==================== design 1
design_1/gate_families.png
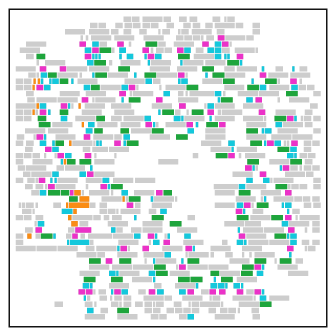
design_1/final_clocks.png
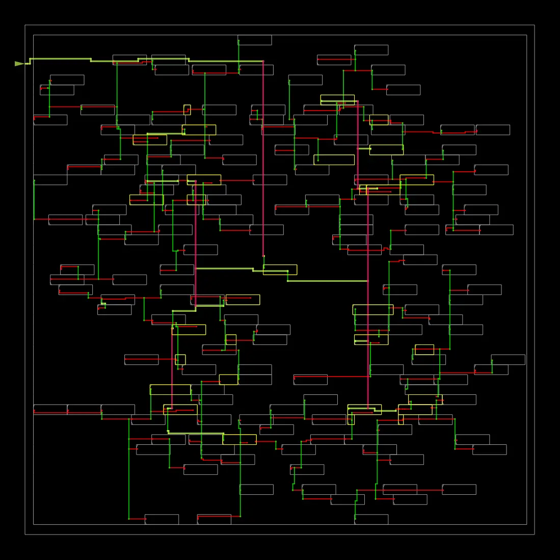
## config.mk

```make
export PLATFORM = sky130hd
export DESIGN_NAME = pipe_stage_buf
export DESIGN_NICKNAME = d
export VERILOG_FILES = /design/src/rtl/pipe_pkg.sv /design/src/rtl/pipe_warmup_ctr.sv /design/src/rtl/pipe_stage_buf.sv
export SDC_FILE = /design/constraint.sdc
export NUM_CORES = 1
export LEC_CHECK = 0
export ABC_AREA = 0
export CAP_MARGIN = 20
export CORE_MARGIN = 2
export CORE_UTILIZATION = 40
export CTS_CLUSTER_DIAMETER = 80
export DETAILED_ROUTE_END_ITERATION = 16
export PLACE_DENSITY = 0.65
export RECOVER_POWER = 25
export SLEW_MARGIN = 20
export SYNTH_ARGS = -nofsm -noshare
export SYNTH_HDL_FRONTEND = slang
export SYNTH_SLANG_ARGS = --single-unit
```

## constraint.sdc

```tcl
create_clock -name clk -period 4.4 [get_ports clk]
set_input_delay 0.44 -clock clk [delete_from_list [all_inputs] [get_ports clk]]
set_output_delay 0.44 -clock clk [all_outputs]
set_load 0.02 [all_outputs]
```

## src/rtl/pipe_pkg.sv

```systemverilog
// Shared definitions for the pipeline stage buffers: control-bundle bit offsets and buffer state encoding.
// Latency: n/a (declarations only).
// Backpressure: n/a.
package pipe_pkg;

   // Bit offsets inside the control bundle carried alongside each payload
   localparam int CTRL_MEMREAD  = 0;
   localparam int CTRL_MEMWRITE = 1;
   localparam int CTRL_REGWRITE = 2;
   localparam int CTRL_MEMTOREG = 3;
   localparam int CTRL_PCSRC    = 4;   // two bits: [5:4]
   localparam int CTRL_PCSRC_W  = 2;
   localparam int CTRL_WWD      = 6;
   localparam int CTRL_DONE     = 7;

   // Stage buffer occupancy states; SKID means main and skid registers both hold beats
   typedef enum logic [1:0] {
      ST_EMPTY = 2'd0,
      ST_FULL  = 2'd1,
      ST_SKID  = 2'd2
   } pipe_state_t;

endpackage

```

## src/rtl/pipe_warmup_ctr.sv

```systemverilog
// Post-reset hold: counts WARMUP clock edges after reset release, then raises warm.
// Latency: warm rises WARMUP edges after reset_n deasserts (immediately when WARMUP=0).
// Backpressure: none; consumers gate their ready with warm.
module pipe_warmup_ctr #(
   parameter int WARMUP = 2
) (
   input  logic clk,
   input  logic reset_n,
   output logic warm
);

   localparam int CW = (WARMUP < 1) ? 1 : $clog2(WARMUP + 1);
   localparam logic [CW-1:0] LIMIT = CW'(WARMUP);

   logic [CW-1:0] cnt;

   // Count up to the limit, then saturate so warm stays high until the next reset
   always_ff @(posedge clk or negedge reset_n) begin
      if (!reset_n) begin
         cnt <= '0;
      end else if (cnt < LIMIT) begin
         cnt <= cnt + CW'(1);
      end
   end

   // Qualifying with reset_n keeps warm low during reset even when WARMUP=0
   assign warm = reset_n & (cnt == LIMIT);

endmodule

```

## src/rtl/pipe_stage_buf.sv

```systemverilog
// Pipeline stage register: payload + control between stages with valid/ready, optional 2-entry skid, flush to bubble.
// Latency: 1 cycle (beat accepted at edge N is presented after edge N); 1 beat/cycle sustained.
// Backpressure: SKID=1 in_ready is registered (no out_ready path); SKID=0 in_ready = warm & (!full | out_ready), combinational.
module pipe_stage_buf
   import pipe_pkg::*;
#(
   parameter int DATA_W = 64,
   parameter int CTRL_W = 10,
   parameter int WARMUP = 2,
   parameter int SKID   = 1
) (
   input  logic              clk,
   input  logic              reset_n,
   input  logic              flush,
   input  logic              in_valid,
   output logic              in_ready,
   input  logic [DATA_W-1:0] in_data,
   input  logic [CTRL_W-1:0] in_ctrl,
   output logic              out_valid,
   input  logic              out_ready,
   output logic [DATA_W-1:0] out_data,
   output logic [CTRL_W-1:0] out_ctrl,
   output logic [1:0]        occupancy,
   output logic              warm
);

   pipe_state_t       state;
   pipe_state_t       state_nxt;

   logic              accept;
   logic              emit;
   logic              main_vld;
   logic              skid_vld;
   logic              main_load_in;
   logic              main_load_skid;
   logic              skid_load;

   logic [DATA_W-1:0] main_data;
   logic [CTRL_W-1:0] main_ctrl;
   logic [DATA_W-1:0] skid_data;
   logic [CTRL_W-1:0] skid_ctrl;

   pipe_warmup_ctr #(
      .WARMUP (WARMUP)
   ) u_warmup (
      .clk     (clk),
      .reset_n (reset_n),
      .warm    (warm)
   );

   assign accept = in_valid & in_ready;
   assign emit   = out_valid & out_ready;

   generate
      if (SKID != 0) begin : g_ready_skid
         // Ready depends only on registered state, breaking the out_ready -> in_ready chain
         assign in_ready = warm & (state != ST_SKID);
      end else begin : g_ready_single
         // Single entry: can refill in the same cycle it drains, so ready looks through out_ready
         assign in_ready = warm & (~main_vld | out_ready);
      end
   endgenerate

   // State register
   always_ff @(posedge clk or negedge reset_n) begin
      if (!reset_n) begin
         state <= ST_EMPTY;
      end else begin
         state <= state_nxt;
      end
   end

   // Next-state: flush wins over any accept/emit; SKID is only reachable with the skid buffer present
   always_comb begin
      state_nxt = state;
      if (flush) begin
         state_nxt = ST_EMPTY;
      end else begin
         case (state)
            ST_EMPTY: if (accept) state_nxt = ST_FULL;
            ST_FULL: begin
               if (accept && !emit) begin
                  state_nxt = (SKID != 0) ? ST_SKID : ST_FULL;
               end else if (!accept && emit) begin
                  state_nxt = ST_EMPTY;
               end
            end
            ST_SKID:  if (emit) state_nxt = ST_FULL;
            default:  state_nxt = ST_EMPTY;
         endcase
      end
   end

   // Outputs decoded from state and the head register; control is zeroed on bubbles
   always_comb begin
      main_vld  = (state != ST_EMPTY);
      skid_vld  = (state == ST_SKID);
      out_valid = main_vld;
      out_data  = main_data;
      out_ctrl  = main_vld ? main_ctrl : '0;
      occupancy = 2'(main_vld) + 2'(skid_vld);
   end

   // Register load enables; a flushed cycle loads nothing so out_data keeps its last payload
   always_comb begin
      main_load_in   = 1'b0;
      main_load_skid = 1'b0;
      skid_load      = 1'b0;
      if (!flush) begin
         main_load_in   = accept & ((state == ST_EMPTY) | ((state == ST_FULL) & emit));
         main_load_skid = emit & (state == ST_SKID);
         skid_load      = (SKID != 0) & accept & (state == ST_FULL) & ~emit;
      end
   end

   // Main (head) register: takes the incoming beat or the promoted skid entry
   always_ff @(posedge clk or negedge reset_n) begin
      if (!reset_n) begin
         main_data <= '0;
         main_ctrl <= '0;
      end else if (main_load_in) begin
         main_data <= in_data;
         main_ctrl <= in_ctrl;
      end else if (main_load_skid) begin
         main_data <= skid_data;
         main_ctrl <= skid_ctrl;
      end
   end

   generate
      if (SKID != 0) begin : g_skid_reg
         // Skid register: catches the beat that arrives while the head is stalled
         always_ff @(posedge clk or negedge reset_n) begin
            if (!reset_n) begin
               skid_data <= '0;
               skid_ctrl <= '0;
            end else if (skid_load) begin
               skid_data <= in_data;
               skid_ctrl <= in_ctrl;
            end
         end
      end else begin : g_no_skid
         assign skid_data = '0;
         assign skid_ctrl = '0;
      end
   endgenerate

endmodule

```

==> qor.json <==
{
  "cts-root-to-sink-buffers": {"value": 2},
  "report.final.hold_viol_count": {"value": 0},
  "post_cts_resized": {"value": 0},
  "worstSkewPairLatency": {"value": 0.41, "unit": "ns"},
  "timing.fmax": {"value": 288.4, "unit": "MHz"},
  "start_point_of_the_critical_path": {"value": "reset_n"},
  "setup.worst_path.class": {"value": "in2out"},
  "grt_pass1_wl": {"value": 32360, "unit": "um"},
  "timing.max_cap.violations": {"value": 2},
  "timing.critical_path.to_type": {"value": "output pin"},
  "area_contributors_post_synth": {"value": "dfrtp_1 (52%), mux2_4 (12%), nand4b_1 (8.9%), o311ai_0 (8.9%), inv_1 (4.0%)"},
  "insertedDiodeCount": {"value": 0},
  "final-max-slew-violation-count": {"value": 156},
  "routed_wirelength": {"value": 19840, "unit": "um"},
  "detail-route-antenna-nets": {"value": 0},
  "power.combinational.fraction": {"value": 0.268},
  "synth.cell_area": {"value": 0.007261, "unit": "mm^2"},
  "count_of_nets_after_finishing": {"value": 829},
  "post_synth_most_frequent_cells": {"value": "dfrtp_1 (152), inv_1 (78), nand2_1 (75), nand4b_1 (74), o311ai_0 (74)"},
  "crit_path_max_incr_delay": {"value": 1.43, "unit": "ns"},
  "worst-r2r-setup-slack": {"value": 1.66, "unit": "ns"},
  "share_clk_of_total_power": {"value": 0.311},
  "synthDistinctLibCells": {"value": 30},
  "post-place-cells": {"value": 958},
  "grt_antenna_before_repair": {"value": 0},
  "power_leakage": {"value": 4.120, "unit": "nW"},
  "power_switching": {"value": 1.366, "unit": "mW"},
  "status": {"value": "finished, violations left"},
  "synthesis.nets": {"value": 702},
  "grt_pass1_vias": {"value": 5862},
  "dpl_cell_area": {"value": 0.008989, "unit": "mm^2"},
  "layout.non_clock_inverters": {"value": 79},
  "post_synth.cell_area_avg": {"value": 11.69, "unit": "um^2"},
  "timing.critical_path.to": {"value": "in_ready"},
  "failing_checks": {"value": "max-capacitance violations, max-slew violations"},
  "critPathSlowestCell": {"value": "clkbuf_2"},
  "grt_util_met2": {"value": 0.3340},
  "cp_max_fo": {"value": 81},
  "tritoncts": {"value": "yes"},
  "worst_r2r_path_depth": {"value": 6}
}
## Picture notes: design_1/gate_families.png
colour	family	cells	most used
orange	NOR gates	18	nor2_1
cyan	NAND gates	152	nand2_1
magenta	inverting AOI/OAI gates	77	o311ai_0
green	multiplexers	75	mux2_4

## Picture notes: design_1/final_clocks.png
sequential cell count: 152
number of clock sinks: 152
worst-case clock skew: 0.006324 ns


==================== design 2
design_2/gate_families.png
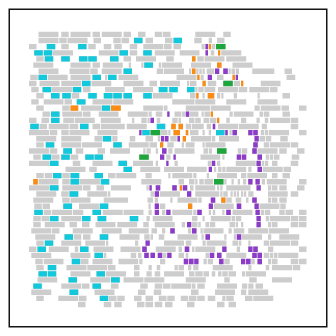
design_2/drive_strength.png
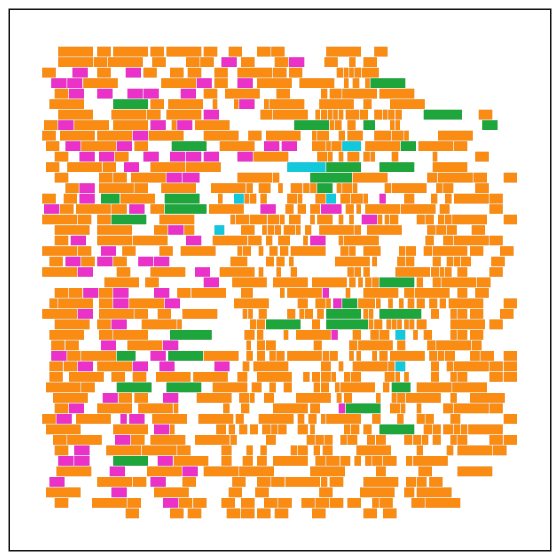
**src/rtl/cfg_stream_loader_pkg.sv**
```systemverilog
// cfg_stream_loader_pkg
//   Shared definitions for the configuration stream loader: parser state
//   encoding, error codes and the default charset terminator byte.
package cfg_stream_loader_pkg;

   typedef enum logic [2:0] {
      ST_CHARSET = 3'd0,
      ST_SEED    = 3'd1,
      ST_GOAL    = 3'd2,
      ST_DONE    = 3'd3,
      ST_ERROR   = 3'd4
   } state_e;

   localparam logic [1:0] ERR_NONE     = 2'b00;
   localparam logic [1:0] ERR_EMPTY    = 2'b01;
   localparam logic [1:0] ERR_OVERFLOW = 2'b10;

   localparam logic [7:0] DEF_TERM_CHAR = 8'h0A;

endpackage

```
**src/rtl/cfg_word_assembler.sv**
```systemverilog
// cfg_word_assembler
//   Collects NBYTES bytes into a word, first byte ending up as the MSB.
//   Ports:
//     clk, rst  - clock, asynchronous active-high reset
//     clr       - zero the byte counter (word contents are kept)
//     load      - shift byte_in into the word
//     byte_in   - incoming byte
//     word      - assembled word
//     last      - combinational: the current load is the final byte
module cfg_word_assembler
   import cfg_stream_loader_pkg::*;
#(
   parameter int NBYTES = 4
) (
   input  logic                  clk,
   input  logic                  rst,
   input  logic                  clr,
   input  logic                  load,
   input  logic [7:0]            byte_in,
   output logic [NBYTES*8-1:0]   word,
   output logic                  last
);

   localparam int CNT_W = (NBYTES > 1) ? $clog2(NBYTES) : 1;

   logic [NBYTES*8-1:0] word_q, word_d;
   logic [CNT_W-1:0]    cnt_q, cnt_d;
   // One byte wider than the word so the shift works for NBYTES == 1 too.
   logic [NBYTES*8+7:0] shifted;

   assign last    = load && (cnt_q == CNT_W'(NBYTES - 1));
   assign shifted = {word_q, byte_in};
   assign word    = word_q;

   always_comb begin
      word_d = word_q;
      cnt_d  = cnt_q;
      if (clr) begin
         cnt_d = '0;
      end else if (load) begin
         word_d = shifted[NBYTES*8-1:0];
         // Wrap after the last byte so the next job starts from zero.
         cnt_d  = last ? '0 : cnt_q + 1'b1;
      end
   end

   always_ff @(posedge clk or posedge rst) begin
      if (rst) begin
         word_q <= '0;
         cnt_q  <= '0;
      end else begin
         word_q <= word_d;
         cnt_q  <= cnt_d;
      end
   end

endmodule

```
**src/rtl/cfg_stream_loader.sv**
```systemverilog
// cfg_stream_loader
//   Parses the host byte stream into NUM_POS terminated charsets, a seed word
//   and a goal word. Charset characters go out through a table write port.
//   Ports:
//     fpgaclk, reset     - clock, asynchronous active-high reset
//     rx_dv, rx_byte     - received byte strobe and data
//     rearm              - drop the current job and start a new parse
//     wr_en/pos/idx/char - charset table write port (registered pulse)
//     len_flat           - per-position charset lengths
//     seed, goal         - assembled words, first byte is MSB
//     cfg_done, cfg_err  - job complete / parse error (levels)
//     err_code           - 01 empty charset, 10 overflow, 00 none
module cfg_stream_loader
   import cfg_stream_loader_pkg::*;
#(
   parameter int         NUM_POS    = 8,
   parameter int         MAX_CHARS  = 64,
   parameter int         SEED_BYTES = 4,
   parameter int         GOAL_BYTES = 4,
   parameter logic [7:0] TERM_CHAR  = DEF_TERM_CHAR,
   localparam int        LEN_W      = $clog2(MAX_CHARS + 1),
   localparam int        POS_W      = (NUM_POS > 1) ? $clog2(NUM_POS) : 1
) (
   input  logic                       fpgaclk,
   input  logic                       reset,
   input  logic                       rx_dv,
   input  logic [7:0]                 rx_byte,
   input  logic                       rearm,
   output logic                       wr_en,
   output logic [POS_W-1:0]           wr_pos,
   output logic [LEN_W-1:0]           wr_idx,
   output logic [7:0]                 wr_char,
   output logic [NUM_POS*LEN_W-1:0]   len_flat,
   output logic [SEED_BYTES*8-1:0]    seed,
   output logic [GOAL_BYTES*8-1:0]    goal,
   output logic                       cfg_done,
   output logic                       cfg_err,
   output logic [1:0]                 err_code
);

   state_e                           state_q, state_d;
   logic [POS_W-1:0]                 pos_q, pos_d;
   logic [LEN_W-1:0]                 idx_q, idx_d;
   logic [NUM_POS-1:0][LEN_W-1:0]    len_q, len_d;
   logic                             wr_en_q, wr_en_d;
   logic [POS_W-1:0]                 wr_pos_q, wr_pos_d;
   logic [LEN_W-1:0]                 wr_idx_q, wr_idx_d;
   logic [7:0]                       wr_char_q, wr_char_d;
   logic                             done_q, done_d;
   logic                             err_q, err_d;
   logic [1:0]                       code_q, code_d;

   logic seed_load, goal_load, asm_clr, seed_last, goal_last;

   always_comb begin
      state_d   = state_q;
      pos_d     = pos_q;
      idx_d     = idx_q;
      len_d     = len_q;
      wr_en_d   = 1'b0;
      wr_pos_d  = wr_pos_q;
      wr_idx_d  = wr_idx_q;
      wr_char_d = wr_char_q;
      done_d    = done_q;
      err_d     = err_q;
      code_d    = code_q;
      seed_load = 1'b0;
      goal_load = 1'b0;
      asm_clr   = 1'b0;
      // rearm takes priority over a coincident byte, which is dropped.
      if (rearm) begin
         state_d = ST_CHARSET;
         pos_d   = '0;
         idx_d   = '0;
         len_d   = '0;
         done_d  = 1'b0;
         err_d   = 1'b0;
         code_d  = ERR_NONE;
         asm_clr = 1'b1;
      end else if (rx_dv) begin
         case (state_q)
            ST_CHARSET: begin
               if (rx_byte != TERM_CHAR) begin
                  if (idx_q < LEN_W'(MAX_CHARS)) begin
                     wr_en_d   = 1'b1;
                     wr_pos_d  = pos_q;
                     wr_idx_d  = idx_q;
                     wr_char_d = rx_byte;
                     idx_d     = idx_q + 1'b1;
                  end else begin
                     state_d = ST_ERROR;
                     err_d   = 1'b1;
                     code_d  = ERR_OVERFLOW;
                  end
               end else if (idx_q == '0) begin
                  state_d = ST_ERROR;
                  err_d   = 1'b1;
                  code_d  = ERR_EMPTY;
               end else begin
                  len_d[pos_q] = idx_q;
                  idx_d        = '0;
                  if (pos_q == POS_W'(NUM_POS - 1)) state_d = ST_SEED;
                  else                              pos_d   = pos_q + 1'b1;
               end
            end
            ST_SEED: begin
               seed_load = 1'b1;
               if (seed_last) state_d = ST_GOAL;
            end
            ST_GOAL: begin
               goal_load = 1'b1;
               if (goal_last) begin
                  state_d = ST_DONE;
                  done_d  = 1'b1;
               end
            end
            default: ;   // DONE / ERROR ignore incoming bytes
         endcase
      end
   end

   always_ff @(posedge fpgaclk or posedge reset) begin
      if (reset) begin
         state_q   <= ST_CHARSET;
         pos_q     <= '0;
         idx_q     <= '0;
         len_q     <= '0;
         wr_en_q   <= 1'b0;
         wr_pos_q  <= '0;
         wr_idx_q  <= '0;
         wr_char_q <= '0;
         done_q    <= 1'b0;
         err_q     <= 1'b0;
         code_q    <= ERR_NONE;
      end else begin
         state_q   <= state_d;
         pos_q     <= pos_d;
         idx_q     <= idx_d;
         len_q     <= len_d;
         wr_en_q   <= wr_en_d;
         wr_pos_q  <= wr_pos_d;
         wr_idx_q  <= wr_idx_d;
         wr_char_q <= wr_char_d;
         done_q    <= done_d;
         err_q     <= err_d;
         code_q    <= code_d;
      end
   end

   cfg_word_assembler #(.NBYTES(SEED_BYTES)) u_seed (
      .clk     (fpgaclk),
      .rst     (reset),
      .clr     (asm_clr),
      .load    (seed_load),
      .byte_in (rx_byte),
      .word    (seed),
      .last    (seed_last)
   );

   cfg_word_assembler #(.NBYTES(GOAL_BYTES)) u_goal (
      .clk     (fpgaclk),
      .rst     (reset),
      .clr     (asm_clr),
      .load    (goal_load),
      .byte_in (rx_byte),
      .word    (goal),
      .last    (goal_last)
   );

   assign wr_en    = wr_en_q;
   assign wr_pos   = wr_pos_q;
   assign wr_idx   = wr_idx_q;
   assign wr_char  = wr_char_q;
   assign len_flat = len_q;
   assign cfg_done = done_q;
   assign cfg_err  = err_q;
   assign err_code = code_q;

endmodule
```
**config.mk**
```make
export PLATFORM = sky130hd
export DESIGN_NAME = cfg_stream_loader
export DESIGN_NICKNAME = d
export VERILOG_FILES = /design/src/rtl/cfg_stream_loader_pkg.sv /design/src/rtl/cfg_word_assembler.sv /design/src/rtl/cfg_stream_loader.sv
export SDC_FILE = /design/constraint.sdc
export NUM_CORES = 1
export LEC_CHECK = 0
export CORE_MARGIN = 8
export CORE_UTILIZATION = 46
export DETAILED_ROUTE_END_ITERATION = 8
export GPL_TIMING_DRIVEN = 0
export PLACE_DENSITY_LB_ADDON = 0.1
export SLEW_MARGIN = 25
export SYNTH_ARGS = -nofsm -noshare
export SYNTH_HDL_FRONTEND = slang
export SYNTH_SLANG_ARGS = --single-unit
export TNS_END_PERCENT = 20
```
**constraint.sdc**
```tcl
create_clock -name fpgaclk -period 5 [get_ports fpgaclk]
set_clock_uncertainty 0.15 [all_clocks]
set_input_delay 0.5 -clock fpgaclk [delete_from_list [all_inputs] [get_ports fpgaclk]]
set_output_delay 0.5 -clock fpgaclk [all_outputs]
set_load 0.005 [all_outputs]
```
==> qor.json <==
{
  "setup.worst_path.class": {"value": "reg2reg"},
  "cts-root-to-sink-buffers": {"value": 2},
  "synth_dominant_cell_count": {"value": "dfrtp_1"},
  "share_clk_of_total_power": {"value": 0.380},
  "cp_max_fo": {"value": 10},
  "timing.critical_path.max_delay_family": {"value": "buffers and inverters"},
  "status": {"value": "complete, no violations"},
  "die_h": {"value": 140, "unit": "um"},
  "cts-hold-fix-buffers": {"value": 0},
  "detailed_place_hpwl": {"value": 14370, "unit": "um"},
  "post_synth.cell_area_avg": {"value": 11.83, "unit": "um^2"},
  "numPortBuffers": {"value": 154},
  "layout.filler_cells": {"value": 1195},
  "synth.cell_area": {"value": 0.007073, "unit": "mm^2"},
  "min_delay_worst_endpoint": {"value": "u_seed.word[27]$_DFFE_PP0P_"},
  "start_point_of_the_critical_path": {"value": "idx_q[0]$_DFFE_PP0P_"},
  "dpl_cell_area": {"value": 0.008885, "unit": "mm^2"},
  "worst_r2r_path_depth": {"value": 9},
  "n_sequential_cell": {"value": 160},
  "muxShareOfSynthArea": {"value": 0.1318},
  "swShare": {"value": 0.2428},
  "clockNetworkPower": {"value": 1.44, "unit": "mW"},
  "final.setup.worst_slack": {"value": 1.787, "unit": "ns"},
  "xor_share": {"value": 0.001238},
  "timing.setup.tns": {"value": 0, "unit": "ns"},
  "insertedDiodeCount": {"value": 0},
  "synth_top_area_share": {"value": 0.5661},
  "yosys-dominant-comb-family": {"value": "AND-OR/OR-AND gates"},
  "maxPowerGroup": {"value": "registers"},
  "synthDistinctLibCells": {"value": 51},
  "routed-wl-met3": {"value": 1768, "unit": "um"},
  "grt_antenna_before_repair": {"value": 0},
  "cts_max_level": {"value": 4},
  "rows": {"value": 45},
  "grt-busiest-layer": {"value": "met2"},
  "flop_cell": {"value": "dfrtp_1"},
  "layout-drive-gt1-share": {"value": 0.1633},
  "period_used_share": {"value": 0.6426},
  "report.final.hold_viol_count": {"value": 0},
  "layout-area-overhead-vs-synth": {"value": 34.83, "unit": "%"},
  "logic_gate_count": {"value": 361}
}
About design_2/gate_families.png:
colour	family	cells	most used
cyan	multiplexers	83	mux2_2
green	adder and majority cells	6	ha_1
orange	NOR gates	25	nor2_1
purple	NAND gates	80	nand4_1
fin cells: 972
logic gate fraction of the total cell area: 0.2873
Commonest Layout Cell: dfrtp_1

About design_2/drive_strength.png:
colour	size	cells	most used
orange	drive 1 or less	656	dfrtp_1
green	drive 6 and up	31	clkbuf_16
magenta	drive 2	90	mux2_2
cyan	drive 3 to 4	7	buf_4


==================== design 3
design_3/gate_families.png
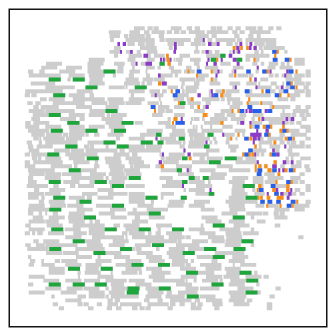
design_3/final_clocks.png
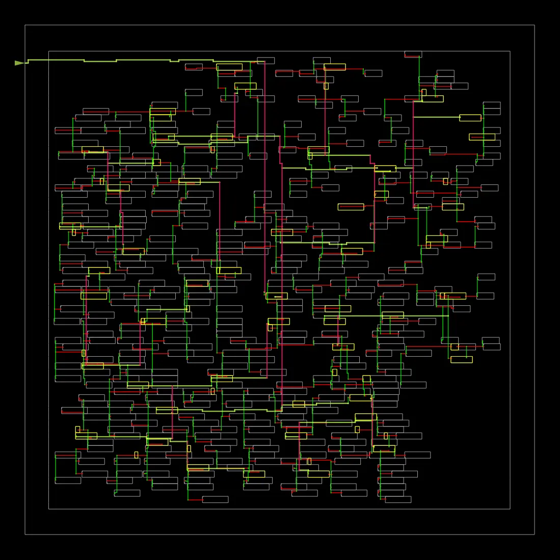
<file path="config.mk">
export PLATFORM = sky130hd
export DESIGN_NAME = axi_tx
export DESIGN_NICKNAME = d
export VERILOG_FILES = /design/src/rtl/axi_tx.sv
export SDC_FILE = /design/constraint.sdc
export NUM_CORES = 1
export LEC_CHECK = 0
export CAP_MARGIN = 20
export CORE_MARGIN = 10
export CORE_UTILIZATION = 40
export DETAILED_ROUTE_END_ITERATION = 6
export PLACE_DENSITY = 0.59
export SLEW_MARGIN = 30
export SYNTH_ARGS = -nofsm -noshare
export SYNTH_HDL_FRONTEND = slang
export SYNTH_SLANG_ARGS = --single-unit
</file>
<file path="constraint.sdc">
create_clock -name clk -period 7.96 [get_ports clk]
set_input_delay 1.592 -clock clk [delete_from_list [all_inputs] [get_ports clk]]
set_output_delay 1.592 -clock clk [all_outputs]
set_load 0.1 [all_outputs]
</file>
<file path="src/rtl/axi_tx.sv">
`default_nettype none
// =============================================================================
// Module   : axi_tx
// Brief    : AXI-Stream master transmitter: FWFT word FIFO, packet-boundary
//            transmit gate and packet/byte/keep-error counters.
// Revision : 1.0
// =============================================================================
module axi_tx #(
    parameter int DATA_WIDTH = 64,
    parameter int DEPTH      = 4
) (
    input  logic                         clk,
    input  logic                         rst,
    input  logic                         in_valid,
    input  logic [DATA_WIDTH-1:0]        in_data,
    input  logic [DATA_WIDTH/8-1:0]      in_keep,
    input  logic                         in_last,
    output logic                         in_ready,
    input  logic                         tx_enable,
    input  logic                         cnt_clr,
    output logic                         tvalid,
    output logic [DATA_WIDTH-1:0]        tdata,
    output logic [DATA_WIDTH/8-1:0]      tkeep,
    output logic                         tlast,
    input  logic                         tready,
    output logic                         busy,
    output logic [$clog2(DEPTH+1)-1:0]   fifo_level,
    output logic [31:0]                  pkt_count,
    output logic [31:0]                  byte_count,
    output logic [15:0]                  keep_err_count
);

    localparam int c_KW = DATA_WIDTH / 8;
    localparam int c_AW = $clog2(DEPTH);
    localparam int c_LW = $clog2(DEPTH + 1);
    localparam int c_BW = $clog2(c_KW + 1);
    localparam int c_EW = DATA_WIDTH + c_KW + 1;
    localparam logic [c_LW-1:0] c_FULL = c_LW'(DEPTH);

    localparam logic [0:0] c_IDLE = 1'b0;
    localparam logic [0:0] c_SEND = 1'b1;

    logic [c_EW-1:0]       r_mem [DEPTH];
    logic [c_AW-1:0]       r_wptr;
    logic [c_AW-1:0]       r_rptr;
    logic [c_LW-1:0]       r_level;
    logic [0:0]            r_state;
    logic                  r_in_pkt;
    logic [31:0]           r_pkt_count;
    logic [31:0]           r_byte_count;
    logic [15:0]           r_keep_err;

    logic                  w_empty;
    logic                  w_tvalid;
    logic                  w_push;
    logic                  w_pop;
    logic                  w_keep_bad;
    logic [c_EW-1:0]       w_head;
    logic [DATA_WIDTH-1:0] w_head_data;
    logic [c_KW-1:0]       w_head_keep;
    logic                  w_head_last;
    logic [c_BW-1:0]       w_pop_bytes;

    assign w_empty  = (r_level == '0);
    assign w_tvalid = (r_state == c_SEND) && !w_empty;
    assign in_ready = (r_level < c_FULL) && !rst;
    assign w_push   = in_valid && in_ready;
    assign w_pop    = w_tvalid && tready;

    // Head entry is forced to zero when empty so the output bus is quiet.
    assign w_head      = w_empty ? '0 : r_mem[r_rptr];
    assign w_head_last = w_head[0];
    assign w_head_keep = w_head[c_KW:1];
    assign w_head_data = w_head[c_EW-1:c_KW+1];

    assign w_keep_bad = (!in_last && (in_keep != {c_KW{1'b1}})) || (in_keep == '0);

    always_comb begin
        w_pop_bytes = '0;
        for (int i = 0; i < c_KW; i++) begin
            w_pop_bytes = w_pop_bytes + c_BW'(w_head_keep[i]);
        end
    end

    always_ff @(posedge clk) begin
        if (w_push) begin
            r_mem[r_wptr] <= {in_data, in_keep, in_last};
        end
    end

    always_ff @(posedge clk) begin
        if (rst) begin
            r_wptr  <= '0;
            r_rptr  <= '0;
            r_level <= '0;
        end else begin
            if (w_push) r_wptr <= r_wptr + 1'b1;
            if (w_pop)  r_rptr <= r_rptr + 1'b1;
            if (w_push && !w_pop)      r_level <= r_level + 1'b1;
            else if (!w_push && w_pop) r_level <= r_level - 1'b1;
        end
    end

    // Dropping out of SEND only happens at a packet boundary or with nothing in flight.
    always_ff @(posedge clk) begin
        if (rst) begin
            r_state  <= c_IDLE;
            r_in_pkt <= 1'b0;
        end else begin
            if (w_pop) r_in_pkt <= !w_head_last;
            case (r_state)
                c_IDLE: begin
                    if (tx_enable && !w_empty) r_state <= c_SEND;
                end
                c_SEND: begin
                    if (!tx_enable && ((w_pop && w_head_last) || (!w_tvalid && !r_in_pkt)))
                        r_state <= c_IDLE;
                end
                default: r_state <= c_IDLE;
            endcase
        end
    end

    always_ff @(posedge clk) begin
        if (rst || cnt_clr) begin
            r_pkt_count  <= '0;
            r_byte_count <= '0;
            r_keep_err   <= '0;
        end else begin
            if (w_pop) begin
                r_byte_count <= r_byte_count + 32'(w_pop_bytes);
                if (w_head_last) r_pkt_count <= r_pkt_count + 1'b1;
            end
            if (w_push && w_keep_bad && (r_keep_err != 16'hFFFF)) begin
                r_keep_err <= r_keep_err + 1'b1;
            end
        end
    end

    assign tvalid         = w_tvalid;
    assign tdata          = w_head_data;
    assign tkeep          = w_head_keep;
    assign tlast          = w_head_last;
    assign busy           = (r_state == c_SEND) || !w_empty;
    assign fifo_level     = r_level;
    assign pkt_count      = r_pkt_count;
    assign byte_count     = r_byte_count;
    assign keep_err_count = r_keep_err;

endmodule
`default_nettype wire

</file>
==> qor.json <==
{
  "xor_share": {"value": 0.02572},
  "status": {"value": "complete, no violations"},
  "power_switching": {"value": 1.574, "unit": "mW"},
  "wl_met2": {"value": 18170, "unit": "um"},
  "synth.largest_area_cell": {"value": "edfxtp_1"},
  "grt_util_met2": {"value": 0.2557},
  "flop_cell": {"value": "edfxtp_1"},
  "design.core.area": {"value": 0.03865, "unit": "mm^2"},
  "met3_usage": {"value": 0.05631},
  "asyncSetResetFlopFracSynth": {"value": 0},
  "hold_path.class": {"value": "reg2reg"},
  "route.detailed.drc": {"value": 0},
  "grt_pass1_vias": {"value": 9829},
  "timing_worst_slew_pin_value": {"value": 1.038, "unit": "ns"},
  "power_leakage": {"value": 6.309, "unit": "nW"},
  "timing.critical_path.depth": {"value": 13},
  "synthAdderAreaFrac": {"value": 0.01805},
  "layout-area-overhead-vs-synth": {"value": 27.23, "unit": "%"}
}
Notes on design_3/gate_families.png above:
colour	family	cells	most used
green	multiplexers	84	mux4_2
orange	NOR gates	91	nor2_1
purple	NAND gates	97	nand2_1
blue	XOR/XNOR gates	46	xnor2_1

Notes on design_3/final_clocks.png above:
sequential cell count: 383
number of clock buffers in the layout: 49
worst-case clock skew: 0.01975 ns
clock insertion delay at the later pin of the skew report: 0.57 ns


==================== design 4
design_4/met2.png
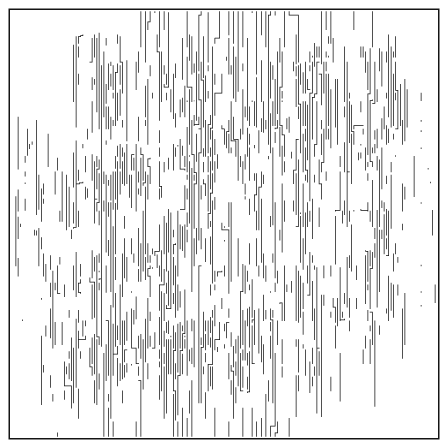
design_4/drive_strength.png
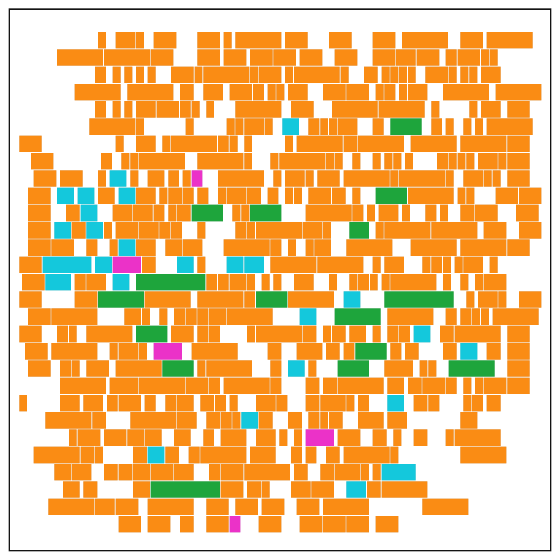
**src/rtl/alu_op_decoder.sv**
```systemverilog
// alu_op_decoder: MIPS R-type decode stage between fetch and execute.
//
// Raw 32-bit instruction words arrive on a valid/ready input port, are
// decoded combinationally into a 5-bit ALU op code plus register/shamt
// fields, and are held in a 2-entry FIFO skid buffer. The head entry drives
// out_* directly from registers.
//
// Handshake semantics (both ports): a transfer happens on a rising clk edge
// where valid && ready are both high. A producer holding valid high must
// keep its payload stable until the transfer. in_ready is a registered
// function of buffer occupancy only, so there is no combinational path from
// out_ready to in_ready.
//
// Build option: define ALU_DEC_SRA_EN to decode funct 0x03 as sra (op 10).
// Without it, funct 0x03 is illegal (op 12, illegal=1) and is counted.
//
// dbg_state exposes the occupancy FSM (0=EMPTY, 1=ONE, 2=FULL).
module alu_op_decoder #(
  parameter int CNT_W = 16
) (
  input  logic             clk,
  input  logic             reset,
  input  logic             flush,
  input  logic             in_valid,
  output logic             in_ready,
  input  logic [31:0]      in_instr,
  output logic             out_valid,
  input  logic             out_ready,
  output logic [4:0]       out_op_code,
  output logic [4:0]       out_shamt,
  output logic [4:0]       out_rs,
  output logic [4:0]       out_rt,
  output logic [4:0]       out_rd,
  output logic             out_illegal,
  output logic [CNT_W-1:0] illegal_count,
  output logic [1:0]       dbg_state
);

  // ALU operation codes.
  localparam logic [4:0] OP_ADD  = 5'd0;
  localparam logic [4:0] OP_ADDU = 5'd1;
  localparam logic [4:0] OP_SUB  = 5'd2;
  localparam logic [4:0] OP_SUBU = 5'd3;
  localparam logic [4:0] OP_AND  = 5'd4;
  localparam logic [4:0] OP_OR   = 5'd5;
  localparam logic [4:0] OP_XOR  = 5'd6;
  localparam logic [4:0] OP_SLT  = 5'd7;
  localparam logic [4:0] OP_SLL  = 5'd8;
  localparam logic [4:0] OP_SRL  = 5'd9;
`ifdef ALU_DEC_SRA_EN
  localparam logic [4:0] OP_SRA  = 5'd10;
`endif
  localparam logic [4:0] OP_JR   = 5'd11;
  localparam logic [4:0] OP_NOP  = 5'd12;

  localparam logic [CNT_W-1:0] CNT_MAX = {CNT_W{1'b1}};

  // One buffered entry: decoded fields only, never the raw word.
  typedef struct packed {
    logic [4:0] op;
    logic [4:0] shamt;
    logic [4:0] rs;
    logic [4:0] rt;
    logic [4:0] rd;
    logic       illegal;
  } entry_t;

  typedef enum logic [1:0] {
    S_EMPTY = 2'd0,
    S_ONE   = 2'd1,
    S_FULL  = 2'd2
  } state_t;

  state_t           state_q;
  entry_t           head_q;
  entry_t           tail_q;
  logic             in_ready_q;
  logic             out_valid_q;
  logic [CNT_W-1:0] cnt_q;
  logic [CNT_W-1:0] cnt_d;

  entry_t dec_entry;
  logic   accept;
  logic   pop;

  // Field extraction and op-code lookup for one instruction word.
  function automatic entry_t decode(input logic [31:0] w);
    entry_t e;
    e.op      = OP_NOP;
    e.shamt   = w[10:6];
    e.rs      = w[25:21];
    e.rt      = w[20:16];
    e.rd      = w[15:11];
    e.illegal = 1'b0;
    if (w == 32'h0000_0000) begin
      // All-zero word is the canonical nop, even though it looks like sll.
      e.op = OP_NOP;
    end else if (w[31:26] != 6'h00) begin
      // Only R-type words are supported by this stage.
      e.illegal = 1'b1;
    end else begin
      case (w[5:0])
        6'h20:   e.op = OP_ADD;
        6'h21:   e.op = OP_ADDU;
        6'h22:   e.op = OP_SUB;
        6'h23:   e.op = OP_SUBU;
        6'h24:   e.op = OP_AND;
        6'h25:   e.op = OP_OR;
        6'h26:   e.op = OP_XOR;
        6'h2A:   e.op = OP_SLT;
        6'h00:   e.op = OP_SLL;
        6'h02:   e.op = OP_SRL;
`ifdef ALU_DEC_SRA_EN
        6'h03:   e.op = OP_SRA;
`endif
        6'h08:   e.op = OP_JR;
        default: e.illegal = 1'b1;
      endcase
    end
    return e;
  endfunction

  // Decode is purely combinational on the word being offered.
  always_comb begin
    dec_entry = decode(in_instr);
  end

  // Transfers; flush swallows the input word so it is neither stored nor counted.
  always_comb begin
    accept = in_valid && in_ready_q && !flush;
    pop    = out_valid_q && out_ready;
  end

  // Saturating illegal counter, next value.
  always_comb begin
    cnt_d = cnt_q;
    if (accept && dec_entry.illegal && (cnt_q != CNT_MAX)) begin
      cnt_d = cnt_q + 1'b1;
    end
  end

  // Occupancy FSM with registered head/tail entries and handshake flags.
  always_ff @(posedge clk) begin
    if (reset) begin
      state_q     <= S_EMPTY;
      head_q      <= '0;
      tail_q      <= '0;
      in_ready_q  <= 1'b1;
      out_valid_q <= 1'b0;
    end else if (flush) begin
      // Entries are dropped; payload registers keep stale contents.
      state_q     <= S_EMPTY;
      in_ready_q  <= 1'b1;
      out_valid_q <= 1'b0;
    end else begin
      case (state_q)
        S_EMPTY: begin
          if (accept) begin
            head_q      <= dec_entry;
            state_q     <= S_ONE;
            out_valid_q <= 1'b1;
            in_ready_q  <= 1'b1;
          end
        end
        S_ONE: begin
          case ({accept, pop})
            2'b10: begin
              // Head is stalled: new word parks in the skid slot.
              tail_q     <= dec_entry;
              state_q    <= S_FULL;
              in_ready_q <= 1'b0;
            end
            2'b01: begin
              state_q     <= S_EMPTY;
              out_valid_q <= 1'b0;
              in_ready_q  <= 1'b1;
            end
            2'b11: begin
              // Pass-through: the new word becomes the head directly.
              head_q <= dec_entry;
            end
            default: begin
              head_q <= head_q;
            end
          endcase
        end
        S_FULL: begin
          // in_ready is low here, so only a pop can happen.
          if (pop) begin
            head_q     <= tail_q;
            state_q    <= S_ONE;
            in_ready_q <= 1'b1;
          end
        end
        default: begin
          state_q     <= S_EMPTY;
          in_ready_q  <= 1'b1;
          out_valid_q <= 1'b0;
        end
      endcase
    end
  end

  // Illegal counter register; only reset clears it.
  always_ff @(posedge clk) begin
    if (reset) begin
      cnt_q <= '0;
    end else begin
      cnt_q <= cnt_d;
    end
  end

  // Output mapping from the head entry and flag registers.
  always_comb begin
    in_ready      = in_ready_q;
    out_valid     = out_valid_q;
    out_op_code   = head_q.op;
    out_shamt     = head_q.shamt;
    out_rs        = head_q.rs;
    out_rt        = head_q.rt;
    out_rd        = head_q.rd;
    out_illegal   = head_q.illegal;
    illegal_count = cnt_q;
    dbg_state     = state_q;
  end

endmodule
```
**config.mk**
```make
export PLATFORM = sky130hd
export DESIGN_NAME = alu_op_decoder
export DESIGN_NICKNAME = d
export VERILOG_FILES = /design/src/rtl/alu_op_decoder.sv
export SDC_FILE = /design/constraint.sdc
export NUM_CORES = 1
export LEC_CHECK = 0
export ABC_AREA = 0
export CAP_MARGIN = 15
export CORE_MARGIN = 1
export CORE_UTILIZATION = 50
export CTS_BUF_LIST = sky130_fd_sc_hd__clkbuf_4 sky130_fd_sc_hd__clkbuf_8 sky130_fd_sc_hd__clkbuf_16
export DETAILED_ROUTE_END_ITERATION = 16
export HOLD_SLACK_MARGIN = 0.03
export PLACE_DENSITY = 0.8
export SKIP_CTS_REPAIR_TIMING = 1
export SYNTH_ARGS = -nofsm -noshare
export SYNTH_HDL_FRONTEND = slang
export SYNTH_SLANG_ARGS = --single-unit
```
**constraint.sdc**
```tcl
create_clock -name clk -period 2.6 [get_ports clk]
set_input_delay 0.52 -clock clk [delete_from_list [all_inputs] [get_ports clk]]
set_output_delay 0.52 -clock clk [all_outputs]
set_load 0.01 [all_outputs]
```
==> qor.json <==
{
  "status": {"value": "complete, no violations"},
  "seq_area_frac": {"value": 0.3039},
  "power_switching": {"value": 0.5892, "unit": "mW"},
  "largest_register_ffs": {"value": 25},
  "routedLengthMet1": {"value": 3993, "unit": "um"},
  "grt_pass1_wl": {"value": 14610, "unit": "um"},
  "worst_hold_path.num_cells": {"value": 2},
  "report.final.hold_viol_count": {"value": 0},
  "design.core.area": {"value": 0.006495, "unit": "mm^2"},
  "area_contributors_post_synth": {"value": "dfxtp_1 (41%), nand2_1 (10%), a311oi_1 (5.6%), a21oi_1 (5.5%), nor2_1 (4.5%)"},
  "timing.critical_path.depth": {"value": 9},
  "regToRegEndpoint": {"value": "illegal_count[15]$_SDFFE_PP0P_"},
  "synth.largest_area_cell": {"value": "dfxtp_1"},
  "rows": {"value": 29},
  "yosys_cells": {"value": 433},
  "layout.clock.cell_area_share": {"value": 0.05317},
  "post_synth_regs": {"value": 70},
  "timing.fmax": {"value": 442.1, "unit": "MHz"},
  "largest_class": {"value": "combinational gates"},
  "power.share.sequential": {"value": 0.451},
  "final_design_area_no_fill": {"value": 0.004612, "unit": "mm^2"},
  "report.power.total": {"value": 2.483, "unit": "mW"},
  "timing_worst_slew_pin_value": {"value": 0.5797, "unit": "ns"},
  "viasPerCell": {"value": 5.848},
  "hold_start": {"value": "tail_q[16]$_SDFFE_PP0P_"},
  "synthDistinctLibCells": {"value": 59},
  "worst_path_arrival_time": {"value": 2.53, "unit": "ns"},
  "yosys-stat-area": {"value": 0.003445, "unit": "mm^2"},
  "intPower": {"value": 1.894, "unit": "mW"},
  "timing.critical_path.to": {"value": "illegal_count[0]$_SDFFE_PP0P_"},
  "grt_start_max_net_pins": {"value": 44},
  "start_point_of_the_critical_path": {"value": "in_instr[5]"},
  "post_synth_most_frequent_cells": {"value": "nand2_1 (95), dfxtp_1 (70), nor2_1 (41), a21oi_1 (38), a311oi_1 (22)"},
  "power_leakage": {"value": 1.660, "unit": "nW"},
  "final_layout_top_logic_cell": {"value": "nand2_1"},
  "globalRouteMet1Util": {"value": 0.3181},
  "final-max-slew-violation-count": {"value": 0},
  "die_h": {"value": 85, "unit": "um"},
  "critPathSlowestCell": {"value": "or4_1"}
}
Notes on design_4/met2.png above:
share of all routed wire	49%
main direction	vertical
nets with wire on the layer	475
wire length on this layer	4340 um

Notes on design_4/drive_strength.png above:
colour	size	cells
orange	drive 1 or less	470
green	drive 6 and up	16
magenta	drive 2	5
cyan	drive 3 to 4	26


==================== design 5
===== config.mk =====
export PLATFORM = sky130hd
export DESIGN_NAME = shift595_chain_driver
export DESIGN_NICKNAME = d
export VERILOG_FILES = /design/src/rtl/shift595_chain_driver.sv
export SDC_FILE = /design/constraint.sdc
export NUM_CORES = 1
export LEC_CHECK = 0
export ABC_AREA = 0
export CORE_MARGIN = 2
export CORE_UTILIZATION = 51
export DETAILED_ROUTE_END_ITERATION = 10
export HOLD_SLACK_MARGIN = 0.08
export PLACE_DENSITY_LB_ADDON = 0.25
export SETUP_SLACK_MARGIN = 0.5
export SLEW_MARGIN = 20
export SYNTH_ARGS = -nofsm -noshare
export SYNTH_HDL_FRONTEND = slang
export SYNTH_SLANG_ARGS = --single-unit

===== constraint.sdc =====
create_clock -name clk -period 1.7 [get_ports clk]
set_input_delay 0.17 -clock clk [delete_from_list [all_inputs] [get_ports clk]]
set_output_delay 0.17 -clock clk [all_outputs]
set_load 0.005 [all_outputs]

===== src/rtl/shift595_chain_driver.sv =====
// shift595_chain_driver: multi-lane serial driver for daisy-chained 74LV595 banks with shared SRCLK/RCLK
module shift595_chain_driver #(
  parameter int CHANNELS   = 4,
  parameter int WIDTH      = 16,
  parameter int DIV        = 1,
  parameter int MSB_FIRST  = 1,
  parameter int CONTINUOUS = 1
) (
  input  logic                      clk,
  input  logic                      resetn,
  input  logic [CHANNELS*WIDTH-1:0] data,
  input  logic                      start,
  output logic                      busy,
  output logic                      done,
  output logic                      SRCLK,
  output logic                      RCLK,
  output logic [CHANNELS-1:0]       SER,
  output logic                      OE_n
);
  localparam int DW = DIV > 1 ? $clog2(DIV) : 1;
  localparam int BW = $clog2(WIDTH);
  localparam int FB = MSB_FIRST != 0 ? WIDTH - 1 : 0;
  typedef enum logic [1:0] {IDLE, SHIFT, LATCH} state_t;
  state_t                    r_state, w_state;
  logic [DW-1:0]             r_div, w_div;
  logic [BW-1:0]             r_bit, w_bit;
  logic                      r_phase, w_phase, r_lat, w_lat, w_tick, w_fin;
  logic [CHANNELS*WIDTH-1:0] r_sh, w_sh;
  logic [CHANNELS-1:0]       w_ser, r_ser;
  logic                      r_busy, r_done, r_srclk, r_rclk, r_oe_n;
  // next-state: divider, bit sequencing, lane shifting and latch pulse
  always_comb begin
    w_tick  = r_div == DW'(DIV - 1);
    w_state = r_state;
    w_div   = r_div;
    w_bit   = r_bit;
    w_phase = r_phase;
    w_lat   = r_lat;
    w_sh    = r_sh;
    w_fin   = 1'b0;
    w_ser   = '0;
    case (r_state)
      IDLE: begin
        w_div = '0;
        if (CONTINUOUS != 0 || start) begin
          w_state = SHIFT;
          w_sh    = data;
          w_bit   = '0;
          w_phase = 1'b0;
          w_lat   = 1'b0;
        end
      end
      SHIFT: begin
        w_div = w_tick ? '0 : r_div + 1'b1;
        if (w_tick) begin
          w_phase = !r_phase;
          if (r_phase) begin
            for (int c = 0; c < CHANNELS; c++)
              w_sh[c*WIDTH +: WIDTH] = MSB_FIRST != 0 ? {r_sh[c*WIDTH +: WIDTH-1], 1'b0}
                                                      : {1'b0, r_sh[c*WIDTH+1 +: WIDTH-1]};
            w_bit = r_bit + 1'b1;
            if (r_bit == BW'(WIDTH - 1)) begin
              w_state = LATCH;
              w_lat   = 1'b0;
            end
          end
        end
      end
      LATCH: begin
        w_div = w_tick ? '0 : r_div + 1'b1;
        if (w_tick) begin
          w_lat = 1'b1;
          if (r_lat) begin
            w_state = IDLE;
            w_fin   = 1'b1;
          end
        end
      end
      default: w_state = IDLE;
    endcase
    for (int c = 0; c < CHANNELS; c++)
      w_ser[c] = w_state == SHIFT && w_sh[c*WIDTH + FB];
  end
  // state and registered outputs, decoded from the next state so pins change glitch-free on the edge
  always_ff @(posedge clk) begin
    if (!resetn) begin
      r_state <= IDLE;
      r_div   <= '0;
      r_bit   <= '0;
      r_phase <= 1'b0;
      r_lat   <= 1'b0;
      r_sh    <= '0;
      r_ser   <= '0;
      r_busy  <= 1'b0;
      r_done  <= 1'b0;
      r_srclk <= 1'b0;
      r_rclk  <= 1'b0;
      r_oe_n  <= 1'b1;
    end else begin
      r_state <= w_state;
      r_div   <= w_div;
      r_bit   <= w_bit;
      r_phase <= w_phase;
      r_lat   <= w_lat;
      r_sh    <= w_sh;
      r_ser   <= w_ser;
      r_busy  <= w_state != IDLE;
      r_done  <= w_fin;
      r_srclk <= w_state == SHIFT && w_phase;
      r_rclk  <= w_state == LATCH && !w_lat;
      if (w_fin) r_oe_n <= 1'b0;
    end
  end
  assign busy  = r_busy;
  assign done  = r_done;
  assign SRCLK = r_srclk;
  assign RCLK  = r_rclk;
  assign SER   = r_ser;
  assign OE_n  = r_oe_n;
endmodule


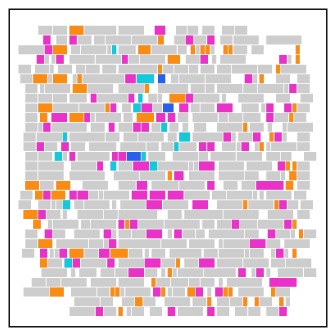
design_5/gate_families.png
colour	family	cells
blue	AND and OR gates	3
orange	NOR gates	69
magenta	inverting AOI/OAI gates	91
cyan	NAND gates	14

==> qor.json <==
{
  "xor_share": {"value": 0},
  "min_delay_worst_endpoint": {"value": "r_sh[56]$_SDFFE_PN0P_"},
  "worst-r2r-setup-slack": {"value": 0.31, "unit": "ns"},
  "cp.required": {"value": 2.01, "unit": "ns"},
  "status": {"value": "complete, no violations"},
  "cp_max_fo": {"value": 8},
  "timing.critical_path.to_type": {"value": "flip-flop"},
  "synth_cells": {"value": 421},
  "power_leakage": {"value": 2.178, "unit": "nW"},
  "report.final.hold_viol_count": {"value": 0},
  "gr-total-overflow": {"value": 0},
  "seq_area_frac": {"value": 0.2880},
  "insertedDiodeCount": {"value": 0},
  "asyncSetResetFlopFracSynth": {"value": 0},
  "layout.non_clock_inverters": {"value": 61},
  "sequential_cell_power_consumption": {"value": 2.14, "unit": "mW"},
  "layout.filler_cells": {"value": 382},
  "cp-start-kind": {"value": "flip-flop"},
  "power_switching": {"value": 1.297, "unit": "mW"},
  "synth_dominant_cell_count": {"value": "dfxtp_1"},
  "sh_comb_area": {"value": 0.3358},
  "grt_start_max_net_pins": {"value": 52},
  "hold_start": {"value": "resetn"},
  "layout.area.comb": {"value": 0.001911, "unit": "mm^2"},
  "synthDistinctLibCells": {"value": 32}
}

==================== design 6
==> src/rtl/edge_detect_multi_if.sv <==
// Bus bundle for edge_detect_multi: raw inputs, per-channel controls and edge results.
// The detector uses the slave modport; whoever drives the inputs uses master.
interface edge_detect_multi_if #(
  parameter int WIDTH = 4,
  parameter int CNT_W = 8
);
  logic [WIDTH-1:0]   signal;
  logic [2*WIDTH-1:0] mode;
  logic [WIDTH-1:0]   clr;
  logic               cnt_clr;
  logic [WIDTH-1:0]   detect;
  logic [WIDTH-1:0]   status;
  logic [WIDTH-1:0]   level;
  logic [CNT_W-1:0]   event_cnt;
  logic               armed;

  modport master (
    output signal, mode, clr, cnt_clr,
    input  detect, status, level, event_cnt, armed
  );

  modport slave (
    input  signal, mode, clr, cnt_clr,
    output detect, status, level, event_cnt, armed
  );
endinterface

==> src/rtl/edge_detect_multi.sv <==
// Multi-channel synchronising edge detector with sticky status and a saturating event counter.
// Optional per-channel glitch filter after the synchroniser: define EDGE_FILTER_EN.
module edge_detect_multi #(
  parameter int WIDTH       = 4,
  parameter int SYNC_STAGES = 2,
  parameter int CNT_W       = 8,
  parameter int FILTER_LEN  = 3
) (
  input  logic              clk,
  input  logic              rst_n,
  edge_detect_multi_if.slave bus
);

  if (SYNC_STAGES < 2 || FILTER_LEN < 1) begin : g_param_check
    $error("edge_detect_multi: SYNC_STAGES must be >= 2 and FILTER_LEN >= 1");
  end

  // With the filter, level settles FILTER_LEN cycles later, so arming waits that much longer
  // to keep an input held high through reset from producing a false edge.
`ifdef EDGE_FILTER_EN
  localparam int ARM_EDGES = SYNC_STAGES + 1 + FILTER_LEN;
`else
  localparam int ARM_EDGES = SYNC_STAGES + 1;
`endif
  localparam int ACW   = $clog2(ARM_EDGES + 1);
  localparam int PCW   = $clog2(WIDTH + 1);
  localparam int SUM_W = ((CNT_W > PCW) ? CNT_W : PCW) + 1;
  localparam logic [CNT_W-1:0] CNT_MAX = '1;

  typedef enum logic {
    UNARMED = 1'b0,
    ARMED   = 1'b1
  } arm_state_t;

  arm_state_t       state_reg;
  logic [ACW-1:0]   arm_cnt_reg;
  logic             armed_reg;

  logic [WIDTH-1:0] level_vec;
  logic [WIDTH-1:0] detect_next;
  logic [WIDTH-1:0] detect_vec;
  logic [WIDTH-1:0] status_vec;
  logic [PCW-1:0]   hit_cnt;
  logic [CNT_W-1:0] cnt_reg;
  logic [CNT_W-1:0] cnt_base;
  logic [CNT_W-1:0] cnt_next;
  logic [SUM_W-1:0] sum_w;

  always_ff @(posedge clk or negedge rst_n) begin
    if (!rst_n) begin
      state_reg   <= UNARMED;
      arm_cnt_reg <= '0;
      armed_reg   <= 1'b0;
    end else begin
      case (state_reg)
        UNARMED: begin
          if (arm_cnt_reg == ACW'(ARM_EDGES - 1)) begin
            state_reg <= ARMED;
            armed_reg <= 1'b1;
          end else begin
            arm_cnt_reg <= arm_cnt_reg + 1'b1;
          end
        end
        ARMED: begin
          armed_reg <= 1'b1;
        end
        default: begin
          state_reg <= UNARMED;
          armed_reg <= 1'b0;
        end
      endcase
    end
  end

  genvar gi;
  for (gi = 0; gi < WIDTH; gi++) begin : g_chan
    logic [SYNC_STAGES-1:0] chain_reg;
    logic                   sync_level;
    logic                   level_w;
    logic                   prev_reg;
    logic                   detect_reg;
    logic                   status_reg;
    logic                   rise;
    logic                   fall;
    logic                   hit;

    always_ff @(posedge clk or negedge rst_n) begin
      if (!rst_n) begin
        chain_reg <= '0;
      end else begin
        chain_reg <= {chain_reg[SYNC_STAGES-2:0], bus.signal[gi]};
      end
    end
    assign sync_level = chain_reg[SYNC_STAGES-1];

`ifdef EDGE_FILTER_EN
    localparam int FCW = (FILTER_LEN > 1) ? $clog2(FILTER_LEN) : 1;
    logic [FCW-1:0] fcnt_reg;
    logic           filt_reg;

    // Counts consecutive cycles of disagreement; only a run of FILTER_LEN moves the level.
    always_ff @(posedge clk or negedge rst_n) begin
      if (!rst_n) begin
        fcnt_reg <= '0;
        filt_reg <= 1'b0;
      end else if (sync_level == filt_reg) begin
        fcnt_reg <= '0;
      end else if (fcnt_reg == FCW'(FILTER_LEN - 1)) begin
        fcnt_reg <= '0;
        filt_reg <= sync_level;
      end else begin
        fcnt_reg <= fcnt_reg + 1'b1;
      end
    end
    assign level_w = filt_reg;
`else
    assign level_w = sync_level;
`endif

    assign rise = level_w & ~prev_reg;
    assign fall = ~level_w & prev_reg;
    assign hit  = (bus.mode[2*gi] & rise) | (bus.mode[2*gi+1] & fall);
    assign detect_next[gi] = hit & armed_reg;

    // prev keeps tracking while unarmed so arming never sees a stale level.
    always_ff @(posedge clk or negedge rst_n) begin
      if (!rst_n) begin
        prev_reg   <= 1'b0;
        detect_reg <= 1'b0;
        status_reg <= 1'b0;
      end else begin
        prev_reg   <= level_w;
        detect_reg <= detect_next[gi];
        status_reg <= detect_next[gi] | (status_reg & ~bus.clr[gi]);
      end
    end

    assign level_vec[gi]  = level_w;
    assign detect_vec[gi] = detect_reg;
    assign status_vec[gi] = status_reg;
  end

  always_comb begin
    hit_cnt = '0;
    for (int i = 0; i < WIDTH; i++) begin
      hit_cnt = hit_cnt + PCW'(detect_next[i]);
    end
  end

  // A clear that coincides with events restarts from those events rather than from zero.
  assign cnt_base = bus.cnt_clr ? '0 : cnt_reg;
  assign sum_w    = SUM_W'(cnt_base) + SUM_W'(hit_cnt);
  assign cnt_next = (sum_w > SUM_W'(CNT_MAX)) ? CNT_MAX : sum_w[CNT_W-1:0];

  always_ff @(posedge clk or negedge rst_n) begin
    if (!rst_n) begin
      cnt_reg <= '0;
    end else begin
      cnt_reg <= cnt_next;
    end
  end

  assign bus.detect    = detect_vec;
  assign bus.status    = status_vec;
  assign bus.level     = level_vec;
  assign bus.event_cnt = cnt_reg;
  assign bus.armed     = armed_reg;

endmodule

==> src/flat_wrapper.sv <==
// flat-port wrapper written by rule: the top's interface ports become plain ports
module edge_detect_multi_flat 
#(
  parameter int WIDTH       = 4,
  parameter int SYNC_STAGES = 2,
  parameter int CNT_W       = 8,
  parameter int FILTER_LEN  = 3
)
  (clk, rst_n, bus_signal, bus_mode, bus_clr, bus_cnt_clr, bus_detect, bus_status, bus_level, bus_event_cnt, bus_armed);
  edge_detect_multi_if #(.WIDTH(WIDTH), .CNT_W(CNT_W)) bus_i ();
  input  logic clk;
  input  logic rst_n;
  input wire logic [$bits(bus_i.signal)-1:0] bus_signal;
  input wire logic [$bits(bus_i.mode)-1:0] bus_mode;
  input wire logic [$bits(bus_i.clr)-1:0] bus_clr;
  input wire logic [$bits(bus_i.cnt_clr)-1:0] bus_cnt_clr;
  output wire logic [$bits(bus_i.detect)-1:0] bus_detect;
  output wire logic [$bits(bus_i.status)-1:0] bus_status;
  output wire logic [$bits(bus_i.level)-1:0] bus_level;
  output wire logic [$bits(bus_i.event_cnt)-1:0] bus_event_cnt;
  output wire logic [$bits(bus_i.armed)-1:0] bus_armed;
  assign bus_i.signal = bus_signal;
  assign bus_i.mode = bus_mode;
  assign bus_i.clr = bus_clr;
  assign bus_i.cnt_clr = bus_cnt_clr;
  assign bus_detect = bus_i.detect;
  assign bus_status = bus_i.status;
  assign bus_level = bus_i.level;
  assign bus_event_cnt = bus_i.event_cnt;
  assign bus_armed = bus_i.armed;
  edge_detect_multi #(.WIDTH(WIDTH), .SYNC_STAGES(SYNC_STAGES), .CNT_W(CNT_W), .FILTER_LEN(FILTER_LEN)) u_core (.clk(clk), .rst_n(rst_n), .bus(bus_i));
endmodule
==> config.mk <==
export PLATFORM = sky130hd
export DESIGN_NAME = edge_detect_multi_flat
export DESIGN_NICKNAME = d
export VERILOG_FILES = /design/src/rtl/edge_detect_multi_if.sv /design/src/rtl/edge_detect_multi.sv /design/src/flat_wrapper.sv
export SDC_FILE = /design/constraint.sdc
export NUM_CORES = 1
export LEC_CHECK = 0
export CAP_MARGIN = 10
export CELL_PAD_IN_SITES_DETAIL_PLACEMENT = 0
export CELL_PAD_IN_SITES_GLOBAL_PLACEMENT = 1
export CORE_UTILIZATION = 39
export DETAILED_ROUTE_END_ITERATION = 16
export GPL_TIMING_DRIVEN = 0
export PLACE_DENSITY = 0.79
export SKIP_CTS_REPAIR_TIMING = 1
export SLEW_MARGIN = 20
export SYNTH_ARGS = -nofsm -noshare
export SYNTH_HDL_FRONTEND = slang
export SYNTH_SLANG_ARGS = --single-unit
==> constraint.sdc <==
create_clock -name clk -period 6.9 [get_ports clk]
set_clock_uncertainty 0.05 [all_clocks]
set_input_delay 0.69 -clock clk [delete_from_list [all_inputs] [get_ports clk]]
set_output_delay 0.69 -clock clk [all_outputs]
set_load 0.03 [all_outputs]
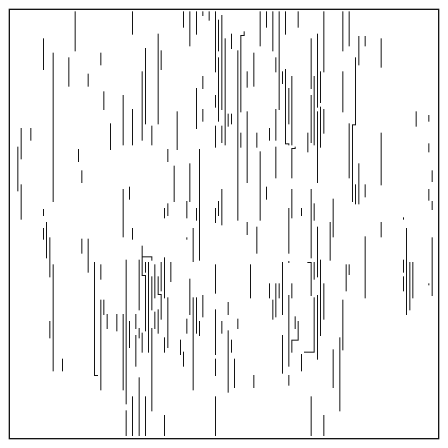
design_6/met2.png
main direction	vertical
wire length on this layer	1110 um
nets with wire on the layer	155
share of all routed wire	48%

==> qor.json <==
{
  "wl_met2": {"value": 1108, "unit": "um"},
  "synth-edff-count": {"value": 0},
  "detailed_place_hpwl": {"value": 1731, "unit": "um"},
  "final_core_util": {"value": 0.5604},
  "final-max-slew-violation-count": {"value": 0},
  "worst_r2r_path_depth": {"value": 11},
  "grt_pass1_vias": {"value": 851},
  "cp-start-kind": {"value": "primary input"},
  "numPortBuffers": {"value": 39},
  "timing.critical_path.depth": {"value": 12},
  "timing.max_cap.violations": {"value": 0},
  "cts-buffers-inserted": {"value": 5},
  "tapcell.inserted": {"value": 46},
  "maxPowerGroup": {"value": "registers"},
  "intPower": {"value": 0.2991, "unit": "mW"},
  "fin_cells": {"value": 208},
  "yosys-stat-area": {"value": 0.001395, "unit": "mm^2"},
  "power_leakage": {"value": 0.8771, "unit": "nW"},
  "layout.filler_cells": {"value": 280},
  "final_design_area_no_fill": {"value": 0.001899, "unit": "mm^2"},
  "period_used_share": {"value": 0.4984},
  "warnings": {"value": 26},
  "synthAdderAreaFrac": {"value": 0.08251},
  "crit_path_max_incr_delay": {"value": 0.48, "unit": "ns"},
  "detail-route-antenna-nets": {"value": 0},
  "min_delay_worst_endpoint": {"value": "u_core.g_chan[3].chain_reg[1]$_DFF_PN0_"},
  "yosys-dominant-comb-family": {"value": "simple AND/OR/NAND/NOR gates"},
  "detail_route.wl_per_cell": {"value": 11.04, "unit": "um"},
  "clockBufferCount": {"value": 5},
  "status": {"value": "complete, no violations"},
  "report.power.total": {"value": 0.4320, "unit": "mW"},
  "design.core.area": {"value": 0.003390, "unit": "mm^2"}
}
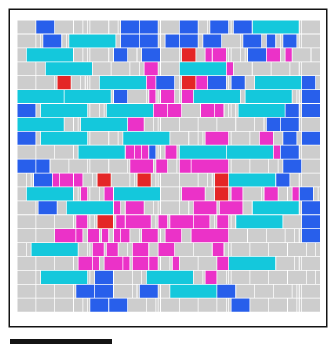
design_6/cell_classes.png
Scale bar: 20 um. Fill, decap, tap and diode cells in grey.
colour	class	cells
cyan	flip-flops	32
blue	other buffers and delay cells	52
red	clock drivers and dummy loads	8
magenta	all other logic	70


==================== design 7
`src/rtl/fetch_pkg.sv`:
```
// fetch_pkg: shared types and constants for the instruction-fetch controller.
//   state_t          - controller FSM states
//   LOAD_ADDR_WIDTH  - width of the IM write-port address (loader burst index)
//   DEF_*            - default widths for the IM read port and instructions
package fetch_pkg;

  typedef enum logic [1:0] {
    S_IDLE  = 2'd0,
    S_LOAD  = 2'd1,
    S_RUN   = 2'd2,
    S_DRAIN = 2'd3
  } state_t;

  localparam int LOAD_ADDR_WIDTH    = 6;
  localparam int DEF_ADDRESS_WIDTH  = 10;
  localparam int DEF_DATA_WIDTH     = 32;

endpackage

```
`src/rtl/fetch_controller.sv`:
```
// fetch_controller: sequences the instruction memory (IM) ports.
//   LOAD  : streams loader words into the IM write port (im_we/im_w_*),
//           ending on load_last or after the last write address.
//   RUN   : drives the PC, issues IM reads (1-cycle latency) and presents
//           instructions to decode over inst_valid/inst_ready, with stall
//           and zero-bubble branch redirect.
//   DRAIN : stops issuing and waits for the held instruction to retire.
// Ports:
//   clk, rst (async, active-high)
//   run_start, run_stop, load_start        - mode control pulses
//   load_valid/load_data/load_last/load_ready, load_done - loader side
//   im_ce/im_address/im_data               - IM read port
//   im_we/im_w_address/im_w_data           - IM write port
//   redirect_valid/redirect_pc             - redirect from a later stage
//   inst_valid/inst_ready/inst_data/inst_pc - decode side
//   busy                                   - controller not idle
module fetch_controller
  import fetch_pkg::*;
#(
  parameter int                       ADDRESS_WIDTH = DEF_ADDRESS_WIDTH,
  parameter int                       DATA_WIDTH    = DEF_DATA_WIDTH,
  parameter logic [ADDRESS_WIDTH-1:0] RESET_PC      = '0,
  parameter int                       LOAD_DEPTH    = 64
) (
  input  logic                       clk,
  input  logic                       rst,
  input  logic                       run_start,
  input  logic                       run_stop,
  input  logic                       load_start,
  input  logic                       load_valid,
  input  logic [31:0]                load_data,
  input  logic                       load_last,
  output logic                       load_ready,
  output logic                       load_done,
  output logic                       im_ce,
  output logic [ADDRESS_WIDTH-1:0]   im_address,
  input  logic [DATA_WIDTH-1:0]      im_data,
  output logic                       im_we,
  output logic [LOAD_ADDR_WIDTH-1:0] im_w_address,
  output logic [31:0]                im_w_data,
  input  logic                       redirect_valid,
  input  logic [ADDRESS_WIDTH-1:0]   redirect_pc,
  output logic                       inst_valid,
  input  logic                       inst_ready,
  output logic [DATA_WIDTH-1:0]      inst_data,
  output logic [ADDRESS_WIDTH-1:0]   inst_pc,
  output logic                       busy
);

  localparam logic [LOAD_ADDR_WIDTH-1:0] LAST_WPTR = LOAD_ADDR_WIDTH'(LOAD_DEPTH - 1);

  state_t                     state;
  logic [ADDRESS_WIDTH-1:0]   pc;
  logic [ADDRESS_WIDTH-1:0]   fetch_pc_q;
  logic [LOAD_ADDR_WIDTH-1:0] wptr;
  logic                       valid_q;
  logic                       load_done_q;

  logic                       in_load;
  logic                       in_run;
  logic                       can_issue;
  logic                       issue;
  logic [ADDRESS_WIDTH-1:0]   fetch_addr;
  logic                       load_accept;
  logic                       load_end;

  assign in_load     = (state == S_LOAD);
  assign in_run      = (state == S_RUN);

  // Loader stage: words are written straight through in the cycle they arrive.
  assign load_accept = in_load && load_valid;
  // Auto-terminate on the last write address so the pointer never wraps.
  assign load_end    = load_accept && (load_last || (wptr == LAST_WPTR));

  // Fetch issue stage: a redirect always issues, overriding the sequential PC
  // and replacing whatever instruction is currently held.
  assign can_issue   = !valid_q || inst_ready;
  assign fetch_addr  = redirect_valid ? redirect_pc : pc;
  assign issue       = in_run && !run_stop && (can_issue || redirect_valid);

  assign load_ready   = in_load;
  assign load_done    = load_done_q;
  assign im_we        = load_accept;
  assign im_w_address = in_load ? wptr : '0;
  assign im_w_data    = in_load ? load_data : '0;
  assign im_ce        = issue;
  assign im_address   = in_run ? fetch_addr : '0;

  // Present stage: the IM holds its read data while im_ce=0, so a stalled
  // instruction stays stable without a local copy.
  assign inst_valid   = valid_q && !redirect_valid;
  assign inst_data    = valid_q ? im_data : '0;
  assign inst_pc      = fetch_pc_q;
  assign busy         = (state != S_IDLE);

  always_ff @(posedge clk or posedge rst) begin
    if (rst) begin
      state       <= S_IDLE;
      pc          <= RESET_PC;
      wptr        <= '0;
      valid_q     <= 1'b0;
      fetch_pc_q  <= '0;
      load_done_q <= 1'b0;
    end else begin
      load_done_q <= 1'b0;
      case (state)
        S_IDLE: begin
          if (load_start) begin
            state <= S_LOAD;
            wptr  <= '0;
          end else if (run_start) begin
            state <= S_RUN;
            pc    <= RESET_PC;
          end
        end
        S_LOAD: begin
          if (load_accept) begin
            wptr <= wptr + LOAD_ADDR_WIDTH'(1);
            if (load_end) begin
              state       <= S_IDLE;
              load_done_q <= 1'b1;
            end
          end
        end
        S_RUN: begin
          if (run_stop) begin
            // Stop beats redirect: the target is never fetched, and a held
            // instruction squashed by that redirect is dropped as well.
            state <= S_DRAIN;
            if (inst_ready || redirect_valid) valid_q <= 1'b0;
          end else if (issue) begin
            fetch_pc_q <= fetch_addr;
            pc         <= fetch_addr + ADDRESS_WIDTH'(1);
            valid_q    <= 1'b1;
          end else if (inst_ready) begin
            valid_q <= 1'b0;
          end
        end
        S_DRAIN: begin
          if (!valid_q || inst_ready || redirect_valid) begin
            state   <= S_IDLE;
            valid_q <= 1'b0;
          end
        end
        default: state <= S_IDLE;
      endcase
    end
  end

endmodule

```
`config.mk`:
```
export PLATFORM = sky130hd
export DESIGN_NAME = fetch_controller
export DESIGN_NICKNAME = d
export VERILOG_FILES = /design/src/rtl/fetch_pkg.sv /design/src/rtl/fetch_controller.sv
export SDC_FILE = /design/constraint.sdc
export NUM_CORES = 1
export LEC_CHECK = 0
export ABC_AREA = 0
export CAP_MARGIN = 15
export CORE_MARGIN = 2
export CORE_UTILIZATION = 33
export DETAILED_ROUTE_END_ITERATION = 16
export PLACE_DENSITY_LB_ADDON = 0.12
export RECOVER_POWER = 25
export REMOVE_ABC_BUFFERS = 1
export SLEW_MARGIN = 15
export SYNTH_ARGS = -nofsm -noshare
export SYNTH_HDL_FRONTEND = slang
export SYNTH_SLANG_ARGS = --single-unit
export TNS_END_PERCENT = 10
```
`constraint.sdc`:
```
create_clock -name clk -period 2.43 [get_ports clk]
set_input_delay 0.3645 -clock clk [delete_from_list [all_inputs] [get_ports clk]]
set_output_delay 0.3645 -clock clk [all_outputs]
set_load 0.005 [all_outputs]
```
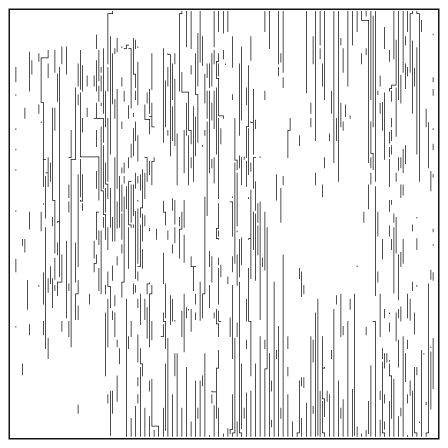
design_7/met2.png
longest straight run	41.8 um
wire length on this layer	3840 um
nets with wire on the layer	442
Routed Wire Length: 8150 um
total number of vias: 2523

==> qor.json <==
{
  "report.power.total": {"value": 3.343, "unit": "mW"},
  "post-place-cells": {"value": 526},
  "gr-total-overflow": {"value": 0},
  "drt-pass1-iter-count": {"value": 4},
  "insertedDiodeCount": {"value": 0},
  "status": {"value": "finished, violations left"},
  "worst_path_arrival_time": {"value": 2.00, "unit": "ns"},
  "path_cells": {"value": "clkdlybuf4s50_1, buf_4, buf_4, mux2i_1, nor2_1, clkdlybuf4s50_1"},
  "worstSkewPairLatency": {"value": 0.28, "unit": "ns"},
  "yosys-stat-area": {"value": 0.002186, "unit": "mm^2"},
  "cts-root-to-sink-buffers": {"value": 2},
  "clkSinkCount": {"value": 30},
  "timing_worst_slew_pin_value": {"value": 1.629, "unit": "ns"},
  "timing.max_cap.violations": {"value": 1},
  "layout.clock.cell_area_share": {"value": 0.02139},
  "failing_checks": {"value": "max-capacitance violations, max-slew violations"},
  "layout-drive-gt1-share": {"value": 0.08753},
  "drtIter0Drc": {"value": 102},
  "final-max-slew-violation-count": {"value": 31},
  "route.detailed.drc": {"value": 0},
  "largest_class": {"value": "buffers"},
  "power_leakage": {"value": 1.791, "unit": "nW"},
  "yosys-dominant-comb-family": {"value": "simple AND/OR/NAND/NOR gates"},
  "clockNetworkPower": {"value": 0.413, "unit": "mW"},
  "area_contributors_post_synth": {"value": "dfrtp_1 (34%), and2_1 (20%), nor2_1 (5.0%), mux2i_1 (4.6%), xor2_1 (3.2%)"},
  "power.combinational.fraction": {"value": 0.620},
  "design.core.area": {"value": 0.006386, "unit": "mm^2"},
  "critPathSlowestCell": {"value": "clkdlybuf4s50_1"},
  "wl_met2": {"value": 3842, "unit": "um"}
}
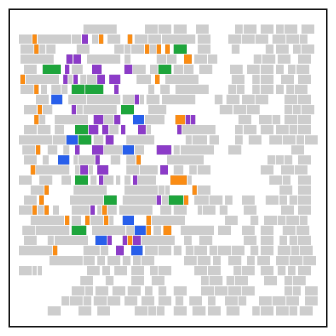
design_7/gate_families.png
colour	family	cells	most used
green	multiplexers	12	mux2i_1
orange	NOR gates	33	nor2_1
blue	XOR/XNOR gates	9	xor2_1
purple	NAND gates	38	nand2_1
Commonest Layout Cell: clkdlybuf4s50_1
fin cells: 534


==================== design 8
design_8/drive_strength.png
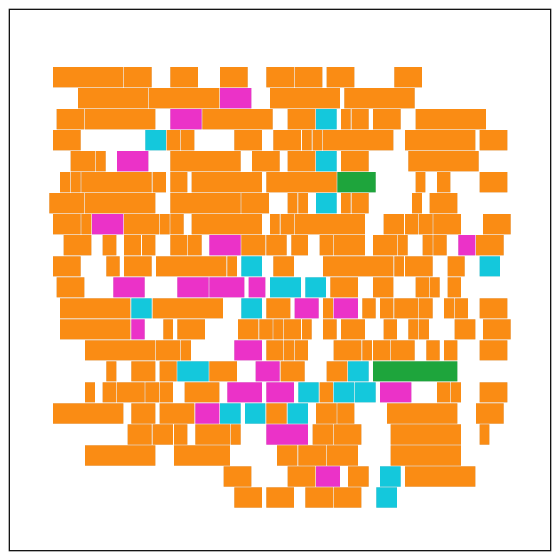
design_8/met2.png
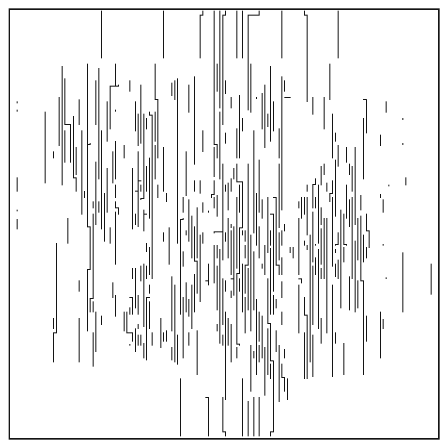
$ cat src/rtl/bf_program_sequencer.sv
// Loads filtered Brainfuck commands from a UART byte stream into the
// instruction RAM, checks bracket balance and capacity, then runs the core.
// Ports: sysClk/extReset (async active-low); loadReq/runReq request pulses;
// rxValid/rxData received bytes; procDone core done flag; memWe/memAddr/
// memData RAM write port; procReset active-low core reset; loading/running/
// error status; progLen number of stored commands.
// Optional macro BF_LOAD_STRICT_EN: non-command bytes during load are errors.
`timescale 1ns/1ps
module bf_program_sequencer #(
  parameter int ADDR_WIDTH = 4,
  parameter logic [7:0] TERMINATOR = 8'h21,
  parameter int RESET_HOLD = 2
) (
  input  logic                  sysClk,
  input  logic                  extReset,
  input  logic                  loadReq,
  input  logic                  runReq,
  input  logic                  rxValid,
  input  logic [7:0]            rxData,
  input  logic                  procDone,
  output logic                  memWe,
  output logic [ADDR_WIDTH-1:0] memAddr,
  output logic [7:0]            memData,
  output logic                  procReset,
  output logic                  loading,
  output logic                  running,
  output logic                  error,
  output logic [ADDR_WIDTH:0]   progLen
);

  localparam int CAPI = 1 << ADDR_WIDTH;
  localparam logic [ADDR_WIDTH:0] CAP = CAPI[ADDR_WIDTH:0];
  localparam logic [ADDR_WIDTH:0] ONE = (ADDR_WIDTH+1)'(1);
  localparam int HW = (RESET_HOLD > 1) ? $clog2(RESET_HOLD) : 1;
  localparam logic [HW-1:0] HOLD_LAST = HW'(RESET_HOLD - 1);

  typedef enum logic [2:0] {
    S_IDLE,
    S_LOAD,
    S_HOLD,
    S_RUN,
    S_HALT,
    S_ERR
  } state_t;

  state_t                state;
  logic [ADDR_WIDTH:0]   depth;
  logic [HW-1:0]         hold_cnt;

  logic is_cmd;
  logic is_open;
  logic is_close;
  logic is_term;
  logic full;

  always_comb begin
    is_cmd   = rxData inside {8'h2B, 8'h2D, 8'h3C, 8'h3E,
                              8'h5B, 8'h5D, 8'h2E, 8'h2C};
    is_open  = (rxData == 8'h5B);
    is_close = (rxData == 8'h5D);
    is_term  = (rxData == TERMINATOR);
    full     = (progLen == CAP);
  end

  always_ff @(posedge sysClk or negedge extReset) begin
    if (!extReset) begin
      state     <= S_IDLE;
      memWe     <= 1'b0;
      memAddr   <= '0;
      memData   <= '0;
      procReset <= 1'b0;
      loading   <= 1'b0;
      running   <= 1'b0;
      error     <= 1'b0;
      progLen   <= '0;
      depth     <= '0;
      hold_cnt  <= '0;
    end else begin
      memWe <= 1'b0;
      // A load request restarts loading from every state except HOLD,
      // and wins over any other event in the same cycle.
      if (loadReq && state != S_HOLD) begin
        state     <= S_LOAD;
        loading   <= 1'b1;
        running   <= 1'b0;
        procReset <= 1'b0;
        error     <= 1'b0;
        progLen   <= '0;
        depth     <= '0;
      end else begin
        case (state)
          S_IDLE: begin
            if (runReq) begin
              state    <= S_HOLD;
              hold_cnt <= '0;
            end
          end
          S_LOAD: begin
            if (rxValid) begin
              if (is_cmd) begin
                if (full || (is_close && depth == '0)) begin
                  state   <= S_ERR;
                  loading <= 1'b0;
                  error   <= 1'b1;
                end else begin
                  memWe   <= 1'b1;
                  memAddr <= progLen[ADDR_WIDTH-1:0];
                  memData <= rxData;
                  progLen <= progLen + ONE;
                  if (is_open) depth <= depth + ONE;
                  else if (is_close) depth <= depth - ONE;
                end
              end else if (is_term) begin
                if (depth != '0) begin
                  state   <= S_ERR;
                  loading <= 1'b0;
                  error   <= 1'b1;
                end else begin
                  // Zero marks end of program when there is room for it.
                  if (!full) begin
                    memWe   <= 1'b1;
                    memAddr <= progLen[ADDR_WIDTH-1:0];
                    memData <= 8'h00;
                  end
                  state    <= S_HOLD;
                  loading  <= 1'b0;
                  hold_cnt <= '0;
                end
              end
`ifdef BF_LOAD_STRICT_EN
              else begin
                state   <= S_ERR;
                loading <= 1'b0;
                error   <= 1'b1;
              end
`else
              else begin
                state <= S_LOAD;
              end
`endif
            end
          end
          S_HOLD: begin
            if (hold_cnt == HOLD_LAST) begin
              state     <= S_RUN;
              procReset <= 1'b1;
              running   <= 1'b1;
            end else begin
              hold_cnt <= hold_cnt + HW'(1);
            end
          end
          S_RUN: begin
            if (procDone) begin
              state   <= S_HALT;
              running <= 1'b0;
            end
          end
          S_HALT: begin
            if (runReq) begin
              state     <= S_HOLD;
              procReset <= 1'b0;
              hold_cnt  <= '0;
            end
          end
          S_ERR: begin
            state <= S_ERR;
          end
          default: begin
            state <= S_IDLE;
          end
        endcase
      end
    end
  end

endmodule

$ cat config.mk
export PLATFORM = sky130hd
export DESIGN_NAME = bf_program_sequencer
export DESIGN_NICKNAME = d
export VERILOG_FILES = /design/src/rtl/bf_program_sequencer.sv
export SDC_FILE = /design/constraint.sdc
export NUM_CORES = 1
export LEC_CHECK = 0
export CORE_MARGIN = 5
export CORE_UTILIZATION = 51
export DETAILED_ROUTE_END_ITERATION = 6
export GPL_ROUTABILITY_DRIVEN = 0
export PLACE_DENSITY = 0.85
export RECOVER_POWER = 50
export SLEW_MARGIN = 10
export SYNTH_ARGS = -nofsm -noshare
export SYNTH_HDL_FRONTEND = slang
export SYNTH_SLANG_ARGS = --single-unit
export TNS_END_PERCENT = 30
$ cat constraint.sdc
create_clock -name sysClk -period 3.4 [get_ports sysClk]
set_clock_uncertainty 0.2 [all_clocks]
set_input_delay 0.68 -clock sysClk [delete_from_list [all_inputs] [get_ports sysClk]]
set_output_delay 0.68 -clock sysClk [all_outputs]
set_load 0.01 [all_outputs]
==> qor.json <==
{
  "status": {"value": "finished, violations left"},
  "failing_checks": {"value": "max-capacitance violations, max-slew violations"},
  "worst_path_most_repeated_cell": {"value": "a21oi_1"},
  "synthesis.nets": {"value": 203},
  "largest-register": {"value": "memData"},
  "logic_gate_count": {"value": 134},
  "n_sequential_cell": {"value": 31},
  "ys_warn_count": {"value": 0},
  "postSynthSeqShare": {"value": 0.4241},
  "regToRegEndpoint": {"value": "state[2]$_DFFE_PN0P_"},
  "intPower": {"value": 0.6092, "unit": "mW"},
  "critPathSlowestCell": {"value": "clkdlybuf4s50_1"},
  "area_contributors_post_synth": {"value": "dfrtp_1 (42%), mux2_2 (4.9%), mux2i_1 (4.4%), o21ai_0 (3.8%), ha_1 (3.4%)"},
  "synth.largest_area_cell": {"value": "dfrtp_1"},
  "final-max-slew-violation-count": {"value": 32},
  "synth_cells": {"value": 183},
  "worst_hold_path.num_cells": {"value": 2},
  "cp.required": {"value": 3.46, "unit": "ns"},
  "timing.max_cap.violations": {"value": 1},
  "layout.filler_cells": {"value": 282},
  "grt_pass1_vias": {"value": 1485},
  "seq_area_frac": {"value": 0.3249}
}
Notes on design_8/drive_strength.png above:
colour	size	cells
orange	drive 1 or less	189
magenta	drive 2	21
cyan	drive 3 to 4	20
green	drive 6 and up	2

Notes on design_8/met2.png above:
share of all routed wire	50%
wire length on this layer	2020 um


==================== design 9
design_9/gate_families.png
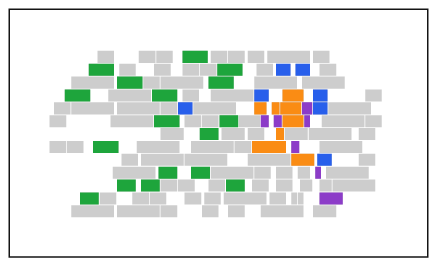
design_9/met2.png
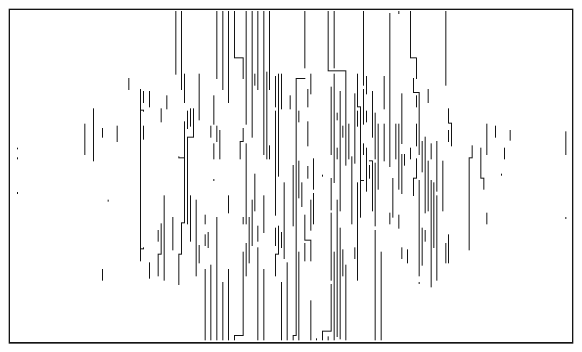
design_9/drive_strength.png
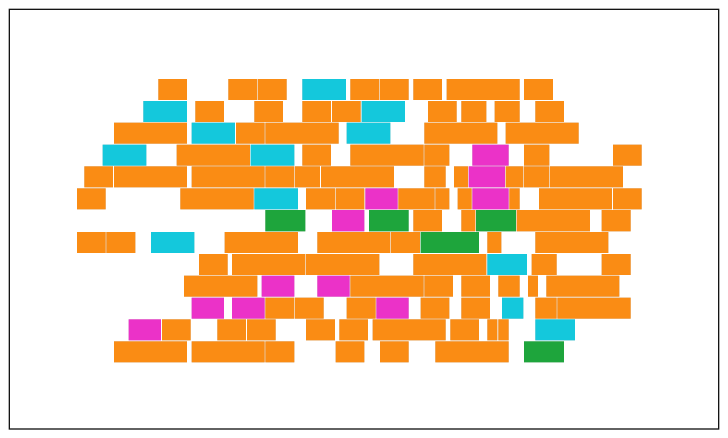
==> src/rtl/synch_pkg.sv <==
`default_nettype none
// ============================================================================
// synch_pkg : shared types and constants for the cross-domain handshake blocks
// Revision  : 1.0
// ============================================================================
package synch_pkg;

    typedef enum logic [0:0] {
        IDLE = 1'b0,
        HOLD = 1'b1
    } state_t;

    localparam int SYNC_STAGES_MIN = 2;
    localparam int XFER_W          = 8;

endpackage
`default_nettype wire

==> src/rtl/synch_chain.sv <==
`default_nettype none
// ============================================================================
// synch_chain : N-stage flop synchroniser for a single level, async reset
// Revision    : 1.0
// ============================================================================
module synch_chain #(
    parameter int STAGES = 2
) (
    input  logic clk,
    input  logic reset,
    input  logic d,
    output logic q
);

    logic [STAGES-1:0] r_sync;

    always_ff @(posedge clk or posedge reset) begin
        if (reset) begin
            r_sync <= '0;
        end else begin
            r_sync <= {r_sync[STAGES-2:0], d};
        end
    end

    assign q = r_sync[STAGES-1];

endmodule
`default_nettype wire

==> src/rtl/synch_resp.sv <==
`default_nettype none
// ============================================================================
// synch_resp : four-phase req/ack responder with one-entry valid/ready buffer
// Revision   : 1.0
// ============================================================================
module synch_resp
    import synch_pkg::*;
#(
    parameter int WIDTH       = 16,
    parameter int SYNC_STAGES = 2
) (
    input  logic              clk,
    input  logic              reset,
    input  logic              req,
    input  logic [WIDTH-1:0]  din,
    output logic              ack,
    output logic [WIDTH-1:0]  dout,
    output logic              dvalid,
    input  logic              dready,
    output logic [XFER_W-1:0] xfers
);

    generate
        if (SYNC_STAGES < SYNC_STAGES_MIN) begin : g_param_check
            $error("synch_resp: SYNC_STAGES must be at least SYNC_STAGES_MIN");
        end
    endgenerate

    state_t            r_state;
    state_t            w_state_nxt;
    logic              w_req_s;
    logic              w_free;
    logic              w_capture;
    logic [WIDTH-1:0]  r_dout;
    logic              r_dvalid;
    logic [XFER_W-1:0] r_xfers;

    synch_chain #(
        .STAGES (SYNC_STAGES)
    ) u_req_sync (
        .clk   (clk),
        .reset (reset),
        .d     (req),
        .q     (w_req_s)
    );

    // din is deliberately unsynchronised: the handshake holds it stable until ack is seen.
    assign w_free = !r_dvalid || dready;

    always_ff @(posedge clk or posedge reset) begin
        if (reset) begin
            r_state <= IDLE;
        end else begin
            r_state <= w_state_nxt;
        end
    end

    always_comb begin
        w_state_nxt = r_state;
        w_capture   = 1'b0;
        case (r_state)
            IDLE: begin
                if (w_req_s && w_free) begin
                    w_capture   = 1'b1;
                    w_state_nxt = HOLD;
                end
            end
            HOLD: begin
                if (!w_req_s) begin
                    w_state_nxt = IDLE;
                end
            end
            default: w_state_nxt = IDLE;
        endcase
    end

    // A capture on the same edge as a consume refills the buffer without a bubble.
    always_ff @(posedge clk or posedge reset) begin
        if (reset) begin
            r_dout   <= '0;
            r_dvalid <= 1'b0;
            r_xfers  <= '0;
        end else if (w_capture) begin
            r_dout   <= din;
            r_dvalid <= 1'b1;
            r_xfers  <= r_xfers + {{(XFER_W-1){1'b0}}, 1'b1};
        end else if (r_dvalid && dready) begin
            r_dvalid <= 1'b0;
        end
    end

    assign ack    = (r_state == HOLD);
    assign dout   = r_dout;
    assign dvalid = r_dvalid;
    assign xfers  = r_xfers;

endmodule
`default_nettype wire

==> config.mk <==
export PLATFORM = sky130hd
export DESIGN_NAME = synch_resp
export DESIGN_NICKNAME = d
export VERILOG_FILES = /design/src/rtl/synch_pkg.sv /design/src/rtl/synch_chain.sv /design/src/rtl/synch_resp.sv
export SDC_FILE = /design/constraint.sdc
export NUM_CORES = 1
export LEC_CHECK = 0
export CORE_ASPECT_RATIO = 0.5
export CORE_MARGIN = 8
export CORE_UTILIZATION = 46
export DETAILED_ROUTE_END_ITERATION = 8
export PLACE_DENSITY = 0.87
export SLEW_MARGIN = 15
export SYNTH_ARGS = -nofsm -noshare
export SYNTH_HDL_FRONTEND = slang
export SYNTH_HIERARCHICAL = 1
export SYNTH_SLANG_ARGS = --single-unit
export TNS_END_PERCENT = 30
==> constraint.sdc <==
create_clock -name clk -period 2.3 [get_ports clk]
set_clock_uncertainty 0.2 [all_clocks]
set_input_delay 0.46 -clock clk [delete_from_list [all_inputs] [get_ports clk]]
set_output_delay 0.46 -clock clk [all_outputs]
set_load 0.005 [all_outputs]
==> qor.json <==
{
  "cp_max_fo": {"value": 5},
  "seq_area_frac": {"value": 0.4091},
  "post_cts_resized": {"value": 0},
  "pre_cts_ws": {"value": 0.1729, "unit": "ns"},
  "n_sequential_cell": {"value": 28},
  "synth_top_area_share": {"value": 0.5858},
  "synthDistinctLibCells": {"value": 19},
  "gr-total-overflow": {"value": 0},
  "swShare": {"value": 0.2784},
  "cp-start-kind": {"value": "flip-flop"},
  "post_synth.cell_area_avg": {"value": 15.95, "unit": "um^2"},
  "yosys-stat-area": {"value": 0.001196, "unit": "mm^2"},
  "layout.filler_cells": {"value": 184},
  "clockBufferCount": {"value": 4},
  "hold_path.class": {"value": "in2async"},
  "detailed_place_hpwl": {"value": 1907, "unit": "um"},
  "detail-route-antenna-nets": {"value": 0},
  "area_contributors_post_synth": {"value": "dfrtp_1 (59%), mux2_4 (11%), mux2_2 (7.5%), xor2_1 (5.1%), nor4_2 (3.1%)"},
  "dr.max_layer_used": {"value": "met4"},
  "grt_antenna_before_repair": {"value": 0},
  "drt-pass1-iter-count": {"value": 4},
  "globalRouteMet1Util": {"value": 0.1235},
  "cts_max_level": {"value": 1},
  "clk_pin_slew_worst_paths": {"value": 0.09, "unit": "ns"},
  "layout.clock.cell_area_share": {"value": 0.03214},
  "cp.required": {"value": 1.64, "unit": "ns"},
  "xor_share": {"value": 0.05126},
  "layout.area.comb": {"value": 445.4, "unit": "um^2"},
  "layout.non_clock_inverters": {"value": 2},
  "timing.critical_path.to_type": {"value": "output pin"},
  "status": {"value": "complete, no violations"},
  "power_leakage": {"value": 0.7242, "unit": "nW"},
  "tritoncts": {"value": "yes"},
  "clkSinkCount": {"value": 28},
  "flop_cell": {"value": "dfrtp_1"},
  "clock-root-buffer": {"value": "clkbuf_8"},
  "largest_register_ffs": {"value": 16},
  "warnings": {"value": 26}
}
About design_9/gate_families.png:
colour	family	cells	most used
blue	XOR/XNOR gates	7	xor2_1
orange	NOR gates	8	nor4_2
purple	NAND gates	7	nand3_1
green	multiplexers	17	mux2_4

About design_9/met2.png:
nets with wire on the layer	133
main direction	vertical
wire length on this layer	1390 um
longest straight run	40.3 um
share of all routed wire	56%

About design_9/drive_strength.png:
colour	size	cells	most used
green	drive 6 and up	5	clkbuf_8
magenta	drive 2	11	mux2_2
orange	drive 1 or less	94	clkdlybuf4s50_1
cyan	drive 3 to 4	12	mux2_4
Area growth, synth to finish: 43.20%
post-route cell area: 0.001713 mm^2


==================== design 10
design_10/gate_families.png
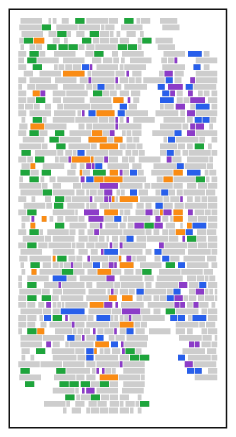
design_10/met2.png
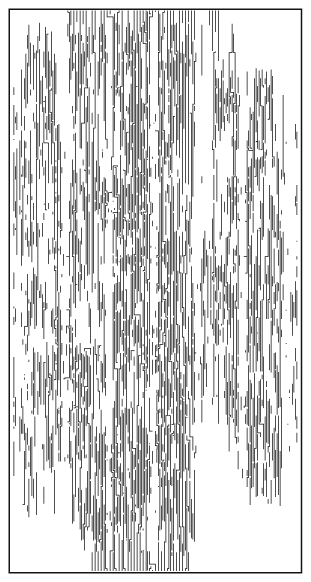
==> src/rtl/fetch_pkg.sv <==
// Shared types and constants for the instruction fetch stage.
package fetch_pkg;

  localparam int unsigned INSTR_W = 32;
  localparam logic [INSTR_W-1:0] PC_STEP = 32'd4;
  localparam logic [INSTR_W-1:0] DEFAULT_HALT_INSTR = 32'h0010_0073;

  typedef enum logic {RUN, HALTED} fetch_state_t;

  // Contents of the IF/ID output slot.
  typedef struct packed {
    logic [INSTR_W-1:0] pc;
    logic [INSTR_W-1:0] instr;
  } id_slot_t;

endpackage

==> src/rtl/instr_fetch_unit_if.sv <==
// Fetch-stage bus: InstructionMemory port, redirect input, IF/ID slot, status.
// The master modport is the fetch unit; slave is the surrounding pipeline/memory.
interface instr_fetch_unit_if;
  import fetch_pkg::*;

  logic               fetch_en;
  logic [INSTR_W-1:0] imem_addr;
  logic [INSTR_W-1:0] imem_instr;
  logic               redirect_valid;
  logic [INSTR_W-1:0] redirect_pc;
  logic               id_valid;
  logic               id_ready;
  logic [INSTR_W-1:0] id_instr;
  logic [INSTR_W-1:0] id_pc;
  logic               halted;
  logic [INSTR_W-1:0] fetch_count;

  modport master (
    input  fetch_en, imem_instr, redirect_valid, redirect_pc, id_ready,
    output imem_addr, id_valid, id_instr, id_pc, halted, fetch_count
  );

  modport slave (
    output fetch_en, imem_instr, redirect_valid, redirect_pc, id_ready,
    input  imem_addr, id_valid, id_instr, id_pc, halted, fetch_count
  );

endinterface

==> src/rtl/fetch_pc_gen.sv <==
// Program counter with next-PC select: redirect beats increment beats hold.
// Latency: new PC visible the cycle after load/redirect; holds whenever neither is asserted.
module fetch_pc_gen
  import fetch_pkg::*;
#(
  parameter logic [INSTR_W-1:0] RESET_PC = 32'h0000_0000
) (
  input  logic               clk,
  input  logic               rst_n,
  input  logic               load,
  input  logic               redirect_valid,
  input  logic [INSTR_W-1:0] redirect_pc,
  output logic [INSTR_W-1:0] pc
);

  logic [INSTR_W-1:0] pc_nxt;

  always_comb begin
    pc_nxt = pc;
    if (redirect_valid) begin
      pc_nxt = redirect_pc & ~32'h3;
    end else if (load) begin
      pc_nxt = pc + PC_STEP;
    end
  end

  always_ff @(posedge clk or negedge rst_n) begin
    if (!rst_n) begin
      pc <= RESET_PC & ~32'h3;
    end else begin
      pc <= pc_nxt;
    end
  end

endmodule

==> src/rtl/instr_fetch_unit.sv <==
// Fetch stage: drives InstructionMemory from the PC and registers instr+PC into the IF/ID slot.
// Latency one cycle; slot stalls (pc, id_instr, id_pc stable) while id_valid && !id_ready.
module instr_fetch_unit
  import fetch_pkg::*;
#(
  parameter logic [INSTR_W-1:0] RESET_PC   = 32'h0000_0000,
  parameter logic [INSTR_W-1:0] HALT_INSTR = DEFAULT_HALT_INSTR
) (
  input  logic clk,
  input  logic rst_n,
  instr_fetch_unit_if.master bus
);

  fetch_state_t       state, state_nxt;
  logic [INSTR_W-1:0] pc;
  id_slot_t           slot;
  logic               slot_vld;
  logic [INSTR_W-1:0] cnt;
  logic               slot_free;
  logic               load;
  logic               handshake;

  assign handshake = slot_vld && bus.id_ready;
  assign slot_free = !slot_vld || bus.id_ready;
  assign load      = (state == RUN) && bus.fetch_en && slot_free && !bus.redirect_valid;

  fetch_pc_gen #(
    .RESET_PC (RESET_PC)
  ) u_pc_gen (
    .clk            (clk),
    .rst_n          (rst_n),
    .load           (load),
    .redirect_valid (bus.redirect_valid),
    .redirect_pc    (bus.redirect_pc),
    .pc             (pc)
  );

  // Halting is decided on the instruction being loaded; only a redirect resumes.
  always_comb begin
    state_nxt = state;
    if (bus.redirect_valid) begin
      state_nxt = RUN;
    end else if (load && (bus.imem_instr == HALT_INSTR)) begin
      state_nxt = HALTED;
    end
  end

  always_ff @(posedge clk or negedge rst_n) begin
    if (!rst_n) begin
      state <= RUN;
    end else begin
      state <= state_nxt;
    end
  end

  // A redirect flushes the slot even when the decoder takes it in the same cycle.
  always_ff @(posedge clk or negedge rst_n) begin
    if (!rst_n) begin
      slot_vld <= 1'b0;
      slot     <= '0;
    end else if (bus.redirect_valid) begin
      slot_vld <= 1'b0;
    end else if (load) begin
      slot_vld   <= 1'b1;
      slot.pc    <= pc;
      slot.instr <= bus.imem_instr;
    end else if (handshake) begin
      slot_vld <= 1'b0;
    end
  end

  always_ff @(posedge clk or negedge rst_n) begin
    if (!rst_n) begin
      cnt <= '0;
    end else if (handshake) begin
      cnt <= cnt + 32'd1;
    end
  end

  assign bus.imem_addr   = {2'b00, pc[31:2]};
  assign bus.id_valid    = slot_vld;
  assign bus.id_instr    = slot.instr;
  assign bus.id_pc       = slot.pc;
  assign bus.halted      = (state == HALTED);
  assign bus.fetch_count = cnt;

endmodule

==> src/flat_wrapper.sv <==
// flat-port wrapper written by rule: the top's interface ports become plain ports
module instr_fetch_unit_flat import fetch_pkg::*;
#(
  parameter logic [INSTR_W-1:0] RESET_PC   = 32'h0000_0000,
  parameter logic [INSTR_W-1:0] HALT_INSTR = DEFAULT_HALT_INSTR
)
  (clk, rst_n, bus_fetch_en, bus_imem_instr, bus_redirect_valid, bus_redirect_pc, bus_id_ready, bus_imem_addr, bus_id_valid, bus_id_instr, bus_id_pc, bus_halted, bus_fetch_count);
  instr_fetch_unit_if bus_i ();
  input  logic clk;
  input  logic rst_n;
  input wire logic [$bits(bus_i.fetch_en)-1:0] bus_fetch_en;
  input wire logic [$bits(bus_i.imem_instr)-1:0] bus_imem_instr;
  input wire logic [$bits(bus_i.redirect_valid)-1:0] bus_redirect_valid;
  input wire logic [$bits(bus_i.redirect_pc)-1:0] bus_redirect_pc;
  input wire logic [$bits(bus_i.id_ready)-1:0] bus_id_ready;
  output wire logic [$bits(bus_i.imem_addr)-1:0] bus_imem_addr;
  output wire logic [$bits(bus_i.id_valid)-1:0] bus_id_valid;
  output wire logic [$bits(bus_i.id_instr)-1:0] bus_id_instr;
  output wire logic [$bits(bus_i.id_pc)-1:0] bus_id_pc;
  output wire logic [$bits(bus_i.halted)-1:0] bus_halted;
  output wire logic [$bits(bus_i.fetch_count)-1:0] bus_fetch_count;
  assign bus_i.fetch_en = bus_fetch_en;
  assign bus_i.imem_instr = bus_imem_instr;
  assign bus_i.redirect_valid = bus_redirect_valid;
  assign bus_i.redirect_pc = bus_redirect_pc;
  assign bus_i.id_ready = bus_id_ready;
  assign bus_imem_addr = bus_i.imem_addr;
  assign bus_id_valid = bus_i.id_valid;
  assign bus_id_instr = bus_i.id_instr;
  assign bus_id_pc = bus_i.id_pc;
  assign bus_halted = bus_i.halted;
  assign bus_fetch_count = bus_i.fetch_count;
  instr_fetch_unit #(.RESET_PC(RESET_PC), .HALT_INSTR(HALT_INSTR)) u_core (.clk(clk), .rst_n(rst_n), .bus(bus_i));
endmodule
==> config.mk <==
export PLATFORM = sky130hd
export DESIGN_NAME = instr_fetch_unit_flat
export DESIGN_NICKNAME = d
export VERILOG_FILES = /design/src/rtl/fetch_pkg.sv /design/src/rtl/instr_fetch_unit_if.sv /design/src/rtl/fetch_pc_gen.sv /design/src/rtl/instr_fetch_unit.sv /design/src/flat_wrapper.sv
export SDC_FILE = /design/constraint.sdc
export NUM_CORES = 1
export LEC_CHECK = 0
export ABC_AREA = 0
export CAP_MARGIN = 20
export CORE_ASPECT_RATIO = 2
export CORE_MARGIN = 3
export CORE_UTILIZATION = 41
export DETAILED_ROUTE_END_ITERATION = 10
export GPL_TIMING_DRIVEN = 1
export PLACE_DENSITY = 0.83
export SLEW_MARGIN = 15
export SYNTH_ARGS = -nofsm -noshare
export SYNTH_HDL_FRONTEND = slang
export SYNTH_SLANG_ARGS = --single-unit
==> constraint.sdc <==
create_clock -name clk -period 1.5 [get_ports clk]
set_input_delay 0.45 -clock clk [delete_from_list [all_inputs] [get_ports clk]]
set_output_delay 0.45 -clock clk [all_outputs]
set_load 0.03 [all_outputs]
==> qor.json <==
{
  "status": {"value": "finished, violations left"},
  "failing_checks": {"value": "negative setup slack"},
  "post_cts_resized": {"value": 414},
  "worst_hold_path.num_cells": {"value": 2},
  "asyncSetResetFlopFracSynth": {"value": 1.000},
  "post_synth_regs": {"value": 126},
  "design.core.area": {"value": 0.01344, "unit": "mm^2"},
  "post-cts-setup-buffers": {"value": 54},
  "setup-violations-final": {"value": 157},
  "max-slew-margin-rel": {"value": 0.6352},
  "dpl_cell_area": {"value": 0.008597, "unit": "mm^2"},
  "intPower": {"value": 8.434, "unit": "mW"},
  "ys_warn_count": {"value": 0},
  "timing.fmax": {"value": 580.4, "unit": "MHz"},
  "timing.max_cap.violations": {"value": 0},
  "n_sequential_cell": {"value": 126},
  "final.setup.worst_slack": {"value": -0.2228, "unit": "ns"},
  "cts-hold-fix-buffers": {"value": 1},
  "timing.critical_path.to_type": {"value": "flip-flop"},
  "flop_cell": {"value": "dfrtp_1"},
  "detail-route-antenna-nets": {"value": 0},
  "cp_max_fo": {"value": 6},
  "post_synth_most_frequent_cells": {"value": "dfrtp_1 (126), mux2_2 (65), nand2_1 (48), xnor2_1 (44), nand3_1 (21)"},
  "io_pins": {"value": 199},
  "yosys-stat-area": {"value": 0.005630, "unit": "mm^2"},
  "rows": {"value": 60},
  "path_cells": {"value": "and4_4, nand4_4, buf_4, nor3_2, xnor2_1, o21ai_0"},
  "yosys-dominant-comb-family": {"value": "simple AND/OR/NAND/NOR gates"},
  "clkSinkCount": {"value": 126},
  "hold_path.class": {"value": "in2reg"}
}
Notes on design_10/gate_families.png above:
colour	family	cells
blue	XOR/XNOR gates	56
purple	NAND gates	87
orange	NOR gates	42
green	multiplexers	66

Notes on design_10/met2.png above:
share of all routed wire	58%
main direction	vertical
nets with wire on the layer	878
met2 track demand over resource in global routing: 0.4903
total number of vias: 5441
Routed Wire Length: 21420 um


==================== design 11
design_11/final_clocks.png
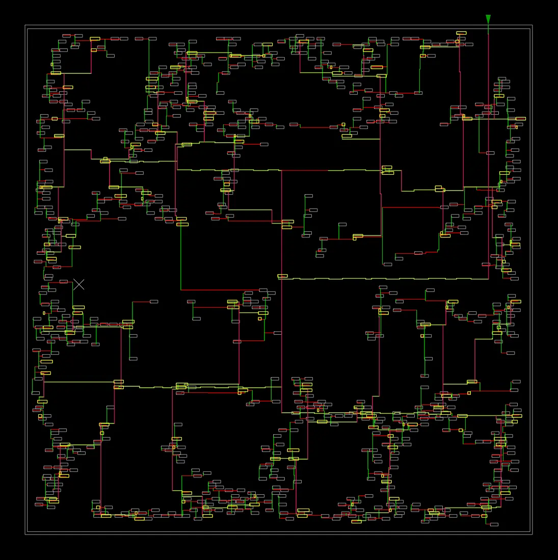
design_11/cell_classes.png
Scale bar: 100 um. Fill, decap, tap and diode cells in grey.
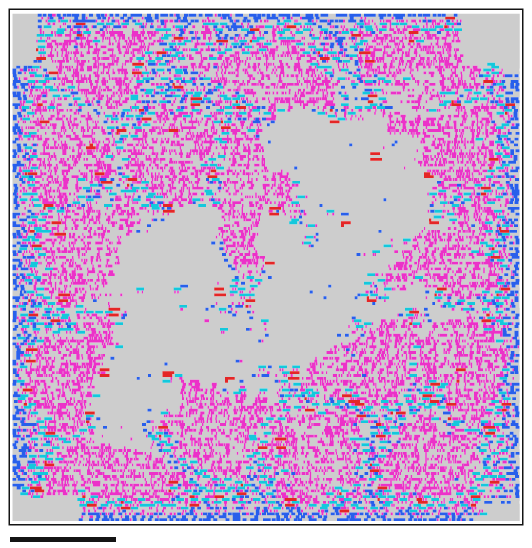
**src/rtl/conv2_bias_relu.sv**
```systemverilog
`default_nettype none
// ============================================================================
// Module   : conv2_bias_relu
// Brief    : conv2 post-accumulation stage. Takes one batch of signed channel
//            sums, fetches the batch biases from the bias ROM, then per channel
//            adds bias, applies ReLU, round-shifts and saturates to an
//            unsigned activation, presented on a valid/ready handshake.
// Revision : 1.0 - initial release
// ============================================================================
module conv2_bias_relu #(
    parameter int NUM_CH    = 16,
    parameter int NUM_BATCH = 1,
    parameter int W_BATCH   = 1,
    parameter int W_ACC     = 34,
    parameter int W_BIAS    = 34,
    parameter int W_OUT     = 8,
    parameter int SHIFT     = 24
) (
    input  logic                      clk,
    input  logic                      rst,
    // accumulator batch input
    input  logic                      in_valid,
    output logic                      in_ready,
    input  logic [NUM_CH*W_ACC-1:0]   in_acc,
    input  logic [W_BATCH-1:0]        in_batch,
    // bias ROM port
    output logic                      rom_cena,
    output logic [W_BATCH-1:0]        rom_aa,
    input  logic [NUM_CH*W_BIAS-1:0]  rom_qa,
    // activation output
    output logic                      out_valid,
    input  logic                      out_ready,
    output logic [NUM_CH*W_OUT-1:0]   out_data,
    output logic [NUM_CH-1:0]         out_sat,
    output logic                      out_err
);

    // Sum width: one guard bit above the wider operand so bias + acc never wraps.
    localparam int c_w_max = (W_ACC > W_BIAS) ? W_ACC : W_BIAS;
    localparam int c_w_sum = c_w_max + 1;
    // One more bit so adding the rounding constant cannot wrap either.
    localparam int c_w_rnd = c_w_sum + 1;

    typedef enum logic [1:0] {
        S_IDLE  = 2'd0,
        S_FETCH = 2'd1,
        S_WAIT  = 2'd2,
        S_OUT   = 2'd3
    } state_t;

    state_t                     r_state;
    state_t                     w_state_nxt;

    logic [NUM_CH*W_ACC-1:0]    r_acc;
    logic                       r_err;

    logic [NUM_CH*W_OUT-1:0]    w_data;
    logic [NUM_CH-1:0]          w_sat;

    // ------------------------------------------------------------------------
    // Per-channel datapath: bias add, ReLU, round-half-up shift, saturation.
    // Evaluated while the ROM word is valid (WAIT) and captured at WAIT exit.
    // ------------------------------------------------------------------------
    for (genvar c = 0; c < NUM_CH; c++) begin : g_ch
        logic signed [W_ACC-1:0]   w_acc;
        logic signed [W_BIAS-1:0]  w_bias;
        logic signed [c_w_sum-1:0] w_sum;
        logic [c_w_sum-1:0]        w_relu;
        logic [c_w_rnd-1:0]        w_q;

        assign w_acc  = r_acc[c*W_ACC +: W_ACC];
        // An out-of-range batch reads garbage from the ROM, so its bias is zeroed.
        assign w_bias = r_err ? '0 : rom_qa[c*W_BIAS +: W_BIAS];
        assign w_sum  = {{(c_w_sum-W_ACC){w_acc[W_ACC-1]}}, w_acc}
                      + {{(c_w_sum-W_BIAS){w_bias[W_BIAS-1]}}, w_bias};
        assign w_relu = w_sum[c_w_sum-1] ? '0 : w_sum;

        if (SHIFT > 0) begin : g_round
            localparam logic [c_w_rnd-1:0] c_half = c_w_rnd'(1) << (SHIFT - 1);
            assign w_q = ({1'b0, w_relu} + c_half) >> SHIFT;
        end else begin : g_noround
            assign w_q = {1'b0, w_relu};
        end

        if (c_w_rnd > W_OUT) begin : g_sat
            assign w_sat[c] = |w_q[c_w_rnd-1:W_OUT];
            assign w_data[c*W_OUT +: W_OUT] = w_sat[c] ? {W_OUT{1'b1}} : w_q[W_OUT-1:0];
        end else begin : g_nosat
            assign w_sat[c] = 1'b0;
            assign w_data[c*W_OUT +: W_OUT] = W_OUT'(w_q);
        end
    end

    // State register.
    always_ff @(posedge clk) begin
        if (rst) begin
            r_state <= S_IDLE;
        end else begin
            r_state <= w_state_nxt;
        end
    end

    // Next-state decode and input-side ready.
    always_comb begin
        w_state_nxt = r_state;
        in_ready    = 1'b0;
        case (r_state)
            S_IDLE: begin
                in_ready = 1'b1;
                if (in_valid) begin
                    w_state_nxt = S_FETCH;
                end
            end
            S_FETCH: w_state_nxt = S_WAIT;
            S_WAIT:  w_state_nxt = S_OUT;
            S_OUT: begin
                if (out_ready) begin
                    w_state_nxt = S_IDLE;
                end
            end
            default: w_state_nxt = S_IDLE;
        endcase
    end

    // Input capture, ROM request, and result registers, sequenced by state.
    // rom_aa doubles as the latched batch index for the rest of the batch.
    always_ff @(posedge clk) begin
        if (rst) begin
            r_acc     <= '0;
            r_err     <= 1'b0;
            rom_cena  <= 1'b1;
            rom_aa    <= '0;
            out_valid <= 1'b0;
            out_data  <= '0;
            out_sat   <= '0;
            out_err   <= 1'b0;
        end else begin
            case (r_state)
                S_IDLE: begin
                    if (in_valid) begin
                        r_acc    <= in_acc;
                        r_err    <= (32'(in_batch) >= NUM_BATCH);
                        rom_aa   <= in_batch;
                        rom_cena <= 1'b0;
                    end
                end
                S_FETCH: begin
                    rom_cena <= 1'b1;
                end
                S_WAIT: begin
                    out_data  <= w_data;
                    out_sat   <= w_sat;
                    out_err   <= r_err;
                    out_valid <= 1'b1;
                end
                S_OUT: begin
                    if (out_ready) begin
                        out_valid <= 1'b0;
                    end
                end
                default: begin
                    rom_cena <= 1'b1;
                end
            endcase
        end
    end

endmodule
`default_nettype wire

```
**config.mk**
```make
export PLATFORM = sky130hd
export DESIGN_NAME = conv2_bias_relu
export DESIGN_NICKNAME = d
export VERILOG_FILES = /design/src/rtl/conv2_bias_relu.sv
export SDC_FILE = /design/constraint.sdc
export NUM_CORES = 2
export LEC_CHECK = 0
export ABC_AREA = 1
export CAP_MARGIN = 10
export CORE_AREA = 2 2 481 483
export DETAILED_ROUTE_END_ITERATION = 6
export DIE_AREA = 0 0 483 485
export PLACE_DENSITY = 0.57
export SLEW_MARGIN = 20
export SYNTH_ARGS = -nofsm -noshare
export SYNTH_HDL_FRONTEND = slang
export SYNTH_SLANG_ARGS = --single-unit
```
**constraint.sdc**
```tcl
create_clock -name clk -period 10.6 [get_ports clk]
set_clock_uncertainty 0.15 [all_clocks]
set_input_delay 1.06 -clock clk [delete_from_list [all_inputs] [get_ports clk]]
set_output_delay 1.06 -clock clk [all_outputs]
set_load 0.1 [all_outputs]
```
==> qor.json <==
{
  "intPower": {"value": 9.421, "unit": "mW"},
  "drtIter0Drc": {"value": 5018},
  "yosys-stat-area": {"value": 0.06686, "unit": "mm^2"},
  "tapcell.inserted": {"value": 3026},
  "post_synth.cell_area_avg": {"value": 5.501, "unit": "um^2"},
  "horizontal_die_dimension": {"value": 483, "unit": "um"},
  "report.final.hold_viol_count": {"value": 0},
  "status": {"value": "finished, violations left"},
  "failing_checks": {"value": "design-rule violations"},
  "layout.buffer.nonclock.area_share": {"value": 0.1479},
  "max-slew-margin-rel": {"value": 0.2152},
  "timing.fmax": {"value": 187.2, "unit": "MHz"},
  "power.combinational.fraction": {"value": 0.623},
  "grt_setup_unrepaired": {"value": "false"},
  "muxShareOfSynthArea": {"value": 0},
  "route.detailed.drc": {"value": 1},
  "post_synth_most_frequent_cells": {"value": "nand2_1 (3055), nor2_1 (2945), inv_1 (1795), o21ai_0 (911), dfxtp_1 (694)"},
  "timing.setup.tns": {"value": 0, "unit": "ns"},
  "gr-total-overflow": {"value": 0},
  "synthAdderAreaFrac": {"value": 0.1025},
  "insertedDiodeCount": {"value": 49},
  "routedLengthMet1": {"value": 134000, "unit": "um"},
  "grt_pass1_vias": {"value": 74110},
  "timing.critical_path.to_type": {"value": "flip-flop"}
}
Notes on design_11/final_clocks.png above:
Inserted Clock Buffers: 94
number of clock buffers in the layout: 128

Notes on design_11/cell_classes.png above:
colour	class	cells
magenta	all other logic	11158
blue	other buffers and delay cells	1272
cyan	flip-flops	694
red	clock drivers and dummy loads	174
flip-flop and latch share of the layout cell area: 0.1622
Layout Utilization: 0.3741
area of the core: 0.2290 mm^2


==================== design 12
==> src/rtl/st_frame_rx.sv <==
// Serial frame receiver: start / DATA_W payload bits MSB first / even parity / stop.
// Good words go out on a parallel bus with a one-cycle strobe; bad frames raise one error pulse.
module st_frame_rx #(
    parameter int                DATA_W  = 32,
    parameter int                HDR_W   = 4,
    parameter logic [HDR_W-1:0]  HDR_VAL = 4'b1010,
    parameter int                CNT_W   = 8
) (
    input  logic              clk,
    input  logic              rst_n,
    input  logic              rx_in,
    output logic [DATA_W-1:0] data_out,
    output logic              data_valid,
    output logic              par_err,
    output logic              frm_err,
    output logic              hdr_err,
    output logic [CNT_W-1:0]  frame_cnt
);

    localparam int BCNT_W = (DATA_W > 1) ? $clog2(DATA_W) : 1;
    localparam logic [BCNT_W-1:0] LAST_BIT = BCNT_W'(DATA_W - 1);

    typedef enum logic [2:0] {
        S_BREAK,
        S_IDLE,
        S_DATA,
        S_PARITY,
        S_STOP
    } state_e;

    state_e              state_q, state_d;
    logic [BCNT_W-1:0]   bit_cnt_q;
    logic [DATA_W-1:0]   shift_q;
    logic                par_q;
    logic [DATA_W-1:0]   data_out_q;
    logic [CNT_W-1:0]    cnt_q;
    logic                valid_q, par_err_q, frm_err_q, hdr_err_q;

    logic                good_d, par_err_d, frm_err_d, hdr_err_d;

    // State register. BREAK after reset keeps a low line (upstream still in reset)
    // from being taken as a start bit.
    // NOTE: sequential state uses non-blocking assignments so every flop samples pre-edge values.
    always_ff @(posedge clk or negedge rst_n) begin
        if (!rst_n) state_q <= S_BREAK;
        else        state_q <= state_d;
    end

    // NOTE: every combinational output gets a default first, otherwise a latch is inferred.
    always_comb begin
        state_d = state_q;
        unique case (state_q)
            S_BREAK:  if (rx_in)  state_d = S_IDLE;
            S_IDLE:   if (!rx_in) state_d = S_DATA;
            S_DATA:   if (bit_cnt_q == LAST_BIT) state_d = S_PARITY;
            S_PARITY: state_d = S_STOP;
            S_STOP:   state_d = rx_in ? S_IDLE : S_BREAK;
            default:  state_d = S_BREAK;
        endcase
    end

    // Frame evaluation on the stop bit; priority frm > par > hdr > good.
    always_comb begin
        good_d    = 1'b0;
        par_err_d = 1'b0;
        frm_err_d = 1'b0;
        hdr_err_d = 1'b0;
        if (state_q == S_STOP) begin
            if (!rx_in)                                     frm_err_d = 1'b1;
            else if ((^shift_q) != par_q)                   par_err_d = 1'b1;
            else if (shift_q[DATA_W-1 -: HDR_W] != HDR_VAL) hdr_err_d = 1'b1;
            else                                            good_d    = 1'b1;
        end
    end

    always_ff @(posedge clk or negedge rst_n) begin
        if (!rst_n) begin
            bit_cnt_q  <= '0;
            shift_q    <= '0;
            par_q      <= 1'b0;
            data_out_q <= '0;
            cnt_q      <= '0;
            valid_q    <= 1'b0;
            par_err_q  <= 1'b0;
            frm_err_q  <= 1'b0;
            hdr_err_q  <= 1'b0;
        end else begin
            if (state_q == S_IDLE) bit_cnt_q <= '0;
            if (state_q == S_DATA) begin
                bit_cnt_q <= bit_cnt_q + BCNT_W'(1);
                shift_q   <= {shift_q[DATA_W-2:0], rx_in};
            end
            if (state_q == S_PARITY) par_q <= rx_in;
            if (good_d) begin
                data_out_q <= shift_q;
                if (cnt_q != '1) cnt_q <= cnt_q + CNT_W'(1);
            end
            valid_q   <= good_d;
            par_err_q <= par_err_d;
            frm_err_q <= frm_err_d;
            hdr_err_q <= hdr_err_d;
        end
    end

    assign data_out   = data_out_q;
    assign data_valid = valid_q;
    assign par_err    = par_err_q;
    assign frm_err    = frm_err_q;
    assign hdr_err    = hdr_err_q;
    assign frame_cnt  = cnt_q;

endmodule

==> config.mk <==
export PLATFORM = sky130hd
export DESIGN_NAME = st_frame_rx
export DESIGN_NICKNAME = d
export VERILOG_FILES = /design/src/rtl/st_frame_rx.sv
export SDC_FILE = /design/constraint.sdc
export NUM_CORES = 1
export LEC_CHECK = 0
export ABC_AREA = 1
export CORE_ASPECT_RATIO = 0.5
export CORE_UTILIZATION = 40
export CTS_CLUSTER_DIAMETER = 120
export DETAILED_ROUTE_END_ITERATION = 16
export HOLD_SLACK_MARGIN = 0.05
export PLACE_DENSITY = 0.71
export SLEW_MARGIN = 25
export SYNTH_ARGS = -nofsm -noshare
export SYNTH_HDL_FRONTEND = slang
export SYNTH_SLANG_ARGS = --single-unit
==> constraint.sdc <==
create_clock -name clk -period 2 [get_ports clk]
set_input_delay 0.4 -clock clk [delete_from_list [all_inputs] [get_ports clk]]
set_output_delay 0.4 -clock clk [all_outputs]
set_load 0.01 [all_outputs]
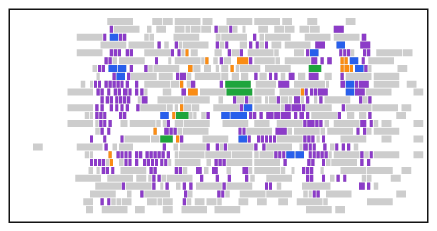
design_12/gate_families.png
colour	family	cells	most used
purple	NAND gates	267	nand2_1
green	adder and majority cells	5	ha_1
orange	NOR gates	19	nor2_1
blue	XOR/XNOR gates	17	xor2_1

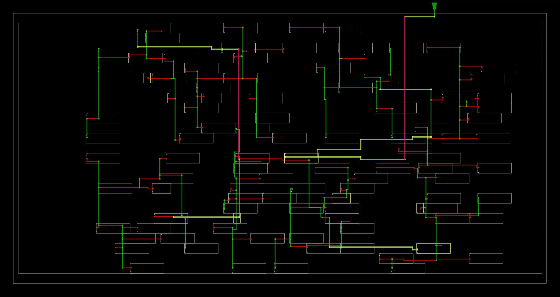
design_12/final_clocks.png
number of clock sinks: 85
worst-case clock skew: 0.005615 ns
number of clock buffers in the layout: 12
clock distribution power: 1.72 mW

==> qor.json <==
{
  "status": {"value": "finished, violations left"},
  "failing_checks": {"value": "negative setup slack"},
  "post_synth_regs": {"value": 85},
  "fp_util": {"value": 0.4214},
  "design.core.area": {"value": 0.009666, "unit": "mm^2"},
  "worstSkewPairLatency": {"value": 0.34, "unit": "ns"},
  "hold_start": {"value": "data_out[31]$_DFFE_PN0P_"},
  "seq_area_frac": {"value": 0.3942},
  "layout.buffer.nonclock.area_share": {"value": 0.1535},
  "final.setup.worst_slack": {"value": -0.1156, "unit": "ns"},
  "routed-wl-met3": {"value": 342, "unit": "um"},
  "clock-root-buffer": {"value": "clkbuf_16"},
  "synthDistinctLibCells": {"value": 27},
  "power_switching": {"value": 2.720, "unit": "mW"},
  "power_leakage": {"value": 2.776, "unit": "nW"},
  "drt-pass1-iter-count": {"value": 4},
  "vias": {"value": 3416},
  "synth-edff-count": {"value": 0},
  "muxShareOfSynthArea": {"value": 0},
  "layout.non_clock_inverters": {"value": 41},
  "post_cts_resized": {"value": 10},
  "share_clk_of_total_power": {"value": 0.257},
  "cp_max_fo": {"value": 16},
  "met3_usage": {"value": 0.06454},
  "asyncSetResetFlopFracSynth": {"value": 1.000},
  "period_used_share": {"value": 1.058},
  "layout.clock.cell_area_share": {"value": 0.05775},
  "min_delay_worst_endpoint": {"value": "data_out[31]$_DFFE_PN0P_"},
  "rows": {"value": 25},
  "swShare": {"value": 0.4062},
  "path_buffers": {"value": 3},
  "cts-buffers-inserted": {"value": 9},
  "setup-violations-final": {"value": 41},
  "gr-total-overflow": {"value": 0},
  "setup.worst_path.class": {"value": "reg2reg"},
  "count_of_nets_after_finishing": {"value": 599}
}

==================== design 13
===== src/rtl/hazard_scoreboard.sv =====
// Register hazard scoreboard for a mixed ARM / RISC-V decode stage: per-register
// result countdowns drive decode/fetch stalls, bypass selects and a stall counter.
module hazard_scoreboard #(
   parameter int REG_W   = 5,
   parameter int MAX_LAT = 4,
   parameter int PERF_W  = 32,
   parameter int ARM_PC  = 15
) (
   input  logic                         clk,
   input  logic                         rst,
   input  logic                         arm_i,
   input  logic                         issue_i,
   input  logic [REG_W-1:0]             rs1_i,
   input  logic [REG_W-1:0]             rs2_i,
   input  logic                         rs1_en_i,
   input  logic                         rs2_en_i,
   input  logic [REG_W-1:0]             rd_i,
   input  logic                         rd_en_i,
   input  logic [$clog2(MAX_LAT+1)-1:0] lat_i,
   output logic                         stall_d_o,
   output logic                         stall_f_o,
   output logic                         fwd_a_o,
   output logic                         fwd_b_o,
   output logic                         pc_pending_o,
   output logic [2**REG_W-1:0]          busy_o,
   output logic [PERF_W-1:0]            stall_cnt_o
);
   localparam int               LAT_W  = $clog2(MAX_LAT + 1);
   localparam int               NREG   = 2**REG_W;
   localparam logic [REG_W-1:0] PC_IDX = REG_W'(ARM_PC);

   logic [LAT_W-1:0]  cnt_r [NREG];
   logic [PERF_W-1:0] stall_cnt_r;
   logic [LAT_W-1:0]  c1_s, c2_s, cd_s, cpc_s;
   logic              x0_1_s, x0_2_s, rd_trk_s;
   logic              rdy1_s, rdy2_s, waw_s, stall_d_s, accept_s;

   function automatic logic src_ready(input logic en, input logic x0, input logic [LAT_W-1:0] c);
      return !en || x0 || (c <= LAT_W'(1));
   endfunction

   function automatic logic src_fwd(input logic en, input logic x0, input logic [LAT_W-1:0] c);
      return en && !x0 && (c == LAT_W'(1));
   endfunction

   // Decode-side lookups; while reset is asserted every lookup sees the cleared state.
   always_comb begin
      if (rst) begin
         c1_s  = cnt_r[rs1_i];
         c2_s  = cnt_r[rs2_i];
         cd_s  = cnt_r[rd_i];
         cpc_s = cnt_r[PC_IDX];
      end else begin
         c1_s  = {LAT_W{1'b0}};
         c2_s  = {LAT_W{1'b0}};
         cd_s  = {LAT_W{1'b0}};
         cpc_s = {LAT_W{1'b0}};
      end
      x0_1_s    = !arm_i && (rs1_i == {REG_W{1'b0}});
      x0_2_s    = !arm_i && (rs2_i == {REG_W{1'b0}});
      rd_trk_s  = rd_en_i && (lat_i != {LAT_W{1'b0}}) && (arm_i || (rd_i != {REG_W{1'b0}}));
      rdy1_s    = src_ready(rs1_en_i, x0_1_s, c1_s);
      rdy2_s    = src_ready(rs2_en_i, x0_2_s, c2_s);
      waw_s     = rd_trk_s && (cd_s > lat_i);
      stall_d_s = issue_i && (!rdy1_s || !rdy2_s || waw_s);
      accept_s  = issue_i && !stall_d_s;
   end

   // Busy vector mirrors nonzero counters.
   always_comb begin
      for (int r = 0; r < NREG; r++) begin
         busy_o[r] = rst && (cnt_r[r] != {LAT_W{1'b0}});
      end
   end

   assign stall_d_o    = stall_d_s;
   assign pc_pending_o = arm_i && (cpc_s != {LAT_W{1'b0}});
   assign stall_f_o    = stall_d_s || pc_pending_o;
   assign fwd_a_o      = src_fwd(rs1_en_i, x0_1_s, c1_s);
   assign fwd_b_o      = src_fwd(rs2_en_i, x0_2_s, c2_s);
   assign stall_cnt_o  = stall_cnt_r;

   // Per-register countdown; an accepted load wins over the decrement.
   always_ff @(posedge clk) begin
      for (int r = 0; r < NREG; r++) begin
         if (!rst) begin
            cnt_r[r] <= {LAT_W{1'b0}};
         end else if (accept_s && rd_trk_s && (rd_i == REG_W'(r))) begin
            cnt_r[r] <= lat_i;
         end else if (cnt_r[r] != {LAT_W{1'b0}}) begin
            cnt_r[r] <= cnt_r[r] - LAT_W'(1);
         end else begin
            cnt_r[r] <= cnt_r[r];
         end
      end
   end

   // Saturating count of decode-stall cycles.
   always_ff @(posedge clk) begin
      if (!rst) begin
         stall_cnt_r <= {PERF_W{1'b0}};
      end else if (stall_d_s && (stall_cnt_r != {PERF_W{1'b1}})) begin
         stall_cnt_r <= stall_cnt_r + PERF_W'(1);
      end else begin
         stall_cnt_r <= stall_cnt_r;
      end
   end
endmodule

===== config.mk =====
export PLATFORM = sky130hd
export DESIGN_NAME = hazard_scoreboard
export DESIGN_NICKNAME = d
export VERILOG_FILES = /design/src/rtl/hazard_scoreboard.sv
export SDC_FILE = /design/constraint.sdc
export NUM_CORES = 1
export LEC_CHECK = 0
export ABC_CLOCK_PERIOD_IN_PS = 8640
export CAP_MARGIN = 20
export CORE_UTILIZATION = 50
export CTS_BUF_LIST = sky130_fd_sc_hd__clkbuf_8
export DETAILED_ROUTE_END_ITERATION = 8
export PLACE_DENSITY = 0.75
export SLEW_MARGIN = 40
export SYNTH_ARGS = -nofsm -noshare
export SYNTH_HDL_FRONTEND = slang
export SYNTH_SLANG_ARGS = --single-unit

===== constraint.sdc =====
create_clock -name clk -period 8.64 [get_ports clk]
set_input_delay 2.592 -clock clk [delete_from_list [all_inputs] [get_ports clk]]
set_output_delay 2.592 -clock clk [all_outputs]
set_load 0.01 [all_outputs]

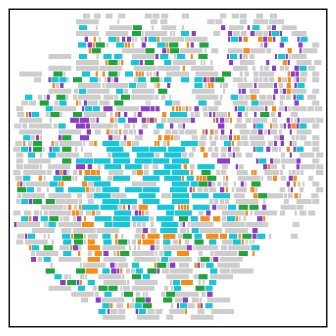
design_13/gate_families.png
colour	family	cells	most used
purple	NAND gates	180	nand2_1
cyan	multiplexers	171	mux2i_1
green	adder and majority cells	68	ha_1
orange	NOR gates	156	nor2_1

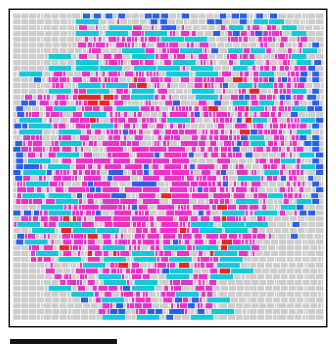
design_13/cell_classes.png
Scale bar: 50 um. Fill, decap, tap and diode cells in grey.
colour	class	cells
magenta	all other logic	880
blue	other buffers and delay cells	130
cyan	flip-flops	128
red	clock drivers and dummy loads	32

==> qor.json <==
{
  "status": {"value": "complete, no violations"},
  "post-route-min-period": {"value": 8.488, "unit": "ns"},
  "final.setup.worst_slack": {"value": 0.1517, "unit": "ns"},
  "cp.required": {"value": 6.05, "unit": "ns"},
  "mostFrequentLayoutCells": {"value": "inv_1 (122), edfxtp_1 (96), nor2_1 (94)"},
  "clkSinkCount": {"value": 128},
  "insertedDiodeCount": {"value": 0},
  "asyncSetResetFlopFracSynth": {"value": 0},
  "flop_cell": {"value": "edfxtp_1"},
  "grt-busiest-layer": {"value": "met2"},
  "timing.setup.tns": {"value": 0, "unit": "ns"},
  "dr.max_layer_used": {"value": "met4"},
  "numPortBuffers": {"value": 93},
  "critPathSlowestCell": {"value": "mux4_2"},
  "largest_register_ffs": {"value": 96},
  "detail_route.wl_per_cell": {"value": 21.16, "unit": "um"},
  "muxShareOfSynthArea": {"value": 0.2284},
  "global_routing_usage_summed_across_all_routing_layers": {"value": 0.2874},
  "seq_area_frac": {"value": 0.2840},
  "timing.max_cap.violations": {"value": 0},
  "detailed_place_hpwl": {"value": 23040, "unit": "um"},
  "layout.non_clock_buffers": {"value": 130},
  "drtIter0Drc": {"value": 1136},
  "timing.critical_path.to_type": {"value": "output pin"},
  "largest_class": {"value": "combinational gates"},
  "viasPerCell": {"value": 6.302},
  "intPower": {"value": 1.946, "unit": "mW"},
  "wl_met2": {"value": 14300, "unit": "um"},
  "synth_dominant_cell_count": {"value": "inv_1"},
  "worst_hold_path.num_cells": {"value": 2},
  "swShare": {"value": 0.3992}
}


==> layout pictures side by side <==
Clock wiring as the flow saved it.
Plate I
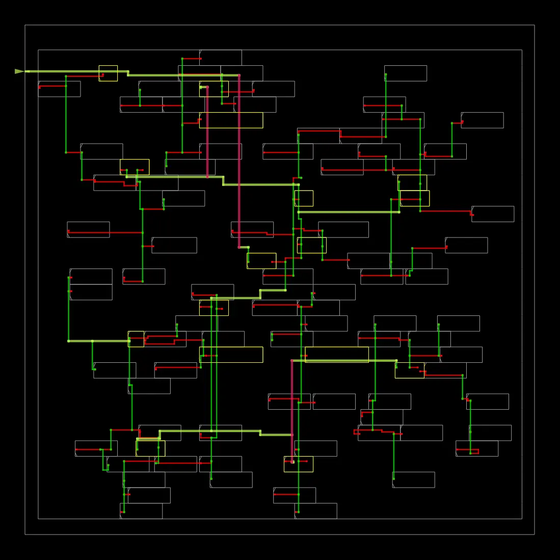
Plate II
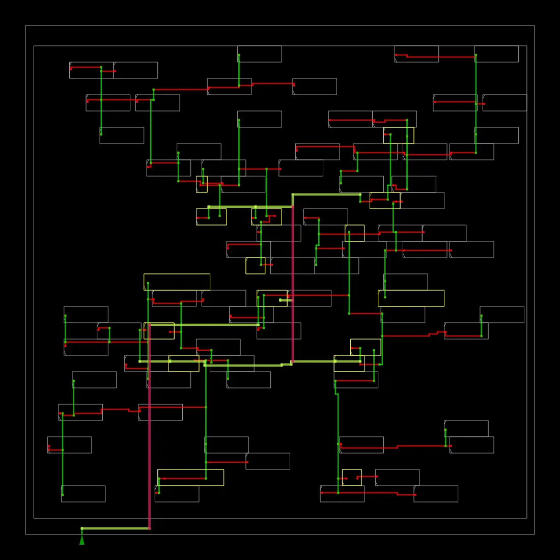
Plate III
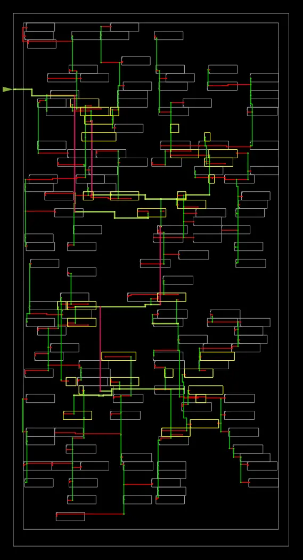
Plate IV
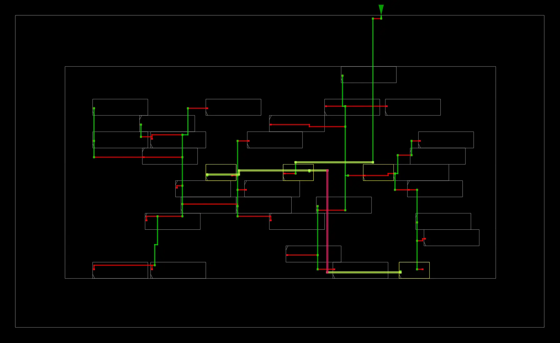
Plate V
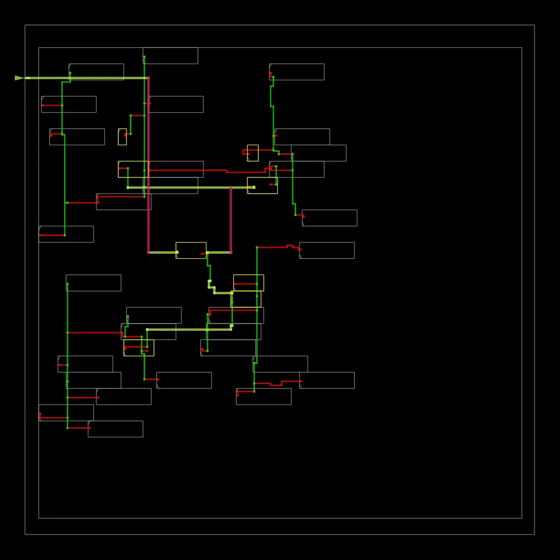
Plate VI
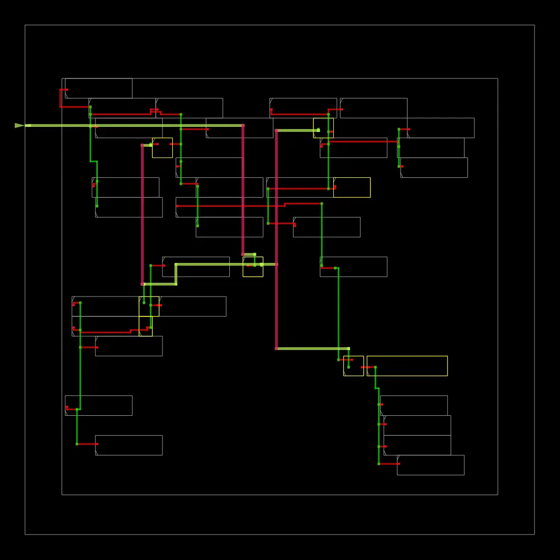
- most clock buffers: Plate III
- most sequential cells: Plate III
| picture | from |
|---|---|
| Plate I | design 5 |
| Plate II | design 4 |
| Plate III | design 10 |
| Plate VI | design 8 |
| Plate V | design 7 |
| Plate IV | design 9 |


==> gallery <==
Clock wiring as the flow saved it.
shot_01.png
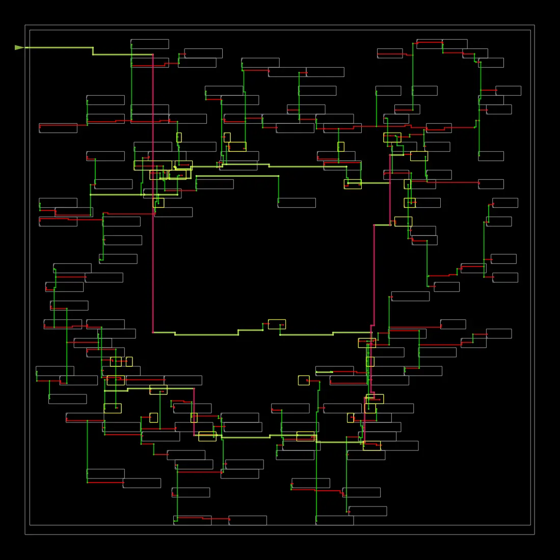
shot_02.png
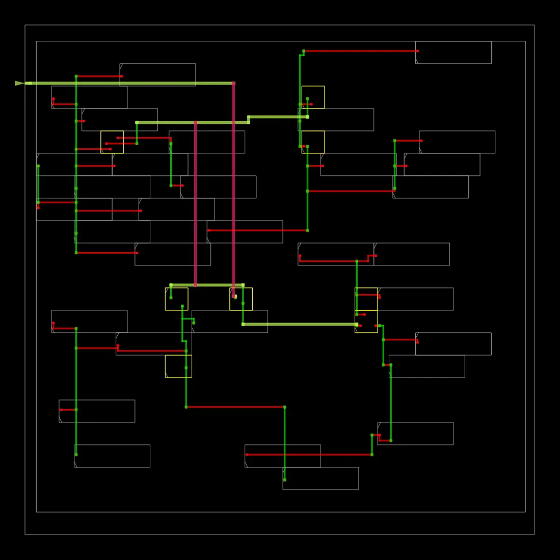
shot_03.png
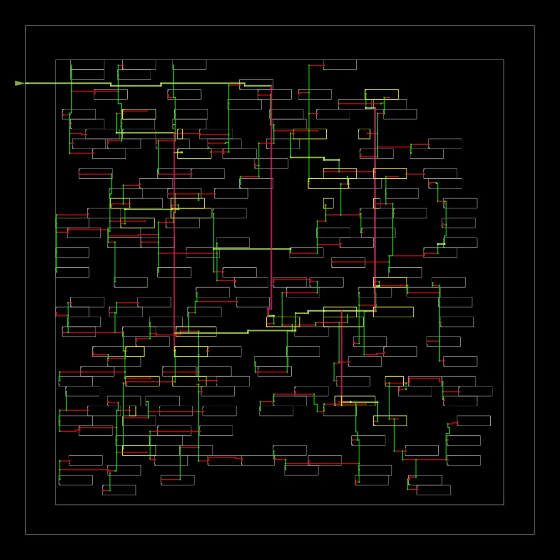
| picture | from |
|---|---|
| shot_01.png | design 13 |
| shot_03.png | design 2 |
| shot_02.png | design 6 |

Power and IR drop assume default switching activity.
